=== serial_sub_ctrl ===
==> serial_sub_ctrl/registers.png <==
Other sequential cells in the stronger grey, the rest of the logic in the fainter grey.
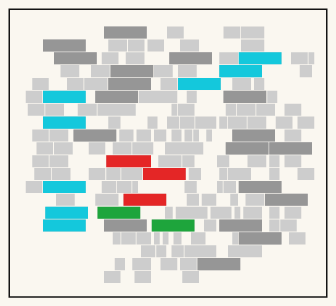
==> serial_sub_ctrl/final_congestion.png <==
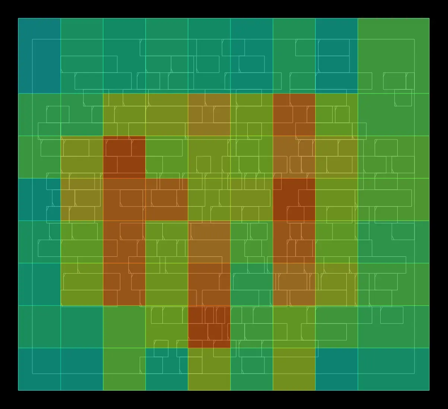
==> serial_sub_ctrl/clock_map.png <==
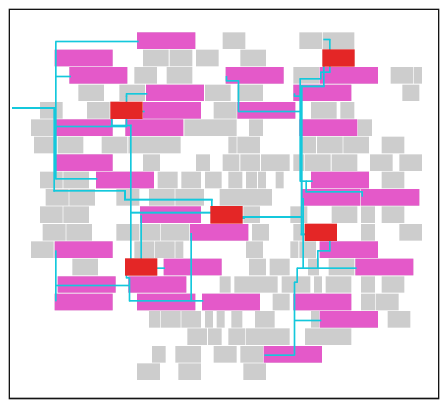
### src/rtl/serial_sub_ctrl.sv
// Bit-serial subtractor: computes a - b - bin one bit per cycle, LSB first,
// through a single full-subtractor stage driven by a three-state controller.
module serial_sub_ctrl #(
   parameter int WIDTH = 8
) (
   input  logic             clk,
   input  logic             rst,
   input  logic             start,
   input  logic [WIDTH-1:0] a,
   input  logic [WIDTH-1:0] b,
   input  logic             bin,
   output logic             busy,
   output logic             done,
   output logic [WIDTH-1:0] diff,
   output logic             bout
);

   localparam int CW = $clog2(WIDTH);

   typedef enum logic [1:0] {IDLE, RUN, DONE} state_t;

   state_t           state_q, state_d;
   logic [WIDTH-1:0] a_q, a_d;
   logic [WIDTH-1:0] b_q, b_d;
   logic [WIDTH-1:0] res_q, res_d;
   logic [CW-1:0]    cnt_q, cnt_d;
   logic             br_q, br_d;
   logic             bout_q, bout_d;

   logic x, y, d_bit, br_nxt, last;

   always_comb begin
      x      = a_q[cnt_q];
      y      = b_q[cnt_q];
      d_bit  = x ^ y ^ br_q;
      br_nxt = (~(x ^ y) & br_q) | (~x & y);
      last   = (cnt_q == CW'(WIDTH - 1));
   end

   always_comb begin
      state_d = state_q;
      a_d     = a_q;
      b_d     = b_q;
      res_d   = res_q;
      cnt_d   = cnt_q;
      br_d    = br_q;
      bout_d  = bout_q;
      unique case (state_q)
         IDLE: begin
            if (start) begin
               a_d     = a;
               b_d     = b;
               br_d    = bin;
               res_d   = '0;
               cnt_d   = '0;
               bout_d  = 1'b0;
               state_d = RUN;
            end
         end
         RUN: begin
            res_d[cnt_q] = d_bit;
            br_d         = br_nxt;
            // Counter parks on the MSB index rather than wrapping.
            if (last) begin
               bout_d  = br_nxt;
               state_d = DONE;
            end else begin
               cnt_d = cnt_q + 1'b1;
            end
         end
         DONE:    state_d = IDLE;
         default: state_d = IDLE;
      endcase
   end

   always_ff @(posedge clk or posedge rst) begin
      if (rst) begin
         state_q <= IDLE;
         a_q     <= '0;
         b_q     <= '0;
         res_q   <= '0;
         cnt_q   <= '0;
         br_q    <= 1'b0;
         bout_q  <= 1'b0;
      end else begin
         state_q <= state_d;
         a_q     <= a_d;
         b_q     <= b_d;
         res_q   <= res_d;
         cnt_q   <= cnt_d;
         br_q    <= br_d;
         bout_q  <= bout_d;
      end
   end

   assign busy = (state_q != IDLE);
   assign done = (state_q == DONE);
   assign diff = res_q;
   assign bout = bout_q;

endmodule

### config.mk
export PLATFORM = sky130hd
export DESIGN_NAME = serial_sub_ctrl
export DESIGN_NICKNAME = d
export VERILOG_FILES = /design/src/rtl/serial_sub_ctrl.sv
export SDC_FILE = /design/constraint.sdc
export NUM_CORES = 1
export LEC_CHECK = 0
export CAP_MARGIN = 5
export CORE_ASPECT_RATIO = 0.9
export CORE_MARGIN = 2
export CORE_UTILIZATION = 45
export DETAILED_ROUTE_END_ITERATION = 7
export PLACE_DENSITY = 0.74
export SYNTH_ARGS = -nofsm -noshare
export SYNTH_HDL_FRONTEND = slang
export SYNTH_SLANG_ARGS = --single-unit
### constraint.sdc
create_clock -name clk -period 2.3 [get_ports clk]
set_input_delay 0.46 -clock clk [delete_from_list [all_inputs] [get_ports clk]]
set_output_delay 0.46 -clock clk [all_outputs]
set_load 0.01 [all_outputs]
==> flow_metrics.py <==
# Physical implementation metrics
metrics = {
    "setup_path": {
        "critPathMaxFanout": 10,
        "crit_cells": 4,
        "critical_path_arrival_ns": 2.32,
        "rrSetupSlack_ns": 0.15,
        "crit_chain": "mux4_2, mux2i_1, fa_2, mux2_2",
    },
    "status": {
        "status": "finished, final reports clean",
    },
    "worst_hold_path": {
        "hp-class": "reg2reg",
    },
    "yosys": {
        "yosysSeqAreaShare_pct": 48.6,
        "fp_nets": 146,
        "ys_sh_simple_pct": 14.1,
        "mux_share_pct": 22.3,
        "yosysWarnings": 0,
    },
    "layout": {
        "inv_count": 3,
        "non_clock_buffer_area_share_pct": 17.6,
        "final_cell_area_um2": 2040,
    },
    "floorplanning": {
        "core-area_um2": 3380,
        "dieWidth_um": 66.8,
        "row_count": 20,
    },
    "final_timing": {
        "setup_viol": 0,
        "rsz0062_at_grt": "false",
    },
    "place": {
        "place_area_um2": 1940,
    },
    "pwr": {
        "p_switching_mw": 0.965,
    },
    "clock_network": {
        "htreeDepth": 2,
    },
}
About serial_sub_ctrl/registers.png:
Key: cyan = `a_q` [placed flops 8]; green = `state_q` [placed flops 2]; red = `cnt_q` [placed flops 3]
Another 18 sequential cells are not coloured.

About serial_sub_ctrl/final_congestion.png:
Core Util, Final: 60.3%
GR peak layer: met2
GR Util met1: 19.9%

About serial_sub_ctrl/clock_map.png:
Key: magenta = flip-flops [count 31]; cyan = clock wires [length 378 µm]; red = cells driving clock nets [count 5]
There are 6 routed clock nets.

-- power groups by stage --
stage,sequential (mW),combinational [mW],clock [mW]
floorplan,0.947,1.07,0
global placement,1.03,1.33,0
detailed placement,1.04,1.38,0
CTS,1.03,1.39,0.433
global route,1.08,1.52,0.461
finish,1.03,1.39,0.420
-- worst register-to-register path: stages, from the launching register on --
cell and delay, ns:
dfrtp_2 0.48, mux4_2 0.53, mux2i_1 0.20, fa_2 0.53
mux2_2 0.29
-- what timing repair did --
item,in CTS,in global routing
gates resized,1,1
endpoints found under the setup margin,7,7
cloned,0,0
hold buffers,0,0

=== pipeline_ctrl ===
==> pipeline_ctrl/met2.png <==
Scale bar: 20 µm.
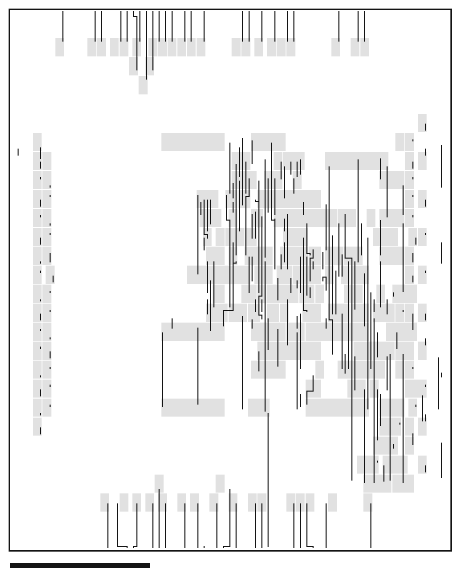
--- src/rtl/pipe_ctrl_pkg.sv ---
// Shared state encoding, counter widths and parameter limits for the pipeline stall/flush sequencer.
package pipe_ctrl_pkg;

    localparam int STATE_W = 2;

    typedef enum logic [STATE_W-1:0] {
        ST_RUN      = 2'd0,
        ST_MEM_WAIT = 2'd1,
        ST_FLUSH    = 2'd2
    } pipe_state_e;

    localparam int MEM_TIMEOUT_MIN = 2;
    localparam int MEM_TIMEOUT_MAX = 255;
    localparam int FLUSH_SLOTS_MIN = 1;
    localparam int FLUSH_SLOTS_MAX = 4;

    localparam int WAIT_CNT_W = 8;
    localparam int SLOT_CNT_W = 3;

    function automatic int clampRange(input int value, input int lo, input int hi);
        if (value < lo) return lo;
        if (value > hi) return hi;
        return value;
    endfunction

endpackage

--- src/rtl/pipe_ctrl_perf_cnt.sv ---
// Enable-gated free-running performance counter; wraps silently at 2^W.
module pipe_ctrl_perf_cnt
    import pipe_ctrl_pkg::*;
#(
    parameter int W = 32
) (
    input  logic         i_clk,
    input  logic         i_rst_n,
    input  logic         i_en,
    output logic [W-1:0] o_count
);

    logic [W-1:0] count_q;
    logic [W-1:0] count_d;

    always_comb begin
        count_d = count_q;
        if (i_en) begin
            count_d = count_q + W'(1);
        end
    end

    always_ff @(posedge i_clk or negedge i_rst_n) begin
        if (!i_rst_n) begin
            count_q <= '0;
        end else begin
            count_q <= count_d;
        end
    end

    assign o_count = count_q;

endmodule

--- src/rtl/pipeline_ctrl.sv ---
// Stall/flush sequencer for the 5-stage pipeline: turns hazard, mispredict and memory-wait requests into stage enables.
// Define PIPE_CTRL_PERF_EN to build the stall/flush/memory-wait performance counters; otherwise they read 0.
module pipeline_ctrl
    import pipe_ctrl_pkg::*;
#(
    parameter int MEM_TIMEOUT = 16,
    parameter int FLUSH_SLOTS = 1,
    parameter int CNT_W       = 32
) (
    input  logic               i_clk,
    input  logic               i_rst_n,
    input  logic               i_stall_load,
    input  logic               i_flush_branch,
    input  logic               i_mem_req,
    input  logic               i_mem_ack,
    output logic               o_pc_en,
    output logic               o_if_id_en,
    output logic               o_if_id_flush,
    output logic               o_id_ex_en,
    output logic               o_id_ex_flush,
    output logic               o_ex_mem_en,
    output logic               o_mem_wb_bubble,
    output logic [STATE_W-1:0] o_state,
    output logic               o_mem_timeout,
    output logic [CNT_W-1:0]   o_stall_cycles,
    output logic [CNT_W-1:0]   o_flush_events,
    output logic [CNT_W-1:0]   o_memwait_cycles
);

    localparam int TimeoutEff = clampRange(MEM_TIMEOUT, MEM_TIMEOUT_MIN, MEM_TIMEOUT_MAX);
    localparam int SlotsEff   = clampRange(FLUSH_SLOTS, FLUSH_SLOTS_MIN, FLUSH_SLOTS_MAX);
    localparam logic [WAIT_CNT_W-1:0] WaitLast = WAIT_CNT_W'(TimeoutEff - 1);
    localparam logic [SLOT_CNT_W-1:0] SlotInit = SLOT_CNT_W'(SlotsEff - 1);

    pipe_state_e             state_q, state_d;
    logic [WAIT_CNT_W-1:0]   waitCnt_q, waitCnt_d;
    logic [SLOT_CNT_W-1:0]   slotCnt_q, slotCnt_d;
    logic                    memTimeout_q, memTimeout_d;

    logic memWait;
    logic freeze;
    logic takeFlush;
    logic takeStall;
    logic shadowFlush;

    assign memWait = i_mem_req & ~i_mem_ack;

    always_comb begin
        state_d      = state_q;
        waitCnt_d    = waitCnt_q;
        slotCnt_d    = slotCnt_q;
        memTimeout_d = memTimeout_q;
        freeze       = 1'b0;
        takeFlush    = 1'b0;
        takeStall    = 1'b0;
        shadowFlush  = 1'b0;
        case (state_q)
            ST_RUN: begin
                if (memWait) begin
                    freeze    = 1'b1;
                    state_d   = ST_MEM_WAIT;
                    waitCnt_d = '0;
                end else if (i_flush_branch) begin
                    takeFlush = 1'b1;
                    if (SlotsEff > 1) begin
                        state_d   = ST_FLUSH;
                        slotCnt_d = SlotInit;
                    end
                end else if (i_stall_load) begin
                    takeStall = 1'b1;
                end
            end
            // An abandoned access releases the pipeline exactly as an ack would.
            ST_MEM_WAIT: begin
                if (i_mem_ack) begin
                    state_d = ST_RUN;
                end else if (waitCnt_q == WaitLast) begin
                    memTimeout_d = 1'b1;
                    state_d      = ST_RUN;
                end else begin
                    freeze    = 1'b1;
                    waitCnt_d = waitCnt_q + WAIT_CNT_W'(1);
                end
            end
            ST_FLUSH: begin
                if (memWait) begin
                    freeze = 1'b1;
                end else begin
                    shadowFlush = 1'b1;
                    slotCnt_d   = slotCnt_q - SLOT_CNT_W'(1);
                    if (slotCnt_q == SLOT_CNT_W'(1)) begin
                        state_d = ST_RUN;
                    end
                end
            end
            default: state_d = ST_RUN;
        endcase
    end

    always_ff @(posedge i_clk or negedge i_rst_n) begin
        if (!i_rst_n) begin
            state_q      <= ST_RUN;
            waitCnt_q    <= '0;
            slotCnt_q    <= '0;
            memTimeout_q <= 1'b0;
        end else begin
            state_q      <= state_d;
            waitCnt_q    <= waitCnt_d;
            slotCnt_q    <= slotCnt_d;
            memTimeout_q <= memTimeout_d;
        end
    end

    // Every strobe is gated by reset so the datapath sees a fully quiet controller while held.
    assign o_pc_en         = i_rst_n & ~freeze & ~takeStall;
    assign o_if_id_en      = i_rst_n & ~freeze & ~takeStall;
    assign o_if_id_flush   = i_rst_n & (takeFlush | shadowFlush);
    assign o_id_ex_en      = i_rst_n & ~freeze;
    assign o_id_ex_flush   = i_rst_n & (takeFlush | takeStall);
    assign o_ex_mem_en     = i_rst_n & ~freeze;
    assign o_mem_wb_bubble = i_rst_n & freeze;
    assign o_state         = state_q;
    assign o_mem_timeout   = memTimeout_q;

`ifdef PIPE_CTRL_PERF_EN
    pipe_ctrl_perf_cnt #(.W(CNT_W)) u_stall_cnt (
        .i_clk   (i_clk),
        .i_rst_n (i_rst_n),
        .i_en    (takeStall),
        .o_count (o_stall_cycles)
    );

    pipe_ctrl_perf_cnt #(.W(CNT_W)) u_flush_cnt (
        .i_clk   (i_clk),
        .i_rst_n (i_rst_n),
        .i_en    (takeFlush),
        .o_count (o_flush_events)
    );

    pipe_ctrl_perf_cnt #(.W(CNT_W)) u_memwait_cnt (
        .i_clk   (i_clk),
        .i_rst_n (i_rst_n),
        .i_en    (freeze),
        .o_count (o_memwait_cycles)
    );
`else
    assign o_stall_cycles   = '0;
    assign o_flush_events   = '0;
    assign o_memwait_cycles = '0;
`endif

endmodule

--- config.mk ---
export PLATFORM = sky130hd
export DESIGN_NAME = pipeline_ctrl
export DESIGN_NICKNAME = d
export VERILOG_FILES = /design/src/rtl/pipe_ctrl_pkg.sv /design/src/rtl/pipe_ctrl_perf_cnt.sv /design/src/rtl/pipeline_ctrl.sv
export SDC_FILE = /design/constraint.sdc
export NUM_CORES = 1
export LEC_CHECK = 0
export CORE_ASPECT_RATIO = 1.25
export CORE_MARGIN = 3
export CORE_UTILIZATION = 33
export DETAILED_ROUTE_END_ITERATION = 8
export HOLD_SLACK_MARGIN = 0.06
export PLACE_DENSITY = 0.89
export SYNTH_ARGS = -nofsm -noshare
export SYNTH_HDL_FRONTEND = slang
export SYNTH_SLANG_ARGS = --single-unit
export TNS_END_PERCENT = 10
--- constraint.sdc ---
create_clock -name i_clk -period 2.5 [get_ports i_clk]
set_clock_uncertainty 0.05 [all_clocks]
set_input_delay 0.5 -clock i_clk [delete_from_list [all_inputs] [get_ports i_clk]]
set_output_delay 0.5 -clock i_clk [all_outputs]
set_load 0.01 [all_outputs]
==> flow_metrics.py <==
# Physical implementation metrics
metrics = {
    "setup_path": {
        "required_ns": 1.95,
        "slowest_delay_ns": 0.58,
        "path_buffers": 1,
    },
    "pwr": {
        "power.leakage_nw": 0.728,
        "comb_cell_power_mw": 0.177,
        "pg_clk_mw": 0.168,
    },
    "global_routing": {
        "grt_max_degree": 13,
    },
    "final_timing": {
        "drv_slew": 0,
    },
    "clock_network": {
        "clk_latency_ns": 0.24,
        "post-cts-setup-buffer-count": 0,
        "cts_buffers": 3,
        "cts_hold_buf": 0,
    },
    "floorplanning": {
        "fp_util_pct": 35.0,
        "dieHeight_um": 77.4,
    },
    "yosys": {
        "synthArstFlopShare_pct": 100,
    },
    "place": {
        "place_area_um2": 1220,
        "hpwl_um": 1740,
    },
    "worst_hold_path": {
        "hp-class": "reg2reg",
    },
    "status": {
        "status": "finished, final reports clean",
    },
}
About pipeline_ctrl/met2.png:
The wires run mostly vertical. The layer carries 1060 µm of wire. The longest straight run is 31.8 µm. 182 nets have wire on it.

final timing paths:
kind                          startpoint       endpoint  slack (ns)  depth (start not counted)
max                         waitCnt_q[5]     o_if_id_en        0.02                          5
min                        o_mem_timeout  o_mem_timeout        0.43                          2
max reg2reg                 waitCnt_q[0]   waitCnt_q[7]        0.67                          6
min reg2reg                o_mem_timeout  o_mem_timeout        0.43                          2
max in group asynchronous        i_rst_n   waitCnt_q[6]        1.56                          2
min in group asynchronous        i_rst_n     o_state[0]        0.44                          1

=== apb_fnd_scan_n ===
--- config.mk ---
export PLATFORM = sky130hd
export DESIGN_NAME = apb_fnd_scan_n
export DESIGN_NICKNAME = d
export VERILOG_FILES = /design/src/rtl/apb_fnd_scan_n.sv
export SDC_FILE = /design/constraint.sdc
export NUM_CORES = 1
export LEC_CHECK = 0
export ABC_AREA = 1
export CAP_MARGIN = 20
export CELL_PAD_IN_SITES_DETAIL_PLACEMENT = 1
export CELL_PAD_IN_SITES_GLOBAL_PLACEMENT = 2
export CORE_UTILIZATION = 32
export CTS_BUF_LIST = sky130_fd_sc_hd__clkbuf_16
export CTS_CLUSTER_DIAMETER = 50
export DETAILED_ROUTE_END_ITERATION = 8
export PLACE_DENSITY_LB_ADDON = 0.1
export SLEW_MARGIN = 25
export SYNTH_ARGS = -nofsm -noshare
export SYNTH_HDL_FRONTEND = slang
export SYNTH_SLANG_ARGS = --single-unit
--- constraint.sdc ---
create_clock -name PCLK -period 2.3 [get_ports PCLK]
set_clock_uncertainty 0.15 [all_clocks]
set_input_delay 0.345 -clock PCLK [delete_from_list [all_inputs] [get_ports PCLK]]
set_output_delay 0.345 -clock PCLK [all_outputs]
set_load 0.02 [all_outputs]
--- src/rtl/apb_fnd_scan_n.sv ---
// APB peripheral driving an N-digit multiplexed common-anode 7-segment display,
// with hex/decimal modes, sequential BCD conversion, blanking, blink and overflow.
module apb_fnd_scan_n #(
    parameter int NUM_DIGITS  = 4,
    parameter int CLK_FREQ_HZ = 100_000_000,
    parameter int SCAN_HZ     = 1000,
    parameter int BLINK_TICKS = 250
) (
    input  logic                  PCLK,
    input  logic                  PRESETn,
    input  logic [3:0]            PADDR,
    input  logic [31:0]           PWDATA,
    input  logic                  PWRITE,
    input  logic                  PSEL,
    input  logic                  PENABLE,
    output logic [31:0]           PRDATA,
    output logic                  PREADY,
    output logic [NUM_DIGITS-1:0] fnd_comm,
    output logic [7:0]            fnd_font
);

    localparam int SCAN_DIV = CLK_FREQ_HZ / SCAN_HZ;
    localparam int PRE_W    = $clog2(SCAN_DIV);
    localparam int IDX_W    = (NUM_DIGITS > 1) ? $clog2(NUM_DIGITS) : 1;
    localparam int BLK_W    = (BLINK_TICKS > 1) ? $clog2(BLINK_TICKS) : 1;
    localparam int SH_W     = 4 * NUM_DIGITS;

    typedef enum logic [1:0] {
        S_IDLE,
        S_HEX_LOAD,
        S_SHIFT,
        S_FINISH
    } conv_state_e;

    function automatic logic [7:0] seg_font(input logic [3:0] n);
        logic [7:0] f;
        case (n)
            4'h0: f = 8'hC0;
            4'h1: f = 8'hF9;
            4'h2: f = 8'hA4;
            4'h3: f = 8'hB0;
            4'h4: f = 8'h99;
            4'h5: f = 8'h92;
            4'h6: f = 8'h82;
            4'h7: f = 8'hF8;
            4'h8: f = 8'h80;
            4'h9: f = 8'h90;
            4'hA: f = 8'h88;
            4'hB: f = 8'h83;
            4'hC: f = 8'hC6;
            4'hD: f = 8'hA1;
            4'hE: f = 8'h86;
            default: f = 8'h8E;
        endcase
        return f;
    endfunction

    logic [3:0]            cr_q, cr_d;
    logic [31:0]           dr_q, dr_d;
    logic [NUM_DIGITS-1:0] dpr_q, dpr_d;
    logic                  pready_q, pready_d;
    logic [31:0]           prdata_q, prdata_d;
    conv_state_e           state_q, state_d;
    logic [4:0]            cnt_q, cnt_d;
    logic [31:0]           bin_q, bin_d;
    logic [39:0]           bcd_q, bcd_d;
    logic [SH_W-1:0]       shadow_q, shadow_d;
    logic                  ovf_q, ovf_d;
    logic [PRE_W-1:0]      presc_q, presc_d;
    logic [IDX_W-1:0]      idx_q, idx_d;
    logic [BLK_W-1:0]      blk_cnt_q, blk_cnt_d;
    logic                  blink_off_q, blink_off_d;
    logic [NUM_DIGITS-1:0] comm_q, comm_d;
    logic [7:0]            font_q, font_d;

    logic        access, busy, trigger, trig_hex, tick;
    logic [31:0] trig_val;
    logic [39:0] bcd_adj;
    logic        unused_paddr;

    assign access       = PSEL & PENABLE & ~pready_q;
    assign busy         = (state_q == S_SHIFT) || (state_q == S_FINISH);
    assign unused_paddr = ^PADDR[1:0];

    // A conversion is (re)started by any DR write or a CR write that flips HEX.
    always_comb begin
        cr_d     = cr_q;
        dr_d     = dr_q;
        dpr_d    = dpr_q;
        prdata_d = prdata_q;
        pready_d = access;
        trigger  = 1'b0;
        trig_hex = cr_q[1];
        trig_val = dr_q;
        if (access && PWRITE) begin
            case (PADDR[3:2])
                2'd0: begin
                    cr_d = PWDATA[3:0];
                    if (PWDATA[1] != cr_q[1]) begin
                        trigger  = 1'b1;
                        trig_hex = PWDATA[1];
                    end
                end
                2'd1: begin
                    dr_d     = PWDATA;
                    trigger  = 1'b1;
                    trig_val = PWDATA;
                end
                2'd2:    dpr_d = PWDATA[NUM_DIGITS-1:0];
                default: ;
            endcase
        end else if (access) begin
            case (PADDR[3:2])
                2'd0:    prdata_d = {28'd0, cr_q};
                2'd1:    prdata_d = dr_q;
                2'd2:    prdata_d = 32'(dpr_q);
                default: prdata_d = {30'd0, ovf_q, busy};
            endcase
        end
    end

    always_comb begin
        bcd_adj = bcd_q;
        for (int d = 0; d < 10; d++) begin
            if (bcd_q[4*d +: 4] >= 4'd5) begin
                bcd_adj[4*d +: 4] = bcd_q[4*d +: 4] + 4'd3;
            end
        end
    end

    // Shadow only ever loads from a finished conversion or a hex load, never mid-shift.
    always_comb begin
        state_d  = state_q;
        cnt_d    = cnt_q;
        bin_d    = bin_q;
        bcd_d    = bcd_q;
        shadow_d = shadow_q;
        ovf_d    = ovf_q;
        if (trigger) begin
            if (trig_hex) begin
                state_d = S_HEX_LOAD;
            end else begin
                state_d = S_SHIFT;
                cnt_d   = 5'd0;
                bin_d   = trig_val;
                bcd_d   = 40'd0;
            end
        end else begin
            case (state_q)
                S_HEX_LOAD: begin
                    shadow_d = dr_q[SH_W-1:0];
                    ovf_d    = 1'b0;
                    state_d  = S_IDLE;
                end
                S_SHIFT: begin
                    bcd_d = {bcd_adj[38:0], bin_q[31]};
                    bin_d = {bin_q[30:0], 1'b0};
                    cnt_d = cnt_q + 5'd1;
                    if (cnt_q == 5'd31) state_d = S_FINISH;
                end
                S_FINISH: begin
                    shadow_d = bcd_q[SH_W-1:0];
                    ovf_d    = |bcd_q[39:SH_W];
                    state_d  = S_IDLE;
                end
                default: ;
            endcase
        end
    end

    always_comb begin
        tick        = (presc_q == PRE_W'(SCAN_DIV - 1));
        presc_d     = tick ? '0 : presc_q + PRE_W'(1);
        idx_d       = idx_q;
        blk_cnt_d   = blk_cnt_q;
        blink_off_d = blink_off_q;
        if (tick) begin
            idx_d = (idx_q == IDX_W'(NUM_DIGITS - 1)) ? '0 : idx_q + IDX_W'(1);
            if (blk_cnt_q == BLK_W'(BLINK_TICKS - 1)) begin
                blk_cnt_d   = '0;
                blink_off_d = ~blink_off_q;
            end else begin
                blk_cnt_d = blk_cnt_q + BLK_W'(1);
            end
        end
    end

    logic [3:0]       digit;
    logic             dot, blank, disp_on;
    logic [IDX_W-1:0] top;
    logic [7:0]       glyph;

    always_comb begin
        digit = 4'd0;
        dot   = 1'b0;
        top   = '0;
        for (int i = 0; i < NUM_DIGITS; i++) begin
            if (idx_q == IDX_W'(i)) begin
                digit = shadow_q[4*i +: 4];
                dot   = dpr_q[i];
            end
            if (shadow_q[4*i +: 4] != 4'd0) top = IDX_W'(i);
        end
        blank   = cr_q[2] && (idx_q > top);
        disp_on = cr_q[0] && !(cr_q[3] && blink_off_q);
        glyph   = seg_font(digit);
        if (dot) glyph[7] = 1'b0;
        if (ovf_q && !cr_q[1]) glyph = 8'hBF;
        else if (blank)        glyph = 8'hFF;
        comm_d = disp_on ? ~(NUM_DIGITS'(1) << idx_q) : '1;
        font_d = disp_on ? glyph : 8'hFF;
    end

    always_ff @(posedge PCLK or negedge PRESETn) begin
        if (!PRESETn) begin
            cr_q        <= '0;
            dr_q        <= '0;
            dpr_q       <= '0;
            pready_q    <= 1'b0;
            prdata_q    <= '0;
            state_q     <= S_IDLE;
            cnt_q       <= '0;
            bin_q       <= '0;
            bcd_q       <= '0;
            shadow_q    <= '0;
            ovf_q       <= 1'b0;
            presc_q     <= '0;
            idx_q       <= '0;
            blk_cnt_q   <= '0;
            blink_off_q <= 1'b0;
            comm_q      <= '1;
            font_q      <= 8'hFF;
        end else begin
            cr_q        <= cr_d;
            dr_q        <= dr_d;
            dpr_q       <= dpr_d;
            pready_q    <= pready_d;
            prdata_q    <= prdata_d;
            state_q     <= state_d;
            cnt_q       <= cnt_d;
            bin_q       <= bin_d;
            bcd_q       <= bcd_d;
            shadow_q    <= shadow_d;
            ovf_q       <= ovf_d;
            presc_q     <= presc_d;
            idx_q       <= idx_d;
            blk_cnt_q   <= blk_cnt_d;
            blink_off_q <= blink_off_d;
            comm_q      <= comm_d;
            font_q      <= font_d;
        end
    end

    assign PRDATA   = prdata_q;
    assign PREADY   = pready_q;
    assign fnd_comm = comm_q;
    assign fnd_font = font_q;

endmodule

==> apb_fnd_scan_n/final_congestion.png <==
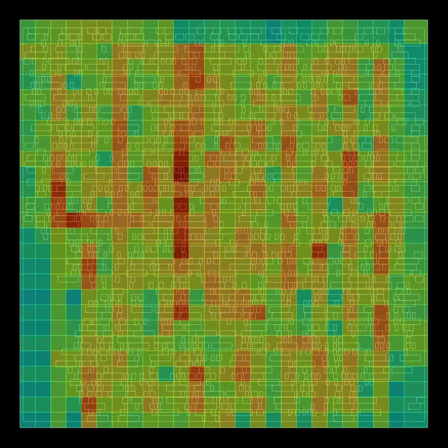
met2 usage: 30.1%
Core Util, Final: 42.7%
Avg WL per Cell: 16.1 µm
GR Util met1: 26.2%

==> apb_fnd_scan_n/cell_classes.png <==
Scale bar: 50 µm.
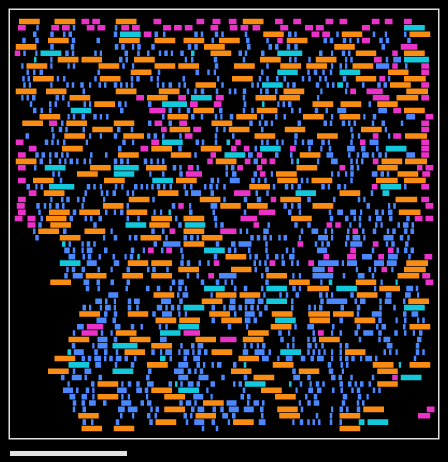
Key: cyan = clock drivers and dummy loads [cells 62, share of their area 9.2%]; blue = all other logic [cells 1029, share of their area 39%]; orange = flip-flops [cells 209, share of their area 40%]; magenta = other buffers and delay cells [cells 148, share of their area 11%]

==> flow_metrics.py <==
# Physical implementation metrics
metrics = {
    "yosys": {
        "fp_nets": 1372,
        "ys_area_um2": 10500,
        "synthAoiAreaFrac_pct": 11.6,
        "netlist-cell-type-count": 38,
        "ys_cells": 1288,
    },
    "layout": {
        "layout_top_cell": "nand2_1",
        "inv_count": 143,
        "drive_gt1_share_pct": 11.3,
        "final_cell_area_um2": 13600,
        "buffers": 148,
        "n_clock_buffer": 37,
        "largest_reg_flops": 40,
    },
    "floorplanning": {
        "dieHeight_um": 183,
        "core-area_um2": 31900,
        "chipArea_um2": 33500,
    },
    "routing": {
        "vias_per_cell": 4.79,
        "drtAntennaViolNets": 0,
        "drt_wl_total_um": 30300,
    },
    "pwr": {
        "clkPwrFrac_pct": 37.9,
        "p_comb_share_pct": 26.1,
    },
    "global_routing": {
        "grt_max_degree": 58,
        "overflow": 0,
    },
    "clock_network": {
        "cts_resized": 1,
    },
    "setup_path": {
        "crit_cells": 9,
        "endpoint": "fnd_font[4]",
        "timing.rr.end": "fnd_font[4]",
    },
    "status": {
        "status": "finished, final reports clean",
    },
    "place": {
        "place_area_um2": 12300,
    },
    "final_timing": {
        "timing.final.ws_setup_ns": 0.174,
    },
}
==> power by group through the flow <==
stage          clock network [mW]  logic (mW)  registers, mW
6_report                     5.40        3.71           5.11
5_1_grt                      5.69        4.25           5.24
4_1_cts                      5.55        3.74           5.11
3_5_place_dp                    0        3.70           5.16
3_3_place_gp                    0        3.62           5.13
2_1_floorplan                   0        2.26           5.12
==> per-layer routing <==
layer / GRT usage, % / part of all wire (%)
met1: 26.2 / 50
met2: 30.1 / 46
met3: 2.94 / 3.3
met4: 4.77 / 1.6
met5: 0 / 0

=== aap_writeback_arbiter ===
### src/rtl/aap_writeback_arbiter_pkg.sv
// Shared sizing defaults for the register-file write-back arbiter.
// Also holds a pointer-width helper that stays at least 1 bit wide.
package aap_writeback_arbiter_pkg;

   localparam int AAP_NUM_REQ = 4;
   localparam int AAP_ADDR_W  = 6;
   localparam int AAP_DATA_W  = 16;
   localparam int AAP_PTR_W   = $clog2(AAP_NUM_REQ);

   function automatic int ptr_width(input int n);
      return (n > 1) ? $clog2(n) : 1;
   endfunction

endpackage

### src/rtl/aap_writeback_arbiter_rr_pick.sv
// Combinational round-robin picker: scans from start (wrapping) and returns
// the first requester that is valid and not excluded.
module aap_rr_pick
   import aap_writeback_arbiter_pkg::*;
#(
   parameter int N     = AAP_NUM_REQ,
   parameter int PTR_W = AAP_PTR_W
) (
   input  logic [N-1:0]     valid,
   input  logic [PTR_W-1:0] start,
   input  logic [N-1:0]     exclude,
   output logic             found,
   output logic [PTR_W-1:0] idx
);

   logic [N-1:0] cand;

   assign cand = valid & ~exclude;

   always_comb begin
      found = 1'b0;
      idx   = '0;
      for (int k = 0; k < N; k++) begin
         if (!found && cand[(int'(start) + k) % N]) begin
            found = 1'b1;
            idx   = PTR_W'((int'(start) + k) % N);
         end
      end
   end

endmodule

### src/rtl/aap_writeback_arbiter.sv
// Round-robin arbiter sharing the two register-file write ports among
// NUM_REQ write-back requesters; never writes one register twice per cycle.
module aap_writeback_arbiter
   import aap_writeback_arbiter_pkg::*;
#(
   parameter int NUM_REQ = AAP_NUM_REQ,
   parameter int ADDR_W  = AAP_ADDR_W,
   parameter int DATA_W  = AAP_DATA_W
) (
   input  logic                      clock,
   input  logic                      reset,
   input  logic [NUM_REQ-1:0]        req_valid,
   input  logic [NUM_REQ*ADDR_W-1:0] req_addr,
   input  logic [NUM_REQ*DATA_W-1:0] req_data,
   output logic [NUM_REQ-1:0]        req_ready,
   output logic [ADDR_W-1:0]         reg_wr1,
   output logic [DATA_W-1:0]         reg_wr1_data,
   output logic                      reg_wr1_enable,
   output logic [ADDR_W-1:0]         reg_wr2,
   output logic [DATA_W-1:0]         reg_wr2_data,
   output logic                      reg_wr2_enable,
   output logic                      busy
);

   localparam int PTR_W = ptr_width(NUM_REQ);

   logic [NUM_REQ-1:0][ADDR_W-1:0] addr_arr;
   logic [NUM_REQ-1:0][DATA_W-1:0] data_arr;
   logic [NUM_REQ-1:0]             same_addr;
   logic [PTR_W-1:0]               rr_ptr;
   logic                           a_found, b_found;
   logic [PTR_W-1:0]               a_idx, b_idx;
   logic                           grant_a, grant_b;
   logic [ADDR_W-1:0]              a_addr;

   assign addr_arr = req_addr;
   assign data_arr = req_data;
   assign a_addr   = addr_arr[a_idx];

   // A's own slot matches too, so this mask also keeps B off A's index
   for (genvar i = 0; i < NUM_REQ; i++) begin : g_cmp
      assign same_addr[i] = (addr_arr[i] == a_addr);
   end

   aap_rr_pick #(.N(NUM_REQ), .PTR_W(PTR_W)) u_pick_a (
      .valid   (req_valid),
      .start   (rr_ptr),
      .exclude ('0),
      .found   (a_found),
      .idx     (a_idx)
   );

   aap_rr_pick #(.N(NUM_REQ), .PTR_W(PTR_W)) u_pick_b (
      .valid   (req_valid),
      .start   (rr_ptr),
      .exclude (same_addr),
      .found   (b_found),
      .idx     (b_idx)
   );

   // No grants while reset is held, so nothing can be accepted and lost
   assign grant_a = a_found & reset;
   assign grant_b = b_found & a_found & reset;

   always_comb begin
      req_ready = '0;
      if (grant_a) req_ready[a_idx] = 1'b1;
      if (grant_b) req_ready[b_idx] = 1'b1;
   end

   assign busy = |(req_valid & ~req_ready);

   function automatic logic [PTR_W-1:0] ptr_inc(input logic [PTR_W-1:0] p);
      return PTR_W'((int'(p) + 1) % NUM_REQ);
   endfunction

   always_ff @(posedge clock or negedge reset) begin
      if (!reset) begin
         rr_ptr         <= '0;
         reg_wr1        <= '0;
         reg_wr1_data   <= '0;
         reg_wr1_enable <= 1'b0;
         reg_wr2        <= '0;
         reg_wr2_data   <= '0;
         reg_wr2_enable <= 1'b0;
      end else begin
         reg_wr1_enable <= grant_a;
         reg_wr2_enable <= grant_b;
         if (grant_a) begin
            reg_wr1      <= addr_arr[a_idx];
            reg_wr1_data <= data_arr[a_idx];
         end
         if (grant_b) begin
            reg_wr2      <= addr_arr[b_idx];
            reg_wr2_data <= data_arr[b_idx];
         end
         if (grant_b)      rr_ptr <= ptr_inc(b_idx);
         else if (grant_a) rr_ptr <= ptr_inc(a_idx);
      end
   end

endmodule

### config.mk
export PLATFORM = sky130hd
export DESIGN_NAME = aap_writeback_arbiter
export DESIGN_NICKNAME = d
export VERILOG_FILES = /design/src/rtl/aap_writeback_arbiter_pkg.sv /design/src/rtl/aap_writeback_arbiter_rr_pick.sv /design/src/rtl/aap_writeback_arbiter.sv
export SDC_FILE = /design/constraint.sdc
export NUM_CORES = 1
export LEC_CHECK = 0
export CAP_MARGIN = 20
export CORE_MARGIN = 4
export CORE_UTILIZATION = 35
export DETAILED_ROUTE_END_ITERATION = 10
export PLACE_DENSITY = 0.66
export SLEW_MARGIN = 40
export SYNTH_ARGS = -nofsm -noshare
export SYNTH_HDL_FRONTEND = slang
export SYNTH_SLANG_ARGS = --single-unit
export TNS_END_PERCENT = 10
### constraint.sdc
create_clock -name clock -period 13 [get_ports clock]
set_input_delay 3.25 -clock clock [delete_from_list [all_inputs] [get_ports clock]]
set_output_delay 3.25 -clock clock [all_outputs]
set_load 0.01 [all_outputs]
==> flow_metrics.py <==
# Physical implementation metrics
metrics = {
    "pwr": {
        "pg_clk_mw": 0.136,
        "p_switching_mw": 0.508,
    },
    "layout": {
        "sh_seq_area_pct": 19.6,
        "inv_count": 22,
        "flop_area_um2": 1200,
    },
    "routing": {
        "drc_errors": 0,
        "wl_met1_um": 7970,
        "drtAntennaViolNets": 0,
    },
    "yosys": {
        "ys_area_um2": 4530,
        "synthArstFlopShare_pct": 100,
    },
    "final_timing": {
        "fin_crit_sh_pct": 89.1,
        "hold_ws_ns": 0.480,
    },
    "clock_network": {
        "clk_pin_slew_ns": 0.07,
        "clock-root-buffer": "clkbuf_16",
        "cts_resized": 0,
        "cts_hold_buf": 0,
    },
    "status": {
        "status": "finished, final reports clean",
    },
    "floorplanning": {
        "core-area_um2": 12700,
        "taps": 172,
        "boundaryPins": 145,
        "dieHeight_um": 122,
    },
    "setup_path": {
        "cp-end-kind": "output pin",
        "worstSetupPathType": "in2out",
        "required_ns": 9.75,
    },
    "worst_hold_path": {
        "hp-class": "reg2reg",
    },
    "global_routing": {
        "use_met2_pct": 38.7,
    },
}
==> kinds of logic after synthesis <==
logic type,after synthesis,share of synthesized area (%)
xor+xnor,5,1.13
buf+inv,77,8.78
flops,48,26.5
compound gates,207,36.3
mux,25,5.52
simple gates,196,21.5
fa+ha+maj,1,0.248
==> sequential cells by signal, summed over array words and instances (netlist names) <==
register / cells
rr_ptr: 2
reg_wr2: 6
reg_wr2_enable: 1
reg_wr1_data: 16
reg_wr2_data: 16
reg_wr1: 6
reg_wr1_enable: 1
==> aap_writeback_arbiter/clock_map.png <==
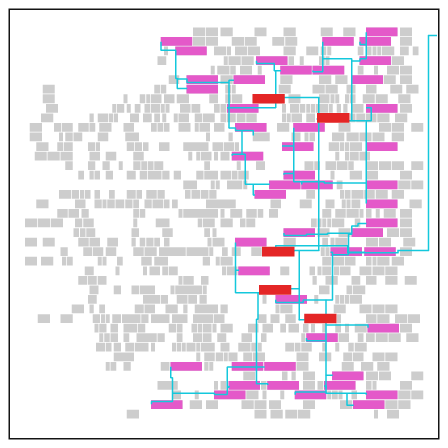
Key: magenta = flip-flops [count 48]; cyan = clock wires [length 738 µm]; red = cells driving clock nets [count 5]
There are 6 routed clock nets.

==> aap_writeback_arbiter/pdn.png <==
Pins as bars on the die edge. Tap cells in grey.
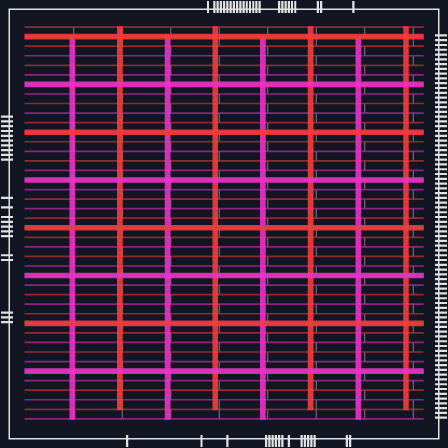
Key: red = VDD; magenta = VSS
172 tap cells. The core has 41 rows. 145 signal pins sit on the boundary. 42 met1 rails follow the rows.


=== tdm_demux4 ===
### config.mk
export PLATFORM = sky130hd
export DESIGN_NAME = tdm_demux4
export DESIGN_NICKNAME = d
export VERILOG_FILES = /design/src/rtl/tdm_demux4.sv
export SDC_FILE = /design/constraint.sdc
export NUM_CORES = 1
export LEC_CHECK = 0
export CAP_MARGIN = 0
export CORE_ASPECT_RATIO = 0.9
export CORE_MARGIN = 2
export CORE_UTILIZATION = 50
export CTS_CLUSTER_SIZE = 8
export DETAILED_ROUTE_END_ITERATION = 8
export MAX_ROUTING_LAYER = met4
export PLACE_DENSITY_LB_ADDON = 0.3
export RECOVER_POWER = 50
export SYNTH_ARGS = -nofsm -noshare
export SYNTH_HDL_FRONTEND = slang
export SYNTH_SLANG_ARGS = --single-unit
### constraint.sdc
create_clock -name clk -period 4.5 [get_ports clk]
set_clock_uncertainty 0.2 [all_clocks]
set_input_delay 0.45 -clock clk [delete_from_list [all_inputs] [get_ports clk]]
set_output_delay 0.45 -clock clk [all_outputs]
set_load 0.005 [all_outputs]
### src/rtl/tdm_demux4.sv
// Receive end of a 4-slot TDM link: locks to a frame marker, steers beats
// into per-slot registers and publishes each complete frame atomically.
module tdm_demux4 #(
    parameter int W = 1
) (
    input  logic           clk,
    input  logic           rst_n,
    input  logic [W-1:0]   din,
    input  logic           din_valid,
    input  logic           frame_sync,
    output logic [4*W-1:0] slot_out,
    output logic [3:0]     slot_wr,
    output logic [4*W-1:0] frame_out,
    output logic           frame_valid,
    output logic           locked,
    output logic           sync_err
);

    typedef enum logic {
        HUNT   = 1'b0,
        LOCKED = 1'b1
    } state_t;

    state_t         r_state;
    logic [1:0]     r_cnt;
    logic [W-1:0]   r_slot [4];
    logic [4*W-1:0] r_frame;
    logic [3:0]     r_slot_wr;
    logic           r_frame_valid;
    logic           r_locked;
    logic           r_sync_err;

    // Framing FSM with all outputs registered; pulses default low each cycle
    // and only valid beats move state, so idle cycles simply hold.
    always_ff @(posedge clk or negedge rst_n) begin
        if (!rst_n) begin
            r_state       <= HUNT;
            r_cnt         <= 2'd0;
            r_slot        <= '{default: '0};
            r_frame       <= '0;
            r_slot_wr     <= 4'b0000;
            r_frame_valid <= 1'b0;
            r_locked      <= 1'b0;
            r_sync_err    <= 1'b0;
        end else begin
            r_slot_wr     <= 4'b0000;
            r_frame_valid <= 1'b0;
            r_sync_err    <= 1'b0;
            if (din_valid) begin
                case (r_state)
                    HUNT: begin
                        if (frame_sync) begin
                            r_slot[0] <= din;
                            r_slot_wr <= 4'b0001;
                            r_cnt     <= 2'd1;
                            r_state   <= LOCKED;
                            r_locked  <= 1'b1;
                        end
                    end
                    LOCKED: begin
                        if (frame_sync) begin
                            // A marker before slot 3 completes abandons the partial frame.
                            r_sync_err <= (r_cnt != 2'd0);
                            r_slot[0]  <= din;
                            r_slot_wr  <= 4'b0001;
                            r_cnt      <= 2'd1;
                        end else if (r_cnt == 2'd0) begin
                            r_sync_err <= 1'b1;
                            r_cnt      <= 2'd0;
                            r_state    <= HUNT;
                            r_locked   <= 1'b0;
                        end else begin
                            r_slot[r_cnt] <= din;
                            r_slot_wr     <= 4'b0001 << r_cnt;
                            r_cnt         <= r_cnt + 2'd1;
                            if (r_cnt == 2'd3) begin
                                // Slot 3 bypasses its register so the frame lands on the same edge.
                                r_frame       <= {din, r_slot[2], r_slot[1], r_slot[0]};
                                r_frame_valid <= 1'b1;
                            end
                        end
                    end
                    default: begin
                        r_state  <= HUNT;
                        r_locked <= 1'b0;
                        r_cnt    <= 2'd0;
                    end
                endcase
            end
        end
    end

    assign slot_out    = {r_slot[3], r_slot[2], r_slot[1], r_slot[0]};
    assign slot_wr     = r_slot_wr;
    assign frame_out   = r_frame;
    assign frame_valid = r_frame_valid;
    assign locked      = r_locked;
    assign sync_err    = r_sync_err;

endmodule
==> tdm_demux4/registers.png <==
Other sequential cells in the stronger grey, the rest of the logic in the fainter grey.
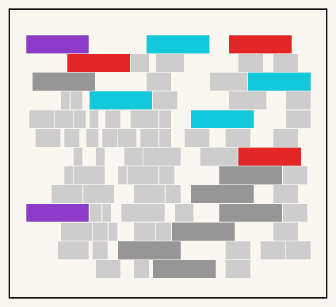
Key: cyan = `slot_out` [placed flops 4]; purple = `r_cnt` [placed flops 2]; red = `frame_out` [placed flops 3]
Another 7 sequential cells are not coloured.

==> tdm_demux4/final_congestion.png <==
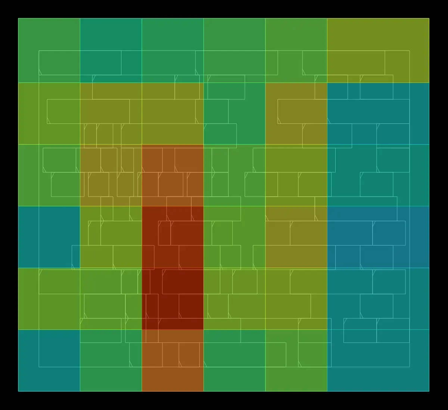
GR Util met1: 24.5%
Avg WL per Cell: 13.7 µm

==> tdm_demux4/cell_classes.png <==
Scale bar: 10 µm.
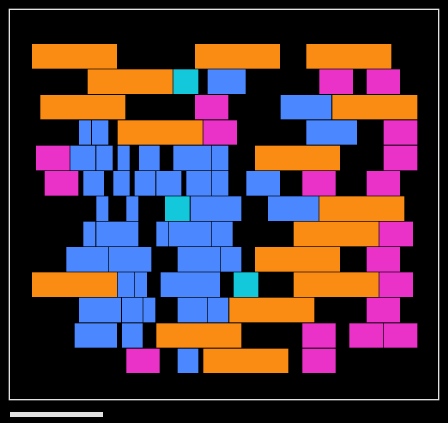
Key: cyan = cells driving clock nets [cells 3, share of their area 2.3%]; blue = all other logic [cells 42, share of their area 36%]; magenta = other buffers and delay cells [cells 19, share of their area 20%]; orange = flip-flops [cells 16, share of their area 42%]

worst min path at each step:
stage | cells past startpoint | slack (ns) | from | endpoint
after floorplan | 0 | -0.05 | rst_n | frame_out[0]
after global placement | 1 | 0.29 | frame_out[2] | frame_out[2]
after detailed placement | 1 | 0.31 | frame_out[0] | frame_out[0]
after CTS | 1 | 0.33 | frame_out[0] | frame_out[0]
after global routing | 1 | 0.35 | frame_out[0] | frame_out[0]
final | 1 | 0.32 | frame_out[0] | frame_out[0]
state kept, by name (all words and copies together), names as in the netlist:
name	count
frame_out	3
frame_valid	1
locked	1
r_cnt	2
r_state	1
slot_out	4
slot_wr	3
sync_err	1
==> flow_metrics.py <==
# Physical implementation metrics
metrics = {
    "yosys": {
        "mux_share_pct": 10.5,
        "syn_area_per_cell_um2": 12.5,
        "fp_nets": 75,
    },
    "worst_hold_path": {
        "hp-class": "reg2reg",
    },
    "setup_path": {
        "cp-end-kind": "register",
        "reg2reg_from": "r_cnt[1]",
        "reg2reg_depth": 7,
    },
    "clock_network": {
        "clk_latency_ns": 0.28,
    },
    "place": {
        "pre_cts_ws_ns": 2.32,
    },
    "final_timing": {
        "rsz0062_at_grt": "false",
        "setup_tns_ns": 0,
    },
    "floorplanning": {
        "chipArea_um2": 1910,
        "row_count": 13,
        "core-area_um2": 1460,
    },
    "global_routing": {
        "grtUsageMet3_pct": 3.91,
    },
    "routing": {
        "vias_per_cell": 5.34,
        "routed.top_layer": "met4",
        "routed-wl-met3_um": 54,
    },
    "layout": {
        "logic_area_um2": 327,
        "buffers": 19,
        "non_clock_buffer_area_share_pct": 19.5,
    },
    "pwr": {
        "pg_clk_mw": 0.0707,
        "power.leakage_nw": 0.476,
    },
    "status": {
        "status": "finished, final reports clean",
    },
}

=== ps2_rx_fifo ===
[config.mk]
export PLATFORM = sky130hd
export DESIGN_NAME = ps2_rx_fifo
export DESIGN_NICKNAME = d
export VERILOG_FILES = /design/src/rtl/ps2_rx_fifo_pkg.sv /design/src/rtl/ps2_rx_fifo_fifo.sv /design/src/rtl/ps2_rx_fifo.sv
export SDC_FILE = /design/constraint.sdc
export NUM_CORES = 1
export LEC_CHECK = 0
export ABC_AREA = 0
export CAP_MARGIN = 20
export CORE_MARGIN = 3
export CORE_UTILIZATION = 56
export CTS_BUF_LIST = sky130_fd_sc_hd__clkbuf_4 sky130_fd_sc_hd__clkbuf_8
export CTS_CLUSTER_SIZE = 20
export DETAILED_ROUTE_END_ITERATION = 10
export GPL_TIMING_DRIVEN = 1
export PLACE_DENSITY = 0.76
export SLEW_MARGIN = 15
export SYNTH_ARGS = -nofsm -noshare
export SYNTH_HDL_FRONTEND = slang
export SYNTH_SLANG_ARGS = --single-unit
[constraint.sdc]
create_clock -name Clock -period 2.88 [get_ports Clock]
set_clock_uncertainty 0.15 [all_clocks]
set_input_delay 0.432 -clock Clock [delete_from_list [all_inputs] [get_ports Clock]]
set_output_delay 0.432 -clock Clock [all_outputs]
set_load 0.03 [all_outputs]
[src/rtl/ps2_rx_fifo_pkg.sv]
// Shared definitions for the PS/2 receive path: frame states, frame-bit levels
// and default sizing for the receiver and its scan-code FIFO.
package ps2_rx_fifo_pkg;

    typedef enum logic [1:0] {
        PS2_IDLE,
        PS2_DATA,
        PS2_PARITY,
        PS2_STOP
    } ps2State_t;

    localparam logic PS2_START_BIT = 1'b0;
    localparam logic PS2_STOP_BIT  = 1'b1;

    localparam int DEFAULT_FIFO_DEPTH     = 4;
    localparam int DEFAULT_FILTER_LEN     = 4;
    localparam int DEFAULT_TIMEOUT_CYCLES = 50000;

    // Odd parity holds when data plus parity bit carry an odd number of ones.
    function automatic logic oddParityOk(input logic [7:0] data, input logic parity);
        return ^{data, parity};
    endfunction

endpackage

[src/rtl/ps2_rx_fifo_fifo.sv]
// Generic show-ahead synchronous FIFO: the head entry is visible on popData
// whenever the FIFO is not empty, and a pop simply advances to the next entry.
module scan_code_fifo #(
    parameter int DEPTH = 4,
    parameter int WIDTH = 8
) (
    input  logic             Clock,
    input  logic             Reset,
    input  logic             push,
    input  logic [WIDTH-1:0] pushData,
    input  logic             pop,
    output logic [WIDTH-1:0] popData,
    output logic             full,
    output logic             empty
);

    localparam int AW = $clog2(DEPTH);

    logic [WIDTH-1:0] mem [DEPTH];
    logic [AW-1:0]    wrPtr;
    logic [AW-1:0]    rdPtr;
    logic [AW:0]      count;
    logic             doPush;
    logic             doPop;

    assign empty   = (count == '0);
    assign full    = (count == (AW+1)'(DEPTH));
    assign doPop   = pop && !empty;
    // A full FIFO still accepts a push when the head leaves in the same cycle.
    assign doPush  = push && (!full || doPop);
    assign popData = empty ? '0 : mem[rdPtr];

    always_ff @(posedge Clock) begin
        if (doPush) begin
            mem[wrPtr] <= pushData;
        end
    end

    always_ff @(posedge Clock or posedge Reset) begin
        if (Reset) begin
            wrPtr <= '0;
            rdPtr <= '0;
            count <= '0;
        end else begin
            if (doPush) begin
                wrPtr <= wrPtr + AW'(1);
            end
            if (doPop) begin
                rdPtr <= rdPtr + AW'(1);
            end
            if (doPush && !doPop) begin
                count <= count + (AW+1)'(1);
            end else if (doPop && !doPush) begin
                count <= count - (AW+1)'(1);
            end
        end
    end

endmodule

[src/rtl/ps2_rx_fifo.sv]
// PS/2 device-to-host receiver: synchronises and filters the pins, deframes
// 11-bit frames, checks them and queues good scan codes in a show-ahead FIFO.
module ps2_rx_fifo
    import ps2_rx_fifo_pkg::*;
#(
    parameter int FIFO_DEPTH     = DEFAULT_FIFO_DEPTH,
    parameter int FILTER_LEN     = DEFAULT_FILTER_LEN,
    parameter int TIMEOUT_CYCLES = DEFAULT_TIMEOUT_CYCLES
) (
    input  logic       Clock,
    input  logic       Reset,
    input  logic       iPS2Clk,
    input  logic       iPS2Data,
    input  logic       iRead,
    output logic [7:0] oData,
    output logic       oValid,
    output logic       oParityError,
    output logic       oFrameError,
    output logic       oOverflow
);

    localparam int FCW = $clog2(FILTER_LEN) + 1;
    localparam int TW  = $clog2(TIMEOUT_CYCLES);

    logic [1:0]     clkSync;
    logic [1:0]     dataSync;
    logic           filtClk;
    logic [FCW-1:0] filtCnt;
    logic           fall;
    logic           sampledData;

    ps2State_t      state, stateNext;
    logic [7:0]     shiftReg, shiftNext;
    logic [2:0]     bitCnt, bitCntNext;
    logic           parityBit, parityNext;
    logic [TW-1:0]  timeoutCnt, timeoutNext;
    logic           pushReq;
    logic           parityErrNext;
    logic           frameErrNext;

    logic           fifoFull;
    logic           fifoEmpty;

    assign sampledData = dataSync[1];

    // Idle PS/2 lines float high, so the synchronisers reset to 1 to avoid a spurious edge.
    always_ff @(posedge Clock or posedge Reset) begin
        if (Reset) begin
            clkSync  <= 2'b11;
            dataSync <= 2'b11;
        end else begin
            clkSync  <= {clkSync[0], iPS2Clk};
            dataSync <= {dataSync[0], iPS2Data};
        end
    end

    // The filtered clock follows the pin only after FILTER_LEN disagreeing samples in a row.
    always_ff @(posedge Clock or posedge Reset) begin
        if (Reset) begin
            filtClk <= 1'b1;
            filtCnt <= '0;
            fall    <= 1'b0;
        end else begin
            fall <= 1'b0;
            if (clkSync[1] != filtClk) begin
                if (filtCnt == FCW'(FILTER_LEN - 1)) begin
                    filtClk <= clkSync[1];
                    filtCnt <= '0;
                    fall    <= filtClk;
                end else begin
                    filtCnt <= filtCnt + FCW'(1);
                end
            end else begin
                filtCnt <= '0;
            end
        end
    end

    always_ff @(posedge Clock or posedge Reset) begin
        if (Reset) begin
            state        <= PS2_IDLE;
            shiftReg     <= '0;
            bitCnt       <= '0;
            parityBit    <= 1'b0;
            timeoutCnt   <= '0;
            oParityError <= 1'b0;
            oFrameError  <= 1'b0;
            oOverflow    <= 1'b0;
        end else begin
            state        <= stateNext;
            shiftReg     <= shiftNext;
            bitCnt       <= bitCntNext;
            parityBit    <= parityNext;
            timeoutCnt   <= timeoutNext;
            oParityError <= parityErrNext;
            oFrameError  <= frameErrNext;
            oOverflow    <= pushReq && fifoFull && !iRead;
        end
    end

    always_comb begin
        stateNext     = state;
        shiftNext     = shiftReg;
        bitCntNext    = bitCnt;
        parityNext    = parityBit;
        timeoutNext   = (state == PS2_IDLE || fall) ? '0 : timeoutCnt + TW'(1);
        pushReq       = 1'b0;
        parityErrNext = 1'b0;
        frameErrNext  = 1'b0;

        case (state)
            PS2_IDLE: begin
                if (fall) begin
                    if (sampledData == PS2_START_BIT) begin
                        stateNext  = PS2_DATA;
                        bitCntNext = '0;
                    end else begin
                        frameErrNext = 1'b1;
                    end
                end
            end
            PS2_DATA: begin
                if (fall) begin
                    shiftNext  = {sampledData, shiftReg[7:1]};
                    bitCntNext = bitCnt + 3'd1;
                    if (bitCnt == 3'd7) begin
                        stateNext = PS2_PARITY;
                    end
                end
            end
            PS2_PARITY: begin
                if (fall) begin
                    parityNext = sampledData;
                    stateNext  = PS2_STOP;
                end
            end
            PS2_STOP: begin
                // A bad stop bit takes precedence; parity is only judged on a well-framed byte.
                if (fall) begin
                    stateNext = PS2_IDLE;
                    if (sampledData != PS2_STOP_BIT) begin
                        frameErrNext = 1'b1;
                    end else if (!oddParityOk(shiftReg, parityBit)) begin
                        parityErrNext = 1'b1;
                    end else begin
                        pushReq = 1'b1;
                    end
                end
            end
            default: begin
                stateNext = PS2_IDLE;
            end
        endcase

        if (state != PS2_IDLE && !fall && timeoutCnt == TW'(TIMEOUT_CYCLES - 1)) begin
            stateNext    = PS2_IDLE;
            timeoutNext  = '0;
            frameErrNext = 1'b1;
        end
    end

    scan_code_fifo #(
        .DEPTH (FIFO_DEPTH),
        .WIDTH (8)
    ) fifo (
        .Clock    (Clock),
        .Reset    (Reset),
        .push     (pushReq),
        .pushData (shiftReg),
        .pop      (iRead),
        .popData  (oData),
        .full     (fifoFull),
        .empty    (fifoEmpty)
    );

    assign oValid = !fifoEmpty;

endmodule

==> ps2_rx_fifo/final_congestion.png <==
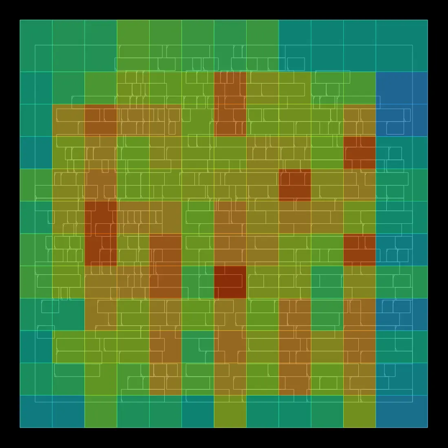
Avg WL per Cell: 15.7 µm
GR Util met1: 22.9%

==> ps2_rx_fifo/clock_map.png <==
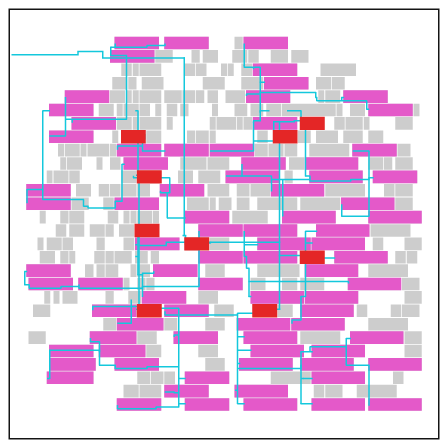
Key: magenta = flip-flops [count 81]; red = cells driving clock nets [count 9]; cyan = clock wires [length 873 µm]
There are 10 routed clock nets.

==> ps2_rx_fifo/registers.png <==
Other sequential cells in the stronger grey, the rest of the logic in the fainter grey.
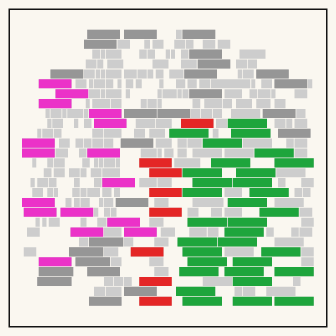
Key: magenta = `timeoutCnt` [placed flops 16, where left middle]; red = `shiftReg` [placed flops 8]; green = `fifo.mem` [placed flops 32]

==> flow_metrics.py <==
# Physical implementation metrics
metrics = {
    "yosys": {
        "synthAoiAreaFrac_pct": 4.09,
        "top_cell": "dfrtp_1",
        "ys_dominant_reg_cell": "dfrtp_1",
    },
    "pwr": {
        "p_switching_mw": 1.00,
        "total_power_mw": 3.19,
        "pg_clk_mw": 0.846,
    },
    "floorplanning": {
        "core-area_um2": 6130,
        "fp_util_pct": 59.9,
    },
    "clock_network": {
        "cts_buffer_depth": 2,
        "post-cts-setup-buffer-count": 0,
        "cts_resized": 0,
    },
    "layout": {
        "drive_gt1_share_pct": 18.8,
    },
    "setup_path": {
        "slowest_delay_ns": 0.58,
        "reg2reg_from": "shiftReg[0]",
        "endpoint": "oData[2]",
    },
    "routing": {
        "vias_per_cell": 5.54,
        "vias": 2035,
    },
    "final_timing": {
        "max-slew-margin-rel_pct": 61.9,
        "min_period_ns": 2.74,
        "max_freq_mhz": 365,
    },
    "worst_hold_path": {
        "min_to": "dataSync[1]",
    },
    "status": {
        "status": "finished, final reports clean",
    },
    "global_routing": {
        "track_usage_pct": 17.4,
    },
    "place": {
        "place.port_buffers": 16,
    },
    "flow_run": {
        "warning_count": 32,
    },
}
[metal layers]
metal,vias to the layer above,track usage [%],share of wire [%]
li1,1002,-,-
met1,996,22.9,47
met2,27,28.5,48
met3,10,3.22,2.6
met4,0,7.37,1.8
met5,-,0,0
[final cells by class]
| class | count | area [µm²] |
|---|---|---|
| multi-input combinational | 167 | 1410 |
| tap | 75 | 93.8 |
| sequential | 81 | 2190 |
| timing repair buffer | 21 | 210 |
| fill | 419 | 1990 |
| clock inverter | 5 | 63.8 |
| inverter | 7 | 26.3 |
| clock buffer | 11 | 145 |

=== count_seq ===
==> count_seq/cell_classes.png <==
Scale bar: 20 µm.
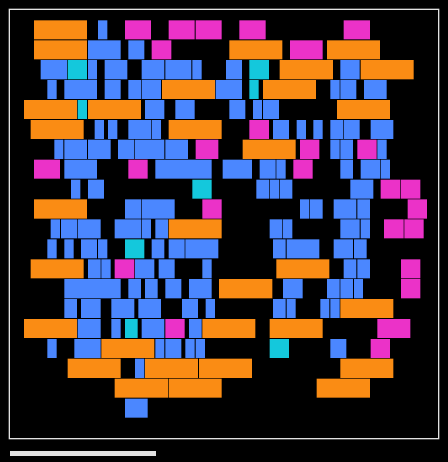
==> count_seq/clock_map.png <==
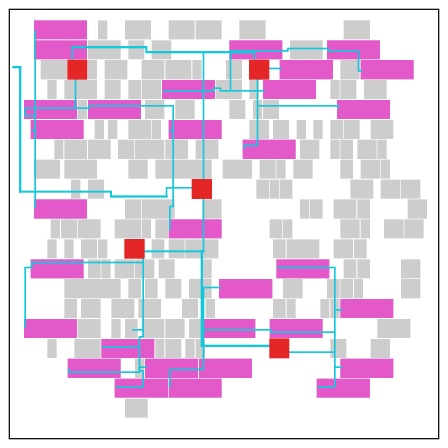
$ cat src/rtl/count_seq.sv
// Prescaled 0..LAST_COUNT sequencer with one-shot/loop runs, pause and abort.
// Drives the count consumed by the address range decoder plus aligned step/wrap/done pulses.
module count_seq #(
    parameter int PRESCALE   = 4,
    parameter int LAST_COUNT = 174,
    parameter int PRE_W      = 16
) (
    input  logic       clk,
    input  logic       rst_n,
    input  logic       start,
    input  logic       stop,
    input  logic       pause,
    input  logic       mode,
    output logic [7:0] count,
    output logic       step,
    output logic       wrap,
    output logic       done,
    output logic       busy
);

    typedef enum logic [1:0] {
        ST_IDLE   = 2'd0,
        ST_RUN    = 2'd1,
        ST_PAUSED = 2'd2
    } state_t;

    localparam logic [PRE_W-1:0] PRE_LAST = PRE_W'(PRESCALE - 1);
    localparam logic [7:0]       CNT_LAST = 8'(LAST_COUNT);
    localparam logic [PRE_W-1:0] PRE_ONE  = PRE_W'(1);

    state_t           state_q, state_d;
    logic [PRE_W-1:0] pre_q, pre_d;
    logic [7:0]       count_q, count_d;
    logic             mode_q, mode_d;
    logic             step_q, step_d;
    logic             wrap_q, wrap_d;
    logic             done_q, done_d;
    logic             busy_q, busy_d;

    // Next-state and output decode; RUN and PAUSED share the advance path so
    // the cycle that releases pause also advances the prescaler.
    always_comb begin
        state_d = state_q;
        pre_d   = pre_q;
        count_d = count_q;
        mode_d  = mode_q;
        busy_d  = busy_q;
        step_d  = 1'b0;
        wrap_d  = 1'b0;
        done_d  = 1'b0;
        case (state_q)
            ST_IDLE: begin
                count_d = 8'd0;
                pre_d   = '0;
                if (start && !stop) begin
                    state_d = ST_RUN;
                    busy_d  = 1'b1;
                    mode_d  = mode;
                end else begin
                    state_d = ST_IDLE;
                    busy_d  = 1'b0;
                end
            end
            ST_RUN, ST_PAUSED: begin
                if (stop) begin
                    state_d = ST_IDLE;
                    count_d = 8'd0;
                    pre_d   = '0;
                    busy_d  = 1'b0;
                end else if (pause) begin
                    state_d = ST_PAUSED;
                end else if (pre_q < PRE_LAST) begin
                    state_d = ST_RUN;
                    pre_d   = pre_q + PRE_ONE;
                end else begin
                    state_d = ST_RUN;
                    pre_d   = '0;
                    step_d  = 1'b1;
                    if (count_q < CNT_LAST) begin
                        count_d = count_q + 8'd1;
                    end else if (mode_q) begin
                        count_d = 8'd0;
                        wrap_d  = 1'b1;
                    end else begin
                        count_d = 8'd0;
                        done_d  = 1'b1;
                        busy_d  = 1'b0;
                        state_d = ST_IDLE;
                    end
                end
            end
            default: begin
                state_d = ST_IDLE;
                count_d = 8'd0;
                pre_d   = '0;
                busy_d  = 1'b0;
            end
        endcase
    end

    // State and output registers with synchronous active-low reset.
    always_ff @(posedge clk) begin
        if (!rst_n) begin
            state_q <= ST_IDLE;
            pre_q   <= '0;
            count_q <= 8'd0;
            mode_q  <= 1'b0;
            step_q  <= 1'b0;
            wrap_q  <= 1'b0;
            done_q  <= 1'b0;
            busy_q  <= 1'b0;
        end else begin
            state_q <= state_d;
            pre_q   <= pre_d;
            count_q <= count_d;
            mode_q  <= mode_d;
            step_q  <= step_d;
            wrap_q  <= wrap_d;
            done_q  <= done_d;
            busy_q  <= busy_d;
        end
    end

    assign count = count_q;
    assign step  = step_q;
    assign wrap  = wrap_q;
    assign done  = done_q;
    assign busy  = busy_q;

endmodule
$ cat config.mk
export PLATFORM = sky130hd
export DESIGN_NAME = count_seq
export DESIGN_NICKNAME = d
export VERILOG_FILES = /design/src/rtl/count_seq.sv
export SDC_FILE = /design/constraint.sdc
export NUM_CORES = 1
export LEC_CHECK = 0
export CORE_UTILIZATION = 45
export DETAILED_ROUTE_END_ITERATION = 6
export PLACE_DENSITY = 0.68
export REMOVE_ABC_BUFFERS = 1
export SLEW_MARGIN = 40
export SYNTH_ARGS = -nofsm -noshare
export SYNTH_HDL_FRONTEND = slang
export SYNTH_SLANG_ARGS = --single-unit
export TNS_END_PERCENT = 5
$ cat constraint.sdc
create_clock -name clk -period 2 [get_ports clk]
set_clock_uncertainty 0.2 [all_clocks]
set_input_delay 0.3 -clock clk [delete_from_list [all_inputs] [get_ports clk]]
set_output_delay 0.3 -clock clk [all_outputs]
set_load 0.05 [all_outputs]
==> flow_metrics.py <==
# Physical implementation metrics
metrics = {
    "global_routing": {
        "grt.met1_usage_pct": 21.6,
        "grt_max_degree": 17,
        "grt_busiest_layer": "met2",
    },
    "routing": {
        "drt_first_pass_iters": 4,
        "met2_length_um": 1510,
        "wire_per_inst_um": 12.8,
        "vias_per_cell": 5.38,
        "drt_wl_total_um": 2980,
    },
    "layout": {
        "most-common-layout-cells": "31 x dfxtp_1, 22 x nor2_1, 17 x buf_4",
        "inv_count": 5,
        "fillCellCount": 284,
        "final_cell_area_um2": 1750,
        "non_clock_buffer_area_share_pct": 12.7,
        "flop_area_um2": 621,
        "comb_area_share_pct": 44.7,
    },
    "final_timing": {
        "rsz0062_at_grt": "false",
        "worstMarginPinSlew_ns": 0.504,
    },
    "yosys": {
        "yosysSeqAreaShare_pct": 43.2,
        "ys_dominant_reg_cell": "dfxtp_1",
        "ys_sh_simple_pct": 29.6,
        "top_cells_by_count": "31 x dfxtp_1, 22 x nor2_1, 12 x nand2_1",
    },
    "floorplanning": {
        "chipArea_um2": 3420,
    },
    "pwr": {
        "p_comb_share_pct": 4.3,
    },
    "clock_network": {
        "post-cts-setup-buffer-count": 0,
        "clk_pin_slew_ns": 0.09,
    },
    "status": {
        "status": "finished, final reports clean",
    },
    "setup_path": {
        "critical_path_arrival_ns": 1.44,
        "cp_slowest_cell": "clkdlybuf4s50_1",
    },
}
Notes on count_seq/cell_classes.png above:
Key: orange = flip-flops [cells 31, share of their area 37%]; cyan = clock drivers and dummy loads [cells 8, share of their area 3.0%]; magenta = other buffers and delay cells [cells 26, share of their area 13%]; blue = all other logic [cells 124, share of their area 47%]

Notes on count_seq/clock_map.png above:
Key: red = cells driving clock nets [count 5]; magenta = flip-flops [count 31]; cyan = clock wires [length 412 µm]
There are 6 routed clock nets.

-- per-stage QoR --
step	instances	power (mW)	setup WS (ns)
6_report	233	1.01	0.0622
5_1_grt	233	1.05	0.0121
4_1_cts	233	1.02	0.0376
3_5_place_dp	225	0.681	0.0763
3_3_place_gp	225	0.680	0.104
2_1_floorplan	155	0.657	0.118
-- path summary, 6_finish.rpt --
check                 from        to  slack [ns]  depth (start not counted)
setup / recovery      wrap      wrap        0.06                          1
hold / removal        busy      busy        0.27                          2
setup reg to reg  pre_q[0]  count[6]        0.17                          6
hold reg to reg       busy      busy        0.27                          2

=== temp_sample_sched ===
**src/rtl/temp_sample_sched.sv**
```systemverilog
// temp_sample_sched
// Periodic temperature sample scheduler with running statistics.
// A free-running divider requests a sample every SAMPLE_DIV cycles. The FSM
// waits for the sensor controller to report ready, captures the reading into
// a 4-entry ring buffer and then publishes current / average / min / max
// through a mode-selected, registered output.
//
// Ports
//   clk          system clock, rising edge
//   rst          asynchronous active-low reset
//   tmp_rdy      sensor ready level (temp valid while high)
//   tmp_err      sensor error level, sets the sticky err flag
//   temp         signed reading, 4 fractional bits
//   mode_btn     one-cycle pulse, advances display mode modulo 4
//   clr          one-cycle pulse, clears statistics, error and in-flight sample
//   sel_temp     registered display value (0 current, 1 avg, 2 min, 3 max)
//   mode         current display mode
//   sample_valid one-cycle pulse per completed sample update
//   err          sticky error flag (sensor error or ready timeout)
module temp_sample_sched #(
   parameter int unsigned SAMPLE_DIV = 100000000,
   parameter int unsigned TO_CYCLES  = 1000000
) (
   input  logic               clk,
   input  logic               rst,
   input  logic               tmp_rdy,
   input  logic               tmp_err,
   input  logic signed [12:0] temp,
   input  logic               mode_btn,
   input  logic               clr,
   output logic        [12:0] sel_temp,
   output logic         [1:0] mode,
   output logic               sample_valid,
   output logic               err
);

   localparam int TW = $clog2(SAMPLE_DIV);
   localparam int OW = $clog2(TO_CYCLES + 1);

   typedef enum logic [1:0] {WAIT_TICK, WAIT_RDY, CAPTURE, UPDATE} state_t;

   state_t                   state_q;
   logic [TW-1:0]            tick_cnt_q;
   logic [OW-1:0]            to_cnt_q;
   logic [1:0]               ptr_q;
   logic signed [12:0]       ring_q [4];
   logic signed [12:0]       sample_q;
   logic                     first_q;
   logic                     sample_valid_q;
   logic                     err_q,   err_d;
   logic                     empty_q, empty_d;
   logic [1:0]               mode_q,  mode_d;
   logic signed [12:0]       cur_q,   cur_d;
   logic signed [12:0]       avg_q,   avg_d;
   logic signed [12:0]       min_q,   min_d;
   logic signed [12:0]       max_q,   max_d;
   logic [12:0]              sel_q,   sel_d;

   logic                     tick;
   logic                     timeout;
   logic signed [14:0]       sum;
   logic signed [12:0]       avg_upd, min_upd, max_upd;

   function automatic logic signed [14:0] sx(input logic signed [12:0] v);
      return {{2{v[12]}}, v};
   endfunction

   assign tick    = (tick_cnt_q == TW'(SAMPLE_DIV - 1));
   assign timeout = (state_q == WAIT_RDY) && !tmp_rdy && (to_cnt_q == OW'(TO_CYCLES - 1));

   // Ring buffer is stable during UPDATE (written on the CAPTURE edge).
   assign sum     = sx(ring_q[0]) + sx(ring_q[1]) + sx(ring_q[2]) + sx(ring_q[3]);
   assign avg_upd = 13'(sum >>> 2);
   // The first sample after empty seeds both extremes.
   assign min_upd = (first_q || sample_q < min_q) ? sample_q : min_q;
   assign max_upd = (first_q || sample_q > max_q) ? sample_q : max_q;

   // Display statistics next-state. The output mux is driven from the next
   // values so sel_temp shows the new statistics in the sample_valid cycle
   // and follows a mode change one cycle after the button pulse.
   always_comb begin
      cur_d   = cur_q;
      avg_d   = avg_q;
      min_d   = min_q;
      max_d   = max_q;
      empty_d = empty_q;
      mode_d  = mode_btn ? mode_q + 2'd1 : mode_q;
      if (clr) begin
         cur_d   = '0;
         avg_d   = '0;
         min_d   = '0;
         max_d   = '0;
         empty_d = 1'b1;
      end else begin
         if (state_q == CAPTURE) empty_d = 1'b0;
         if (state_q == UPDATE) begin
            cur_d = sample_q;
            avg_d = avg_upd;
            min_d = min_upd;
            max_d = max_upd;
         end
      end
      sel_d = '0;
      if (!empty_d) begin
         case (mode_d)
            2'd0:    sel_d = cur_d;
            2'd1:    sel_d = avg_d;
            2'd2:    sel_d = min_d;
            default: sel_d = max_d;
         endcase
      end
      // Error set wins over a simultaneous clear.
      err_d = tmp_err | (~clr & (err_q | timeout));
   end

   // Ring buffer: the first capture after empty fills every entry.
   always_ff @(posedge clk or negedge rst) begin
      if (!rst) begin
         for (int i = 0; i < 4; i++) ring_q[i] <= '0;
      end else if (clr) begin
         for (int i = 0; i < 4; i++) ring_q[i] <= '0;
      end else if (state_q == CAPTURE) begin
         for (int i = 0; i < 4; i++) begin
            if (empty_q || ptr_q == 2'(i)) ring_q[i] <= temp;
         end
      end
   end

   always_ff @(posedge clk or negedge rst) begin
      if (!rst) begin
         state_q        <= WAIT_TICK;
         tick_cnt_q     <= '0;
         to_cnt_q       <= '0;
         ptr_q          <= '0;
         sample_q       <= '0;
         first_q        <= 1'b0;
         sample_valid_q <= 1'b0;
         err_q          <= 1'b0;
         empty_q        <= 1'b1;
         mode_q         <= '0;
         cur_q          <= '0;
         avg_q          <= '0;
         min_q          <= '0;
         max_q          <= '0;
         sel_q          <= '0;
      end else begin
         tick_cnt_q     <= tick ? '0 : tick_cnt_q + 1'b1;
         sample_valid_q <= (state_q == UPDATE) && !clr;
         err_q          <= err_d;
         empty_q        <= empty_d;
         mode_q         <= mode_d;
         cur_q          <= cur_d;
         avg_q          <= avg_d;
         min_q          <= min_d;
         max_q          <= max_d;
         sel_q          <= sel_d;
         if (clr) begin
            // Abandon any in-flight sample; the tick divider keeps running.
            state_q  <= WAIT_TICK;
            to_cnt_q <= '0;
            ptr_q    <= '0;
            first_q  <= 1'b0;
         end else begin
            case (state_q)
               WAIT_TICK: begin
                  if (tick) begin
                     state_q  <= WAIT_RDY;
                     to_cnt_q <= '0;
                  end
               end
               WAIT_RDY: begin
                  if (tmp_rdy)      state_q  <= CAPTURE;
                  else if (timeout) state_q  <= WAIT_TICK;
                  else              to_cnt_q <= to_cnt_q + 1'b1;
               end
               CAPTURE: begin
                  sample_q <= temp;
                  first_q  <= empty_q;
                  ptr_q    <= empty_q ? 2'd1 : ptr_q + 2'd1;
                  state_q  <= UPDATE;
               end
               default: begin
                  state_q <= WAIT_TICK;
               end
            endcase
         end
      end
   end

   assign sel_temp     = sel_q;
   assign mode         = mode_q;
   assign sample_valid = sample_valid_q;
   assign err          = err_q;

endmodule
```
**config.mk**
```make
export PLATFORM = sky130hd
export DESIGN_NAME = temp_sample_sched
export DESIGN_NICKNAME = d
export VERILOG_FILES = /design/src/rtl/temp_sample_sched.sv
export SDC_FILE = /design/constraint.sdc
export NUM_CORES = 1
export LEC_CHECK = 0
export CORE_ASPECT_RATIO = 1.75
export CORE_MARGIN = 3
export CORE_UTILIZATION = 56
export CTS_CLUSTER_DIAMETER = 120
export DETAILED_ROUTE_END_ITERATION = 6
export GPL_TIMING_DRIVEN = 0
export PLACE_DENSITY = 0.75
export SYNTH_ARGS = -nofsm -noshare
export SYNTH_HDL_FRONTEND = slang
export SYNTH_SLANG_ARGS = --single-unit
```
**constraint.sdc**
```tcl
create_clock -name clk -period 3.6 [get_ports clk]
set_clock_uncertainty 0.15 [all_clocks]
set_input_delay 0.54 -clock clk [delete_from_list [all_inputs] [get_ports clk]]
set_output_delay 0.54 -clock clk [all_outputs]
set_load 0.02 [all_outputs]
```
==> temp_sample_sched/final_congestion.png <==
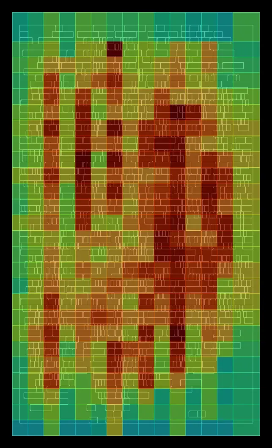
Core Util, Final: 66.6%
GR Util met1: 29.5%
GR peak layer: met2
met3 usage: 4.08%
met2 usage: 51.1%

==> temp_sample_sched/registers.png <==
Other sequential cells in the stronger grey, the rest of the logic in the fainter grey.
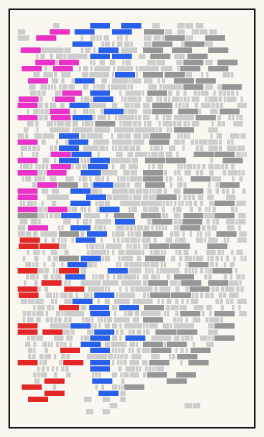
Key: magenta = `tick_cnt_q` [placed flops 27]; blue = `ring_q` [placed flops 52]; red = `to_cnt_q` [placed flops 20]

==> flow_metrics.py <==
# Physical implementation metrics
metrics = {
    "status": {
        "status": "complete, but fails checks",
        "violations": "negative setup slack",
    },
    "final_timing": {
        "min_period_ns": 3.76,
        "setup_viol": 8,
        "timing.final.ws_setup_ns": -0.159,
        "fin_crit_sh_pct": 104,
    },
    "global_routing": {
        "overflow": 0,
        "grt_pass1_wl_um": 43000,
    },
    "yosys": {
        "ys_sh_adder_pct": 10.5,
        "ys_cells": 1089,
    },
    "floorplanning": {
        "dieHeight_um": 185,
    },
    "routing": {
        "drc_errors": 0,
        "drt-initial-drc-count": 414,
        "vias_per_cell": 5.89,
    },
    "layout": {
        "num_antenna_cells": 0,
        "final_cell_count_no_fill": 1400,
        "inv_count": 110,
        "most-common-layout-cells": "186 x dfrtp_1, 127 x nor2_1, 100 x inv_1",
        "seq_cells": 187,
        "drive_gt1_share_pct": 10.2,
    },
    "flow_run": {
        "maxCapViolCount": 0,
    },
    "place": {
        "place_area_um2": 10900,
    },
    "setup_path": {
        "rrSetupSlack_ns": -0.16,
        "worstSetupPathType": "reg2reg",
    },
    "worst_hold_path": {
        "min_path_cells": 1,
    },
    "clock_network": {
        "htreeDepth": 4,
    },
}
-- routing by layer --
metal  share of wire (%)  track usage (%)  up-vias
met2                  55             51.1      266
met1                  35             29.5     4028
met3                 4.0             4.08      103
met4                 6.4             17.5        0
li1                    -                -     3855
met5                   0                0        -
-- report_power, final --
group          switching (mW)  internal, mW
sequential             0.0653          2.14
combinational           0.485         0.205
clock                   0.861         0.937
total                    1.41          3.28

=== fifo_wr_arbiter_flat ===
===== src/rtl/fifo_wr_arbiter_if.sv =====
// Write-side bundle of the fifo write arbiter: producer streams in, one fifo write port out.
// The master modport is the arbiter; the slave modport is the producers plus the fifo.
interface fifo_wr_arbiter_if #(
  parameter int NUM_REQ = 4,
  parameter int WIDTH   = 8
);
  localparam int ID_W = $clog2(NUM_REQ);

  logic [NUM_REQ-1:0]       req_valid;
  logic [NUM_REQ*WIDTH-1:0] req_data;
  logic [NUM_REQ-1:0]       req_ready;
  logic                     out_valid;
  logic [WIDTH-1:0]         out_data;
  logic [ID_W-1:0]          out_id;
  logic                     out_ready;
  logic                     grant_active;
  logic [ID_W-1:0]          grant_id;

  modport master (
    input  req_valid, req_data, out_ready,
    output req_ready, out_valid, out_data, out_id, grant_active, grant_id
  );

  modport slave (
    output req_valid, req_data, out_ready,
    input  req_ready, out_valid, out_data, out_id, grant_active, grant_id
  );
endinterface


===== src/rtl/fifo_wr_arbiter.sv =====
// Round-robin arbiter sharing one fifo write port between NUM_REQ producers, with bursts
// of up to MAX_BURST beats per grant and a one-entry output register carrying data + id.
//
// state | meaning
// IDLE  | no owner; scan from rr_ptr for the next valid requester
// GRANT | grant_id owns the write port until its burst ends or it drops valid
module fifo_wr_arbiter #(
  parameter int NUM_REQ   = 4,
  parameter int WIDTH     = 8,
  parameter int MAX_BURST = 4
) (
  input logic               clk,
  input logic               rst,
  fifo_wr_arbiter_if.master bus
);
  localparam int ID_W = $clog2(NUM_REQ);
  localparam int BW   = $clog2(MAX_BURST + 1);

  typedef enum logic {
    IDLE  = 1'b0,
    GRANT = 1'b1
  } state_t;

  state_t             state;
  state_t             state_nxt;
  logic [ID_W-1:0]    rr_ptr;
  logic [ID_W-1:0]    grant_id;
  logic [ID_W-1:0]    pick;
  logic [ID_W-1:0]    ptr_after_grant;
  logic [BW-1:0]      burst_cnt;
  logic               found;
  logic               start;
  logic               beat;
  logic               release_g;
  logic               slot_free;
  logic [NUM_REQ-1:0] req_ready;
  logic [WIDTH-1:0]   sel_data;
  logic               out_valid;
  logic [WIDTH-1:0]   out_data;
  logic [ID_W-1:0]    out_id;
  int                 scan_idx;

  // First valid requester at or after rr_ptr; the wrap is explicit so non-power-of-2
  // NUM_REQ never aliases through ID_W overflow.
  always_comb begin
    found    = 1'b0;
    pick     = rr_ptr;
    scan_idx = 0;
    for (int k = 0; k < NUM_REQ; k++) begin
      scan_idx = int'(rr_ptr) + k;
      if (scan_idx >= NUM_REQ) scan_idx = scan_idx - NUM_REQ;
      if (!found && bus.req_valid[ID_W'(scan_idx)]) begin
        found = 1'b1;
        pick  = ID_W'(scan_idx);
      end
    end
  end

  // Data lane of the current owner.
  always_comb begin
    sel_data = '0;
    for (int i = 0; i < NUM_REQ; i++) begin
      if (grant_id == ID_W'(i)) sel_data = bus.req_data[i*WIDTH +: WIDTH];
    end
  end

  // The output slot can take a beat when empty or draining this cycle.
  assign slot_free       = !out_valid || bus.out_ready;
  assign ptr_after_grant = (grant_id == ID_W'(NUM_REQ - 1)) ? '0 : grant_id + ID_W'(1);

  // State register.
  always_ff @(posedge clk) begin
    if (rst) state <= IDLE;
    else     state <= state_nxt;
  end

  // Next state, owner handshake and release decision.
  always_comb begin
    state_nxt = state;
    start     = 1'b0;
    beat      = 1'b0;
    release_g = 1'b0;
    req_ready = '0;
    case (state)
      IDLE: begin
        if (found) begin
          start     = 1'b1;
          state_nxt = GRANT;
        end
      end
      GRANT: begin
        req_ready[grant_id] = slot_free;
        beat      = bus.req_valid[grant_id] && slot_free;
        release_g = !bus.req_valid[grant_id] ||
                    (beat && burst_cnt == BW'(MAX_BURST - 1));
        if (release_g) state_nxt = IDLE;
      end
      default: state_nxt = IDLE;
    endcase
    if (rst) req_ready = '0;
  end

  // Owner, burst length and round-robin pointer.
  always_ff @(posedge clk) begin
    if (rst) begin
      rr_ptr    <= '0;
      grant_id  <= '0;
      burst_cnt <= '0;
    end else begin
      if (start) begin
        grant_id  <= pick;
        burst_cnt <= '0;
      end else if (beat) begin
        burst_cnt <= burst_cnt + BW'(1);
      end
      if (release_g) rr_ptr <= ptr_after_grant;
    end
  end

  // One-entry output register; a held beat stays put until the fifo takes it.
  always_ff @(posedge clk) begin
    if (rst) begin
      out_valid <= 1'b0;
      out_data  <= '0;
      out_id    <= '0;
    end else if (beat) begin
      out_valid <= 1'b1;
      out_data  <= sel_data;
      out_id    <= grant_id;
    end else if (bus.out_ready) begin
      out_valid <= 1'b0;
    end
  end

  assign bus.req_ready    = req_ready;
  assign bus.out_valid    = out_valid;
  assign bus.out_data     = out_data;
  assign bus.out_id       = out_id;
  assign bus.grant_active = (state == GRANT);
  assign bus.grant_id     = grant_id;
endmodule


===== src/flat_wrapper.sv =====
// flat-port wrapper written by rule: the top's interface ports become plain ports
module fifo_wr_arbiter_flat 
#(
  parameter int NUM_REQ   = 4,
  parameter int WIDTH     = 8,
  parameter int MAX_BURST = 4
)
  (clk, rst, bus_req_valid, bus_req_data, bus_out_ready, bus_req_ready, bus_out_valid, bus_out_data, bus_out_id, bus_grant_active, bus_grant_id);
  fifo_wr_arbiter_if #(.NUM_REQ(NUM_REQ), .WIDTH(WIDTH)) bus_i ();
  input logic clk;
  input logic rst;
  input wire logic [$bits(bus_i.req_valid)-1:0] bus_req_valid;
  input wire logic [$bits(bus_i.req_data)-1:0] bus_req_data;
  input wire logic [$bits(bus_i.out_ready)-1:0] bus_out_ready;
  output wire logic [$bits(bus_i.req_ready)-1:0] bus_req_ready;
  output wire logic [$bits(bus_i.out_valid)-1:0] bus_out_valid;
  output wire logic [$bits(bus_i.out_data)-1:0] bus_out_data;
  output wire logic [$bits(bus_i.out_id)-1:0] bus_out_id;
  output wire logic [$bits(bus_i.grant_active)-1:0] bus_grant_active;
  output wire logic [$bits(bus_i.grant_id)-1:0] bus_grant_id;
  assign bus_i.req_valid = bus_req_valid;
  assign bus_i.req_data = bus_req_data;
  assign bus_i.out_ready = bus_out_ready;
  assign bus_req_ready = bus_i.req_ready;
  assign bus_out_valid = bus_i.out_valid;
  assign bus_out_data = bus_i.out_data;
  assign bus_out_id = bus_i.out_id;
  assign bus_grant_active = bus_i.grant_active;
  assign bus_grant_id = bus_i.grant_id;
  fifo_wr_arbiter #(.NUM_REQ(NUM_REQ), .WIDTH(WIDTH), .MAX_BURST(MAX_BURST)) u_core (.clk(clk), .rst(rst), .bus(bus_i));
endmodule

===== config.mk =====
export PLATFORM = sky130hd
export DESIGN_NAME = fifo_wr_arbiter_flat
export DESIGN_NICKNAME = d
export VERILOG_FILES = /design/src/rtl/fifo_wr_arbiter_if.sv /design/src/rtl/fifo_wr_arbiter.sv /design/src/flat_wrapper.sv
export SDC_FILE = /design/constraint.sdc
export NUM_CORES = 1
export LEC_CHECK = 0
export CAP_MARGIN = 40
export CORE_MARGIN = 4
export CORE_UTILIZATION = 44
export DETAILED_ROUTE_END_ITERATION = 10
export HOLD_SLACK_MARGIN = 0.1
export PLACE_DENSITY = 0.85
export SLEW_MARGIN = 30
export SYNTH_ARGS = -nofsm -noshare
export SYNTH_HDL_FRONTEND = slang
export SYNTH_SLANG_ARGS = --single-unit

===== constraint.sdc =====
create_clock -name clk -period 3.3 [get_ports clk]
set_input_delay 0.99 -clock clk [delete_from_list [all_inputs] [get_ports clk]]
set_output_delay 0.99 -clock clk [all_outputs]
set_load 0.02 [all_outputs]

==> flow_metrics.py <==
# Physical implementation metrics
metrics = {
    "layout": {
        "top_register": "u_core.bus.out_data",
        "n_clock_buffer": 4,
        "seq_cells": 19,
    },
    "pwr": {
        "clkPwrFrac_pct": 18.5,
        "p_comb_share_pct": 39.4,
        "pg_seq_mw": 0.266,
    },
    "floorplanning": {
        "dieWidth_um": 60.8,
        "core-area_um2": 2570,
    },
    "yosys": {
        "fp_nets": 207,
        "syn_area_per_cell_um2": 7.56,
        "top_area_cell": "dfxtp_1",
        "synth_cells": 162,
    },
    "final_timing": {
        "drv_slew": 0,
    },
    "clock_network": {
        "htreeDepth": 1,
    },
    "setup_path": {
        "startpoint_type": "input pin",
        "endpoint": "bus_req_ready[2]",
    },
    "flow_run": {
        "warning_count": 29,
    },
    "status": {
        "status": "finished, final reports clean",
    },
}
-- cell families (layout without fill, tap and decap cells) --
logic type               count (synthesis)  in the layout  share of synthesized area [%]
flip-flops                              19             19                           31.1
multiplexers                             4              4                           4.39
XOR/XNOR                                 1              1                          0.715
AND-OR/OR-AND                           61             61                           30.5
buffers and inverters                   28             82                           10.4
AND/OR/NAND/NOR                         43             43                           16.8
adder cells (fa/ha/maj)                  6              6                           6.13
-- critical path, delay by kind of cell --
kind,cells,cell delay (ns)
buffers and inverters,2,0.73
and+or+nand+nor,3,0.48
==> fifo_wr_arbiter_flat/registers.png <==
Other sequential cells in the stronger grey, the rest of the logic in the fainter grey.
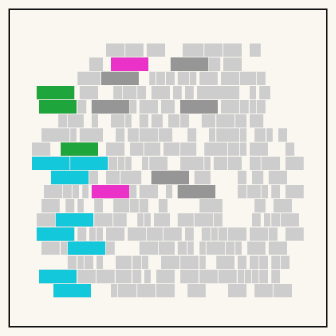
Key: magenta = `u_core.bus.out_id` [placed flops 2]; cyan = `u_core.bus.out_data` [placed flops 8]; green = `u_core.burst_cnt` [placed flops 3]
Another 6 sequential cells are not coloured.

==> fifo_wr_arbiter_flat/final_congestion.png <==
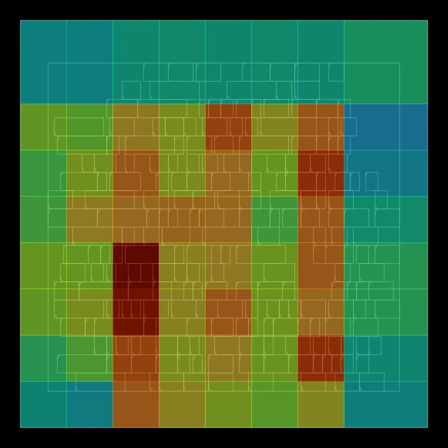
Avg WL per Cell: 15.3 µm
met2 usage: 38.9%
GR Util met1: 26.9%
Core Util, Final: 70.9%
overall global routing resource usage: 21.4%


=== boot_word_feeder ===
`config.mk`:
```
export PLATFORM = sky130hd
export DESIGN_NAME = boot_word_feeder
export DESIGN_NICKNAME = d
export VERILOG_FILES = /design/src/rtl/cpc_boot_pkg.sv /design/src/rtl/boot_byte_packer.sv /design/src/rtl/boot_word_feeder.sv
export SDC_FILE = /design/constraint.sdc
export NUM_CORES = 1
export LEC_CHECK = 0
export ABC_AREA = 1
export CAP_MARGIN = 25
export CORE_ASPECT_RATIO = 1.4
export CORE_MARGIN = 2
export CORE_UTILIZATION = 46
export CTS_BUF_LIST = sky130_fd_sc_hd__clkbuf_16
export DETAILED_ROUTE_END_ITERATION = 12
export GPL_TIMING_DRIVEN = 0
export HOLD_SLACK_MARGIN = 0.02
export PLACE_DENSITY = 0.7
export SYNTH_ARGS = -nofsm -noshare
export SYNTH_HDL_FRONTEND = slang
export SYNTH_SLANG_ARGS = --single-unit
export TNS_END_PERCENT = 20
```
`constraint.sdc`:
```
create_clock -name ck16 -period 1.77 [get_ports ck16]
set_clock_uncertainty 0.05 [all_clocks]
set_input_delay 0.354 -clock ck16 [delete_from_list [all_inputs] [get_ports ck16]]
set_output_delay 0.354 -clock ck16 [all_outputs]
set_load 0.03 [all_outputs]
```
`src/rtl/cpc_boot_pkg.sv`:
```
// rtl/cpc_boot_pkg.sv - shared state encoding, defaults and helpers for the boot word feeder
package cpc_boot_pkg;

    typedef enum logic [2:0] {
        ST_IDLE    = 3'd0,
        ST_FILL    = 3'd1,
        ST_REQ     = 3'd2,
        ST_ACK_LOW = 3'd3,
        ST_DONE    = 3'd4,
        ST_ERROR   = 3'd5
    } boot_state_t;

    localparam int ROM_WORDS_DEFAULT   = 12288;
    localparam int ACK_TIMEOUT_DEFAULT = 65535;
    localparam int WORD_COUNT_W        = 15;

    // Bits needed to count 0..n-1, never less than one.
    function automatic int cnt_width(input int n);
        return (n > 1) ? $clog2(n) : 1;
    endfunction

endpackage

```
`src/rtl/boot_byte_packer.sv`:
```
// rtl/boot_byte_packer.sv - little-endian packer of four image bytes into one 32-bit word
module boot_byte_packer
    import cpc_boot_pkg::*;
(
    input  logic        ck16,
    input  logic        reset_n,
    input  logic        i_clear,
    input  logic        i_load,
    input  logic [7:0]  i_byte,
    output logic        o_last,
    output logic [31:0] o_word
);
    logic [1:0]  r_idx;
    logic [23:0] r_shift;

    // Bytes shift in from the top so the first one ends up in bits [7:0].
    always_ff @(posedge ck16) begin
        if (!reset_n || i_clear) begin
            r_idx   <= '0;
            r_shift <= '0;
        end else if (i_load) begin
            r_idx   <= r_idx + 2'd1;
            r_shift <= {i_byte, r_shift[23:8]};
        end
    end

    assign o_last = i_load && (r_idx == 2'd3);
    assign o_word = {i_byte, r_shift};

endmodule

```
`src/rtl/boot_word_feeder.sv`:
```
// rtl/boot_word_feeder.sv - boot image feeder: packs bytes into words and hands them over with a four-phase req/ack
module boot_word_feeder
    import cpc_boot_pkg::*;
#(
    parameter int ROM_WORDS   = ROM_WORDS_DEFAULT,
    parameter int ACK_TIMEOUT = ACK_TIMEOUT_DEFAULT
) (
    input  logic                    ck16,
    input  logic                    reset_n,
    input  logic                    start,
    input  logic [7:0]              byte_data,
    input  logic                    byte_valid,
    output logic                    byte_ready,
    output logic [31:0]             host_bootdata,
    output logic                    host_bootdata_req,
    input  logic                    host_bootdata_ack,
    output logic                    busy,
    output logic                    done,
    output logic                    error,
    output logic [WORD_COUNT_W-1:0] word_count
);
    localparam int                      TMO_W     = cnt_width(ACK_TIMEOUT);
    localparam logic [TMO_W-1:0]        TMO_LAST  = TMO_W'(ACK_TIMEOUT - 1);
    localparam logic [WORD_COUNT_W-1:0] LAST_WORD = WORD_COUNT_W'(ROM_WORDS - 1);

    boot_state_t             r_state;
    logic [31:0]             r_bootdata;
    logic                    r_req;
    logic                    r_byte_ready;
    logic                    r_busy;
    logic                    r_done;
    logic                    r_error;
    logic [WORD_COUNT_W-1:0] r_word_count;
    logic [TMO_W-1:0]        r_tmo;

    logic        w_idle_like;
    logic        w_load;
    logic        w_last;
    logic [31:0] w_word;

    assign w_idle_like = (r_state == ST_IDLE) || (r_state == ST_DONE) || (r_state == ST_ERROR);
    assign w_load      = byte_valid && r_byte_ready;

    boot_byte_packer u_packer (
        .ck16    (ck16),
        .reset_n (reset_n),
        .i_clear (start && w_idle_like),
        .i_load  (w_load),
        .i_byte  (byte_data),
        .o_last  (w_last),
        .o_word  (w_word)
    );

    always_ff @(posedge ck16) begin
        if (!reset_n) begin
            r_state      <= ST_IDLE;
            r_bootdata   <= '0;
            r_req        <= 1'b0;
            r_byte_ready <= 1'b0;
            r_busy       <= 1'b0;
            r_done       <= 1'b0;
            r_error      <= 1'b0;
            r_word_count <= '0;
            r_tmo        <= '0;
        end else begin
            case (r_state)
                ST_IDLE, ST_DONE, ST_ERROR: begin
                    if (start) begin
                        r_state      <= ST_FILL;
                        r_byte_ready <= 1'b1;
                        r_busy       <= 1'b1;
                        r_done       <= 1'b0;
                        r_error      <= 1'b0;
                        r_word_count <= '0;
                        r_tmo        <= '0;
                    end
                end
                ST_FILL: begin
                    if (w_last) begin
                        r_state      <= ST_REQ;
                        r_bootdata   <= w_word;
                        r_req        <= 1'b1;
                        r_byte_ready <= 1'b0;
                        r_tmo        <= '0;
                    end
                end
                ST_REQ: begin
                    if (host_bootdata_ack) begin
                        r_state <= ST_ACK_LOW;
                        r_req   <= 1'b0;
                        r_tmo   <= '0;
                    end else if (r_tmo == TMO_LAST) begin
                        r_state <= ST_ERROR;
                        r_req   <= 1'b0;
                        r_busy  <= 1'b0;
                        r_error <= 1'b1;
                    end else begin
                        r_tmo <= r_tmo + TMO_W'(1);
                    end
                end
                ST_ACK_LOW: begin
                    // A word only counts once the loader has released ack.
                    if (!host_bootdata_ack) begin
                        r_word_count <= r_word_count + WORD_COUNT_W'(1);
                        if (r_word_count == LAST_WORD) begin
                            r_state <= ST_DONE;
                            r_busy  <= 1'b0;
                            r_done  <= 1'b1;
                        end else begin
                            r_state      <= ST_FILL;
                            r_byte_ready <= 1'b1;
                        end
                    end else if (r_tmo == TMO_LAST) begin
                        r_state <= ST_ERROR;
                        r_busy  <= 1'b0;
                        r_error <= 1'b1;
                    end else begin
                        r_tmo <= r_tmo + TMO_W'(1);
                    end
                end
                default: r_state <= ST_IDLE;
            endcase
        end
    end

    assign byte_ready        = r_byte_ready;
    assign host_bootdata     = r_bootdata;
    assign host_bootdata_req = r_req;
    assign busy              = r_busy;
    assign done              = r_done;
    assign error             = r_error;
    assign word_count        = r_word_count;

endmodule

```
==> boot_word_feeder/registers.png <==
Other sequential cells in the stronger grey, the rest of the logic in the fainter grey.
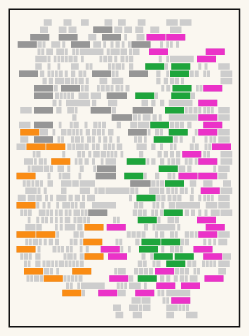
Key: green = `u_packer.r_shift` [placed flops 24]; magenta = `host_bootdata` [placed flops 32]; orange = `r_tmo` [placed flops 16]
Another 25 sequential cells are not coloured.

==> flow_metrics.py <==
# Physical implementation metrics
metrics = {
    "status": {
        "status": "finished, final reports clean",
    },
    "layout": {
        "nNetsFinal": 681,
        "num_antenna_cells": 0,
        "comb_area_share_pct": 36.9,
        "syn_to_final_growth_pct": 27.8,
    },
    "setup_path": {
        "cp_slowest_cell": "dfxtp_2",
    },
    "clock_network": {
        "cts_buffers": 9,
    },
    "worst_hold_path": {
        "min_path_cells": 3,
    },
    "global_routing": {
        "grtUsageMet3_pct": 4.98,
        "grt.met1_usage_pct": 23.3,
    },
    "floorplanning": {
        "core-area_um2": 8980,
        "row_count": 41,
    },
    "final_timing": {
        "worstMarginPinSlew_ns": 0.502,
        "rsz0062_at_grt": "true",
        "max-slew-margin-rel_pct": 66.5,
        "max_freq_mhz": 591,
    },
    "pwr": {
        "power_density_nw_per_um2": 1010,
        "power.leakage_nw": 2.62,
    },
    "routing": {
        "drt_wl_total_um": 9990,
    },
    "yosys": {
        "netlist_area_um2": 4240,
    },
    "place": {
        "pre_cts_ws_ns": -0.513,
    },
}
## Yosys cell counts (all sizes together)
| master | count |
|---|---|
| nor2 | 130 |
| o21bai | 2 |
| o211ai | 1 |
| inv | 53 |
| clkbuf | 15 |
| nand4 | 8 |
| dfxtp | 97 |
| a21oi | 42 |
| nand2 | 100 |
| o21ai | 50 |
| buf | 9 |
| nor3b | 3 |
| nand3 | 42 |
| o211a | 2 |
| nor3 | 14 |
| a31oi | 6 |
| ha | 4 |
| a211oi | 1 |
| xor2 | 4 |

=== spatz_cluster_barrier ===
==> spatz_cluster_barrier/cell_classes.png <==
Scale bar: 20 µm.
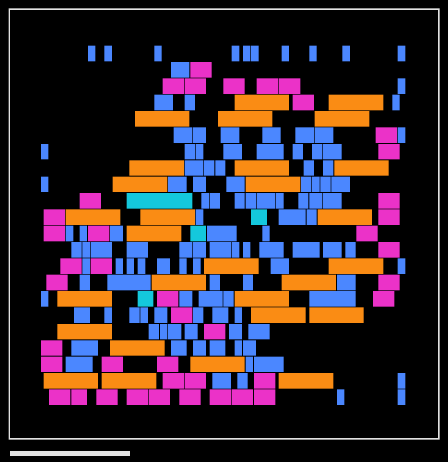
**src/rtl/spatz_cluster_barrier.sv**
```systemverilog
// spatz_cluster_barrier: hardware barrier with per-core arrive/release handshakes.
// Optional perf outputs (stall events, barrier latency) enabled by SPATZ_BARRIER_PERF_EN.
`default_nettype none

module spatz_cluster_barrier #(
  parameter int unsigned NrCores    = 4,
  parameter int unsigned EpochWidth = 16
) (
  input  logic                           clk_i,
  input  logic                           rst_ni,
  input  logic [NrCores-1:0]             participant_mask_i,
  input  logic [NrCores-1:0]             arrive_valid_i,
  output logic [NrCores-1:0]             arrive_ready_o,
  output logic [NrCores-1:0]             release_valid_o,
  input  logic [NrCores-1:0]             release_ready_i,
  output logic [$clog2(NrCores+1)-1:0]   arrived_count_o,
  output logic [EpochWidth-1:0]          epoch_o,
  output logic [NrCores-1:0]             barrier_stall_o,
  output logic [15:0]                    last_latency_o
);

  localparam int unsigned CntWidth = $clog2(NrCores + 1);

  typedef enum logic [0:0] {
    GATHER  = 1'b0,
    RELEASE = 1'b1
  } state_e;

  state_e                state_q, state_d;
  logic [NrCores-1:0]    arrived_q, arrived_d;
  logic [NrCores-1:0]    pending_q, pending_d;
  logic [EpochWidth-1:0] epoch_q, epoch_d;
  logic [CntWidth-1:0]   count_q;
  logic [NrCores-1:0]    gather_ready;
  logic [NrCores-1:0]    release_hs;
  logic                  complete;

  function automatic logic [CntWidth-1:0] popcount(input logic [NrCores-1:0] v);
    logic [CntWidth-1:0] cnt;
    cnt = '0;
    for (int i = 0; i < NrCores; i++) begin
      cnt = cnt + CntWidth'(v[i]);
    end
    return cnt;
  endfunction

  assign gather_ready   = participant_mask_i & ~arrived_q;
  assign arrive_ready_o = (state_q == GATHER) ? gather_ready : '0;
  assign release_hs     = pending_q & release_ready_i;

  always_comb begin
    state_d   = state_q;
    arrived_d = arrived_q;
    pending_d = pending_q;
    epoch_d   = epoch_q;
    complete  = 1'b0;
    case (state_q)
      GATHER: begin
        arrived_d = arrived_q | (arrive_valid_i & gather_ready);
        // An all-zero mask would trivially cover the arrived set; it must hold instead.
        complete  = (arrived_d != '0) && (participant_mask_i != '0) &&
                    ((participant_mask_i & ~arrived_d) == '0);
        if (complete) begin
          state_d   = RELEASE;
          pending_d = arrived_d;
        end
      end
      RELEASE: begin
        pending_d = pending_q & ~release_hs;
        arrived_d = arrived_q & ~release_hs;
        if (pending_d == '0) begin
          state_d = GATHER;
          epoch_d = epoch_q + EpochWidth'(1);
        end
      end
      default: state_d = GATHER;
    endcase
  end

  always_ff @(posedge clk_i or negedge rst_ni) begin
    if (!rst_ni) begin
      state_q   <= GATHER;
      arrived_q <= '0;
      pending_q <= '0;
      epoch_q   <= '0;
      count_q   <= '0;
    end else begin
      state_q   <= state_d;
      arrived_q <= arrived_d;
      pending_q <= pending_d;
      epoch_q   <= epoch_d;
      count_q   <= popcount(arrived_d);
    end
  end

  assign release_valid_o = pending_q;
  assign arrived_count_o = count_q;
  assign epoch_o         = epoch_q;

`ifdef SPATZ_BARRIER_PERF_EN
  logic [NrCores-1:0] stall_q;
  logic [15:0]        lat_cnt_q;
  logic [15:0]        last_lat_q;
  logic [15:0]        lat_inc;

  assign lat_inc = (lat_cnt_q == 16'hFFFF) ? 16'hFFFF : lat_cnt_q + 16'd1;

  // Counter is zero until the first arrival of an epoch, so a barrier of one latches 1.
  always_ff @(posedge clk_i or negedge rst_ni) begin
    if (!rst_ni) begin
      stall_q    <= '0;
      lat_cnt_q  <= '0;
      last_lat_q <= '0;
    end else begin
      stall_q <= arrived_d | pending_d;
      if ((state_q == GATHER) && (arrived_d != '0)) begin
        if (complete) begin
          last_lat_q <= lat_inc;
          lat_cnt_q  <= '0;
        end else begin
          lat_cnt_q  <= lat_inc;
        end
      end
    end
  end

  assign barrier_stall_o = stall_q;
  assign last_latency_o  = last_lat_q;
`else
  assign barrier_stall_o = '0;
  assign last_latency_o  = '0;
`endif

endmodule

`default_nettype wire

```
**config.mk**
```make
export PLATFORM = sky130hd
export DESIGN_NAME = spatz_cluster_barrier
export DESIGN_NICKNAME = d
export VERILOG_FILES = /design/src/rtl/spatz_cluster_barrier.sv
export SDC_FILE = /design/constraint.sdc
export NUM_CORES = 1
export LEC_CHECK = 0
export CAP_MARGIN = 20
export CORE_MARGIN = 5
export CORE_UTILIZATION = 42
export CTS_BUF_LIST = sky130_fd_sc_hd__clkbuf_4
export DETAILED_ROUTE_END_ITERATION = 12
export PLACE_DENSITY = 0.81
export SETUP_SLACK_MARGIN = 0.02
export SYNTH_ARGS = -nofsm -noshare
export SYNTH_HDL_FRONTEND = slang
export SYNTH_SLANG_ARGS = --single-unit
```
**constraint.sdc**
```tcl
create_clock -name clk_i -period 3.2 [get_ports clk_i]
set_input_delay 0.32 -clock clk_i [delete_from_list [all_inputs] [get_ports clk_i]]
set_output_delay 0.32 -clock clk_i [all_outputs]
set_load 0.02 [all_outputs]
```
==> flow_metrics.py <==
# Physical implementation metrics
metrics = {
    "pwr": {
        "comb_cell_power_mw": 0.676,
        "power.leakage_nw": 0.929,
    },
    "yosys": {
        "top_area_share_pct": 44.6,
        "yosysSeqAreaShare_pct": 44.6,
        "top_cell": "dfrtp_1",
        "mux_share_pct": 2.63,
        "ys_area_um2": 1570,
        "ys_sh_simple_pct": 23.6,
    },
    "layout": {
        "nNetsFinal": 212,
        "final_cell_count_no_fill": 241,
        "layout_top_cell": "clkdlybuf4s50_1",
        "fillCellCount": 338,
    },
    "floorplanning": {
        "fp_util_pct": 43.2,
    },
    "final_timing": {
        "fin_crit_sh_pct": 69.3,
        "timing.final.ws_setup_ns": 0.981,
    },
    "clock_network": {
        "clk_latency_ns": 0.34,
        "cts_tree": "yes",
        "cts_buffers": 3,
    },
    "setup_path": {
        "cp-end-kind": "register",
        "cp_slowest_cell": "dfrtp_1",
        "required_ns": 3.43,
    },
    "place": {
        "place_congestion": 0.824,
    },
    "flow_run": {
        "warning_count": 26,
    },
    "routing": {
        "routed.top_layer": "met4",
    },
    "global_routing": {
        "grt_max_degree": 29,
        "grt.met1_usage_pct": 14.7,
    },
    "status": {
        "status": "finished, final reports clean",
    },
}
About spatz_cluster_barrier/cell_classes.png:
Key: blue = all other logic [cells 120, share of their area 40%]; orange = flip-flops [cells 28, share of their area 36%]; cyan = clock drivers and dummy loads [cells 4, share of their area 2.7%]; magenta = other buffers and delay cells [cells 41, share of their area 21%]

-- area by class of cell --
type	count	area (µm²)	area share, %
Multi-Input combinational cell	118	757	38.1
Clock inverter	1	30.0	1.51
Clock buffer	3	22.5	1.13
Sequential cell	28	701	35.3
Tap cell	48	60.1	3.02
Inverter	2	7.51	0.378
Timing Repair Buffer	41	408	20.5
-- worst max-delay path by stage --
stage	to	cells after the start
after floorplan	epoch_o[15]	6
after global placement	arrived_count_o[1]	6
after detailed placement	arrived_count_o[1]	7
after CTS	arrive_ready_o[0]	2
after global routing	arrived_count_o[1]	6
final	arrived_count_o[1]	6

=== keypad_scanner ===
==> keypad_scanner/cell_classes.png <==
Scale bar: 20 µm.
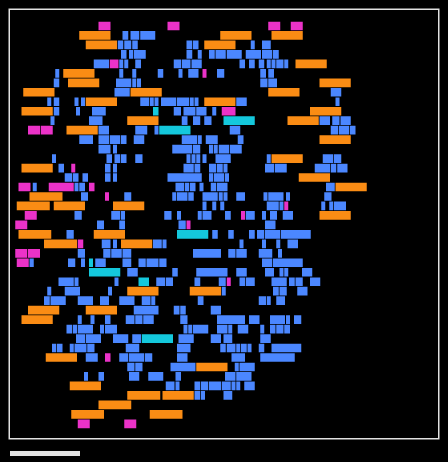
==> keypad_scanner/registers.png <==
Other sequential cells in the stronger grey, the rest of the logic in the fainter grey.
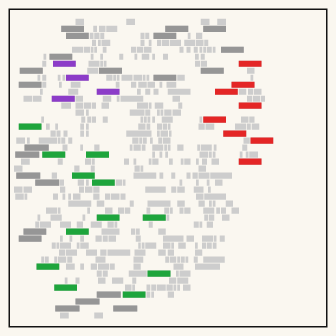
==> keypad_scanner/final_congestion.png <==
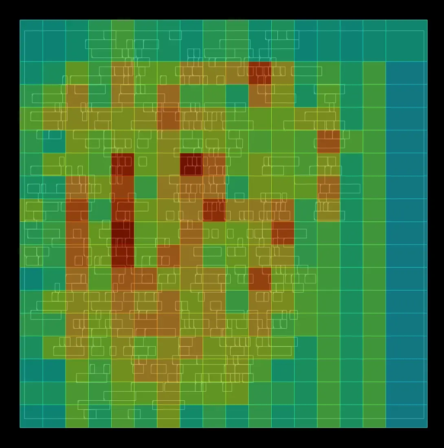
File: config.mk
export PLATFORM = sky130hd
export DESIGN_NAME = keypad_scanner
export DESIGN_NICKNAME = d
export VERILOG_FILES = /design/src/rtl/keypad_scanner.sv
export SDC_FILE = /design/constraint.sdc
export NUM_CORES = 1
export LEC_CHECK = 0
export CORE_MARGIN = 1
export CORE_UTILIZATION = 25
export DETAILED_ROUTE_END_ITERATION = 8
export GPL_TIMING_DRIVEN = 0
export PLACE_DENSITY = 0.41
export SYNTH_ARGS = -nofsm -noshare
export SYNTH_HDL_FRONTEND = slang
export SYNTH_SLANG_ARGS = --single-unit
export TNS_END_PERCENT = 50
File: constraint.sdc
create_clock -name clk -period 14.73 [get_ports clk]
set_clock_uncertainty 0.2 [all_clocks]
set_input_delay 2.946 -clock clk [delete_from_list [all_inputs] [get_ports clk]]
set_output_delay 2.946 -clock clk [all_outputs]
set_load 0.005 [all_outputs]
File: src/rtl/keypad_scanner.sv
// rtl/keypad_scanner.sv - 4x3 matrix keypad scanner with frame-based press/release debounce
module keypad_scanner #(
  parameter int SCAN_DIV       = 4,
  parameter int DEBOUNCE_SCANS = 3
) (
  input  logic       clk,
  input  logic       reset,
  input  logic [3:0] row_n,
  output logic [2:0] col_n,
  output logic [3:0] key_code,
  output logic       key_strobe,
  output logic       multi_key
);

  typedef enum logic [1:0] {IDLE, PRESS_DB, HELD, REL_DB} state_t;

  localparam logic [7:0] DIV_LAST = 8'(SCAN_DIV - 1);
  localparam logic [3:0] DB       = 4'(DEBOUNCE_SCANS);

  logic [3:0]  sync1_q, sync2_q;
  logic [7:0]  div_q, div_d;
  logic [1:0]  col_q, col_d;
  logic [11:0] seen_q, seen_d;
  state_t      state_q, state_d;
  logic [3:0]  cnt_q, cnt_d;
  logic [3:0]  cand_q, cand_d;
  logic [3:0]  code_q, code_d;
  logic        strobe_q, strobe_d;
  logic        multi_q, multi_d;

  logic        sample, frame_end;
  logic [11:0] col_bits, frame_keys;
  logic [3:0]  n_keys, hit_code, cnt_inc;
  logic        res_key, res_multi, match;

  // Key index is row*3+col; bus code is digit+1, '*'=11, '#'=12.
  function automatic logic [3:0] code_of(input int idx);
    case (idx)
      9:       code_of = 4'd11;
      10:      code_of = 4'd1;
      11:      code_of = 4'd12;
      default: code_of = 4'(idx + 2);
    endcase
  endfunction

  always_comb begin
    sample    = (div_q == DIV_LAST);
    frame_end = sample && (col_q == 2'd2);
    col_bits  = '0;
    for (int r = 0; r < 4; r++) begin
      col_bits[r*3 + int'(col_q)] = ~sync2_q[r];
    end
    frame_keys = seen_q | col_bits;
    n_keys   = '0;
    hit_code = '0;
    for (int i = 0; i < 12; i++) begin
      if (frame_keys[i]) begin
        n_keys   = n_keys + 4'd1;
        hit_code = code_of(i);
      end
    end
    res_key   = (n_keys == 4'd1);
    res_multi = (n_keys > 4'd1);
    match     = res_key && (hit_code == cand_q);
    cnt_inc   = cnt_q + 4'd1;
  end

  always_comb begin
    div_d  = sample ? 8'd0 : div_q + 8'd1;
    col_d  = col_q;
    seen_d = seen_q;
    if (sample) begin
      col_d  = (col_q == 2'd2) ? 2'd0 : col_q + 2'd1;
      seen_d = frame_end ? 12'd0 : frame_keys;
    end
  end

  always_comb begin
    state_d  = state_q;
    cnt_d    = cnt_q;
    cand_d   = cand_q;
    code_d   = code_q;
    strobe_d = 1'b0;
    multi_d  = multi_q;
    if (frame_end) begin
      multi_d = res_multi;
      case (state_q)
        IDLE: begin
          if (res_key) begin
            cand_d = hit_code;
            cnt_d  = 4'd1;
            if (DB == 4'd1) begin
              state_d  = HELD;
              code_d   = hit_code;
              strobe_d = 1'b1;
            end else begin
              state_d = PRESS_DB;
            end
          end
        end
        PRESS_DB: begin
          if (match) begin
            cnt_d = cnt_inc;
            if (cnt_inc == DB) begin
              state_d  = HELD;
              code_d   = cand_q;
              strobe_d = 1'b1;
            end
          end else begin
            state_d = IDLE;
            cnt_d   = 4'd0;
          end
        end
        HELD: begin
          if (!match) begin
            cnt_d = 4'd1;
            if (DB == 4'd1) begin
              state_d = IDLE;
              code_d  = 4'd0;
            end else begin
              state_d = REL_DB;
            end
          end
        end
        default: begin
          if (match) begin
            state_d = HELD;
          end else begin
            cnt_d = cnt_inc;
            if (cnt_inc == DB) begin
              state_d = IDLE;
              code_d  = 4'd0;
            end
          end
        end
      endcase
    end
  end

  always_ff @(posedge clk or posedge reset) begin
    if (reset) begin
      sync1_q  <= 4'b1111;
      sync2_q  <= 4'b1111;
      div_q    <= '0;
      col_q    <= '0;
      seen_q   <= '0;
      state_q  <= IDLE;
      cnt_q    <= '0;
      cand_q   <= '0;
      code_q   <= '0;
      strobe_q <= 1'b0;
      multi_q  <= 1'b0;
    end else begin
      sync1_q  <= row_n;
      sync2_q  <= sync1_q;
      div_q    <= div_d;
      col_q    <= col_d;
      seen_q   <= seen_d;
      state_q  <= state_d;
      cnt_q    <= cnt_d;
      cand_q   <= cand_d;
      code_q   <= code_d;
      strobe_q <= strobe_d;
      multi_q  <= multi_d;
    end
  end

  always_comb begin
    case (col_q)
      2'd0:    col_n = 3'b110;
      2'd1:    col_n = 3'b101;
      default: col_n = 3'b011;
    endcase
  end

  assign key_code   = code_q;
  assign key_strobe = strobe_q;
  assign multi_key  = multi_q;

endmodule

==> flow_metrics.py <==
# Physical implementation metrics
metrics = {
    "floorplanning": {
        "boundaryPins": 15,
        "core-area_um2": 14100,
        "fp_util_pct": 25.9,
    },
    "pwr": {
        "power_density_nw_per_um2": 84.2,
        "comb_cell_power_mw": 0.0917,
        "pg_seq_mw": 0.147,
        "power.leakage_nw": 1.86,
    },
    "setup_path": {
        "path_buffers": 6,
        "startpoint_type": "register",
        "reg2reg_depth": 48,
    },
    "yosys": {
        "top_cells_by_count": "46 x nand2_1, 38 x dfrtp_1, 26 x ha_1",
        "ys_sh_simple_pct": 23.2,
        "ys_sh_adder_pct": 8.90,
        "edf_count": 0,
        "syn_area_per_cell_um2": 9.11,
        "top_logic_kind": "simple AND/OR/NAND/NOR gates",
    },
    "clock_network": {
        "post-cts-setup-buffer-count": 0,
    },
    "final_timing": {
        "max_freq_mhz": 104,
        "drv_slew": 0,
        "fin_crit_sh_pct": 65.3,
    },
    "status": {
        "status": "finished, final reports clean",
    },
    "global_routing": {
        "grt_busiest_layer": "met2",
        "overflow": 0,
    },
    "layout": {
        "final_util_pct": 29.7,
        "final_cell_area_um2": 4180,
    },
    "routing": {
        "drt_wl_total_um": 8870,
    },
    "place": {
        "place.port_buffers": 14,
    },
}
About keypad_scanner/cell_classes.png:
Key: orange = flip-flops [cells 46, share of their area 29%]; magenta = other buffers and delay cells [cells 27, share of their area 5.6%]; cyan = clock drivers and dummy loads [cells 8, share of their area 3.6%]; blue = all other logic [cells 343, share of their area 61%]

About keypad_scanner/registers.png:
Key: purple = `cand_q` [placed flops 4, where top left]; green = `seen_q` [placed flops 12]; red = `div_q` [placed flops 8]
Another 22 sequential cells are not coloured.

About keypad_scanner/final_congestion.png:
overall global routing resource usage: 12.9%
met3 usage: 1.61%
Avg WL per Cell: 14.7 µm
GR Util met1: 18.0%

-- flip-flops by register name (all words and copies together), names as in the netlist, named ones only --
name	cells
cnt_q	4
sync2_q	4
div_q	8
cand_q	4
sync1_q	4
multi_key	1
key_code	4
key_strobe	1
seen_q	12
col_q	2
state_q	1
-- cell type report --
class                      count  area (µm²)  area share [%]
multi-input combinational    318        2340            55.9
sequential                    46        1160            27.8
tap                          180         225            5.38
timing repair buffer          15         160            3.83
clock buffer                   6         129            3.08
inverter                      25        93.8            2.24
buffer                        12        60.1            1.44
clock inverter                 2        13.8           0.329

=== change_dispenser ===
## config.mk

```make
export PLATFORM = sky130hd
export DESIGN_NAME = change_dispenser
export DESIGN_NICKNAME = d
export VERILOG_FILES = /design/src/rtl/vm_pkg.sv /design/src/rtl/rise_detect.sv /design/src/rtl/change_dispenser.sv
export SDC_FILE = /design/constraint.sdc
export NUM_CORES = 1
export LEC_CHECK = 0
export CORE_AREA = 4 4 70 46
export DETAILED_ROUTE_END_ITERATION = 7
export DIE_AREA = 0 0 74 50
export GPL_ROUTABILITY_DRIVEN = 0
export HOLD_SLACK_MARGIN = 0.03
export PLACE_DENSITY_LB_ADDON = 0.12
export SKIP_LAST_GASP = 1
export SYNTH_ARGS = -nofsm -noshare
export SYNTH_HDL_FRONTEND = slang
export SYNTH_SLANG_ARGS = --single-unit
```

## constraint.sdc

```tcl
create_clock -name clk_1 -period 4.4 [get_ports clk_1]
set_input_delay 0.88 -clock clk_1 [delete_from_list [all_inputs] [get_ports clk_1]]
set_output_delay 0.88 -clock clk_1 [all_outputs]
set_load 0.02 [all_outputs]
```

## src/rtl/vm_pkg.sv

```systemverilog
// Shared vending-machine definitions: coin encodings, denomination values
// and dispenser state encodings, reused by the core and the change dispenser.
package vm_pkg;

  // Default field widths of the change breakdown produced by the core.
  localparam int W10_DEF  = 2;
  localparam int W5_DEF   = 1;
  localparam int W1_DEF   = 3;
  localparam int WSUM_DEF = 6;

  // Denomination values.
  localparam int VAL10_DEF = 10;
  localparam int VAL5_DEF  = 5;
  localparam int VAL1_DEF  = 1;

  // Width of the coin-value output bus.
  localparam int WVAL = 5;

  typedef enum logic [1:0] {
    COIN_NONE = 2'd0,
    COIN_UNIT = 2'd1,
    COIN_FIVE = 2'd2,
    COIN_TEN  = 2'd3
  } coin_t;

  typedef enum logic [1:0] {
    DSP_IDLE = 2'd0,
    DSP_DISP = 2'd1,
    DSP_DONE = 2'd2
  } disp_state_t;

endpackage : vm_pkg

```

## src/rtl/rise_detect.sv

```systemverilog
// Rising-edge detector: remembers the previous level and pulses for one
// cycle when the level goes from 0 to 1. Reusable for switch inputs.
module rise_detect #(
  parameter logic RESET_VAL = 1'b1
) (
  input  logic clk,
  input  logic reset,
  input  logic i_level,
  output logic o_rise
);

  logic prev_q;
  logic prev_d;

  always_comb begin
    prev_d = i_level;
  end

  // NOTE: sequential state uses non-blocking assignments so every flop
  // samples the pre-edge value of every other flop.
  always_ff @(posedge clk or posedge reset) begin
    if (reset) begin
      prev_q <= RESET_VAL;
    end else begin
      prev_q <= prev_d;
    end
  end

  // A reset value of 1 masks a level that is already high at reset release.
  assign o_rise = i_level & ~prev_q;

endmodule : rise_detect

```

## src/rtl/change_dispenser.sv

```systemverilog
// Change dispenser: latches the 10/5/1 coin breakdown on a start edge and
// pays it out largest-coin-first, one coin per tick, with hold support.
module change_dispenser
  import vm_pkg::*;
#(
  parameter int W10   = W10_DEF,
  parameter int W5    = W5_DEF,
  parameter int W1    = W1_DEF,
  parameter int VAL10 = VAL10_DEF,
  parameter int VAL5  = VAL5_DEF,
  parameter int VAL1  = VAL1_DEF,
  parameter int WSUM  = WSUM_DEF
) (
  input  logic            clk_1,
  input  logic            reset,
  input  logic            i_start,
  input  logic            i_hold,
  input  logic [W10-1:0]  i_num_10,
  input  logic [W5-1:0]   i_num_5,
  input  logic [W1-1:0]   i_num_1,
  output logic            o_busy,
  output logic            o_coin_valid,
  output logic [1:0]      o_coin_type,
  output logic [WVAL-1:0] o_coin_value,
  output logic [W10-1:0]  o_rem_10,
  output logic [W5-1:0]   o_rem_5,
  output logic [W1-1:0]   o_rem_1,
  output logic [WSUM-1:0] o_paid,
  output logic            o_done
);

  logic start_rise;

  disp_state_t     state_q,      state_d;
  logic [W10-1:0]  rem_10_q,     rem_10_d;
  logic [W5-1:0]   rem_5_q,      rem_5_d;
  logic [W1-1:0]   rem_1_q,      rem_1_d;
  logic [WSUM-1:0] paid_q,       paid_d;
  logic            coin_valid_q, coin_valid_d;
  coin_t           coin_type_q,  coin_type_d;
  logic [WVAL-1:0] coin_value_q, coin_value_d;
  logic            done_q,       done_d;

  rise_detect #(
    .RESET_VAL (1'b1)
  ) u_start_rise (
    .clk     (clk_1),
    .reset   (reset),
    .i_level (i_start),
    .o_rise  (start_rise)
  );

  // NOTE: every signal written here gets a default first, so no path leaves
  // a value unassigned and no latch is inferred.
  always_comb begin
    state_d      = state_q;
    rem_10_d     = rem_10_q;
    rem_5_d      = rem_5_q;
    rem_1_d      = rem_1_q;
    paid_d       = paid_q;
    coin_valid_d = 1'b0;
    coin_type_d  = COIN_NONE;
    coin_value_d = '0;
    done_d       = 1'b0;

    unique case (state_q)
      DSP_IDLE: begin
        if (start_rise) begin
          rem_10_d = i_num_10;
          rem_5_d  = i_num_5;
          rem_1_d  = i_num_1;
          paid_d   = '0;
          if ((i_num_10 == '0) && (i_num_5 == '0) && (i_num_1 == '0)) begin
            state_d = DSP_DONE;
          end else begin
            state_d = DSP_DISP;
          end
        end
      end

      DSP_DISP: begin
        if (!i_hold) begin
          // Only a nonzero count is ever decremented, so none can underflow.
          if (rem_10_q != '0) begin
            rem_10_d     = rem_10_q - W10'(1);
            paid_d       = paid_q + WSUM'(VAL10);
            coin_valid_d = 1'b1;
            coin_type_d  = COIN_TEN;
            coin_value_d = WVAL'(VAL10);
          end else if (rem_5_q != '0) begin
            rem_5_d      = rem_5_q - W5'(1);
            paid_d       = paid_q + WSUM'(VAL5);
            coin_valid_d = 1'b1;
            coin_type_d  = COIN_FIVE;
            coin_value_d = WVAL'(VAL5);
          end else if (rem_1_q != '0) begin
            rem_1_d      = rem_1_q - W1'(1);
            paid_d       = paid_q + WSUM'(VAL1);
            coin_valid_d = 1'b1;
            coin_type_d  = COIN_UNIT;
            coin_value_d = WVAL'(VAL1);
          end
          // The edge that pays the last coin also leaves DISP.
          if ((rem_10_d == '0) && (rem_5_d == '0) && (rem_1_d == '0)) begin
            state_d = DSP_DONE;
          end
        end
      end

      DSP_DONE: begin
        done_d  = 1'b1;
        state_d = DSP_IDLE;
      end

      default: begin
        state_d = DSP_IDLE;
      end
    endcase
  end

  // NOTE: reset is asynchronous and active-high; it aborts a payout at once
  // and discards whatever coins were still owed.
  always_ff @(posedge clk_1 or posedge reset) begin
    if (reset) begin
      state_q      <= DSP_IDLE;
      rem_10_q     <= '0;
      rem_5_q      <= '0;
      rem_1_q      <= '0;
      paid_q       <= '0;
      coin_valid_q <= 1'b0;
      coin_type_q  <= COIN_NONE;
      coin_value_q <= '0;
      done_q       <= 1'b0;
    end else begin
      state_q      <= state_d;
      rem_10_q     <= rem_10_d;
      rem_5_q      <= rem_5_d;
      rem_1_q      <= rem_1_d;
      paid_q       <= paid_d;
      coin_valid_q <= coin_valid_d;
      coin_type_q  <= coin_type_d;
      coin_value_q <= coin_value_d;
      done_q       <= done_d;
    end
  end

  // Busy comes straight from the state register, so it is glitch-free.
  assign o_busy       = (state_q != DSP_IDLE);
  assign o_coin_valid = coin_valid_q;
  assign o_coin_type  = coin_type_q;
  assign o_coin_value = coin_value_q;
  assign o_rem_10     = rem_10_q;
  assign o_rem_5      = rem_5_q;
  assign o_rem_1      = rem_1_q;
  assign o_paid       = paid_q;
  assign o_done       = done_q;

endmodule : change_dispenser

```

==> change_dispenser/pdn.png <==
Pins as bars on the die edge. Tap cells in grey.
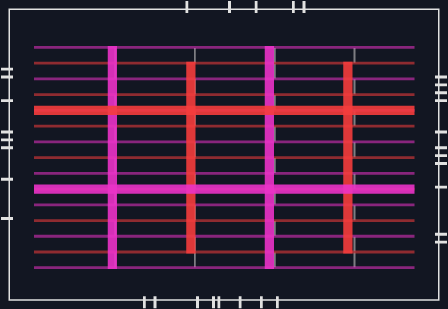
Key: magenta = VSS; red = VDD
15 met1 rails follow the rows. 32 signal pins sit on the boundary. The core has 14 rows. 2 straps on met5.

==> change_dispenser/final_congestion.png <==
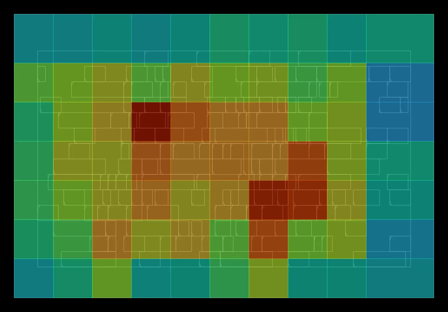
Core Util, Final: 64.8%
met2 usage: 28.8%

==> flow_metrics.py <==
# Physical implementation metrics
metrics = {
    "global_routing": {
        "track_usage_pct": 19.4,
        "grt.met1_usage_pct": 26.8,
    },
    "yosys": {
        "edf_count": 0,
        "synth.area.top_cells": "dfrtp_1 41%, ha_1 4.9%, nor2_1 4.1%",
        "top_cell": "dfrtp_1",
    },
    "setup_path": {
        "crit_cells": 5,
        "cp-end-kind": "register",
        "cp-startpoint": "i_start",
    },
    "final_timing": {
        "fin_crit_sh_pct": 60.4,
    },
    "status": {
        "status": "finished, final reports clean",
    },
    "layout": {
        "comb_cells": 98,
    },
    "worst_hold_path": {
        "min-delay-start": "o_rem_1[0]",
    },
    "routing": {
        "routed-wl-met3_um": 345,
        "met2_length_um": 1460,
    },
    "pwr": {
        "swShare_pct": 46.5,
    },
}
==> change_dispenser/cell_classes.png <==
Scale bar: 20 µm.
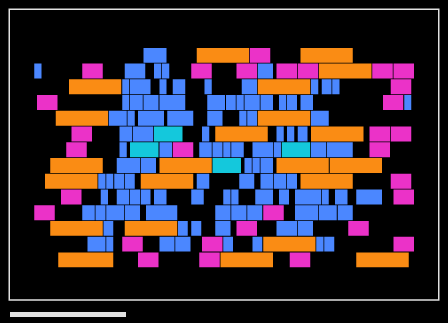
Key: cyan = clock drivers and dummy loads [cells 4, share of their area 3.5%]; blue = all other logic [cells 105, share of their area 43%]; magenta = other buffers and delay cells [cells 30, share of their area 19%]; orange = flip-flops [cells 22, share of their area 35%]

[logic make-up after synthesis]
| family | after synthesis |
|---|---|
| buffers and inverters | 16 |
| and+or+nand+nor | 46 |
| DFF | 22 |
| AOI/OAI and AO/OA | 45 |
| xor gates and xnor gates | 1 |
| other | 1 |
| adders and majority gates | 5 |
[registers in the layout, summed over array words and instances (netlist names)]
| signal | count |
|---|---|
| state_q | 2 |
| o_rem_10 | 2 |
| o_done | 1 |
| o_coin_type | 2 |
| o_coin_value | 3 |
| o_rem_1 | 3 |
| u_start_rise.prev_q | 1 |
| o_coin_valid | 1 |
| o_rem_5 | 1 |
| o_paid | 6 |


==> screenshots <==
Power grid.
Pins as bars on the die edge. Tap cells in grey.
Plate I
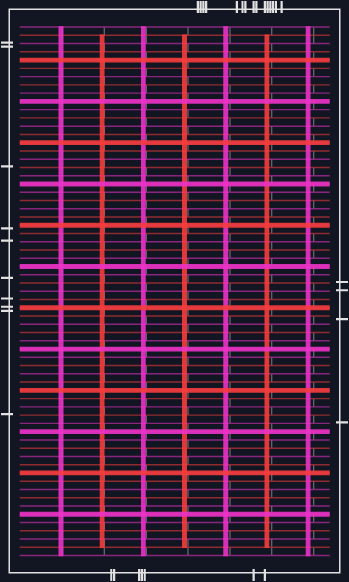
Plate II
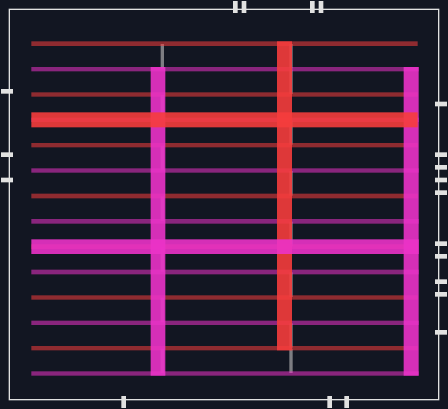
Plate III
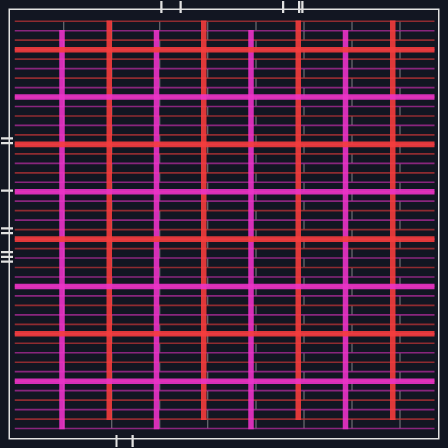
Plate IV
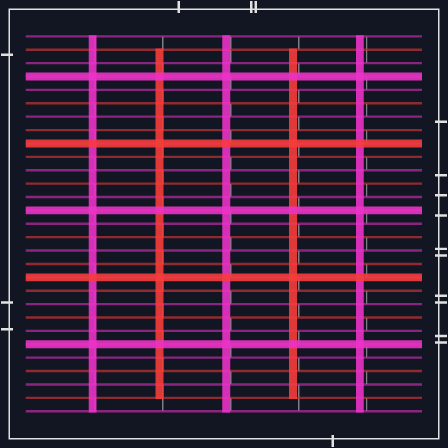
Plate V
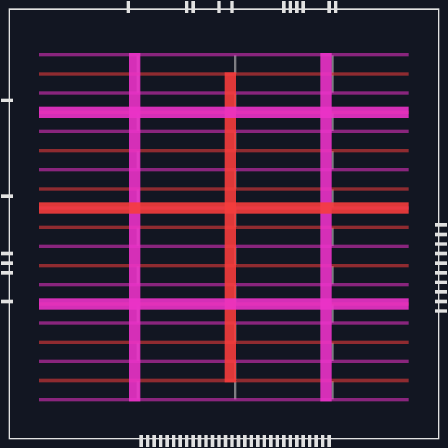
Plate VI
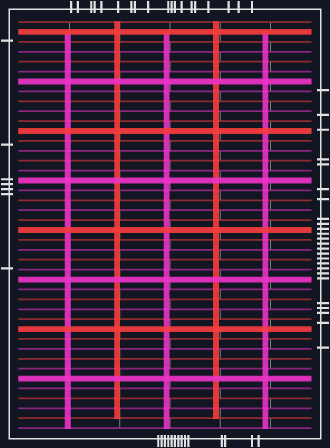
- temp_sample_sched = Plate I
- keypad_scanner = Plate III
- boot_word_feeder = Plate VI
- fifo_wr_arbiter_flat = Plate V
- ps2_rx_fifo = Plate IV
- tdm_demux4 = Plate II
Of these, smallest die: Plate II
Of these, largest die: Plate I


==> gallery <==
Sequential cells coloured by netlist name.
Other sequential cells in the stronger grey, the rest of the logic in the fainter grey.
image #1
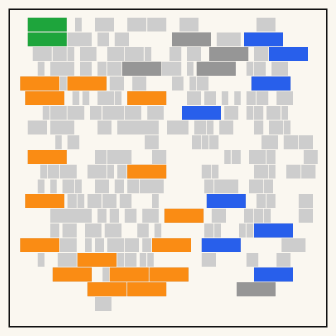
image #2
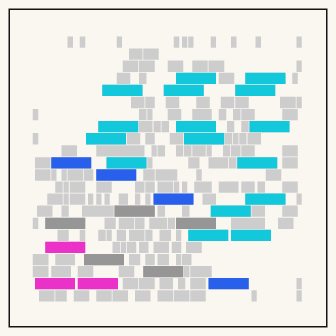
image #3
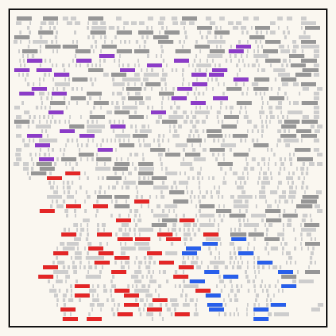
image #4
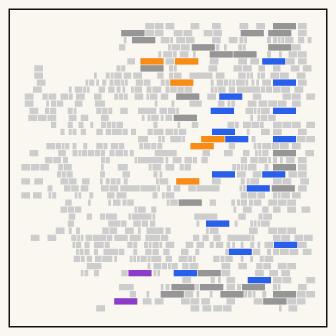
image #5
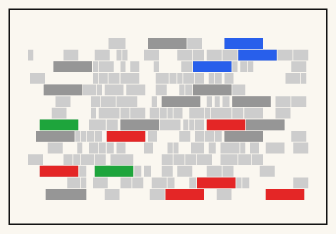
Image #5 is change_dispenser.
Image #1 is count_seq.
Image #3 is apb_fnd_scan_n.
Image #4 is aap_writeback_arbiter.
Image #2 is spatz_cluster_barrier.
The one with the fewest cells is image #5.

Power and IR drop assume default switching activity.
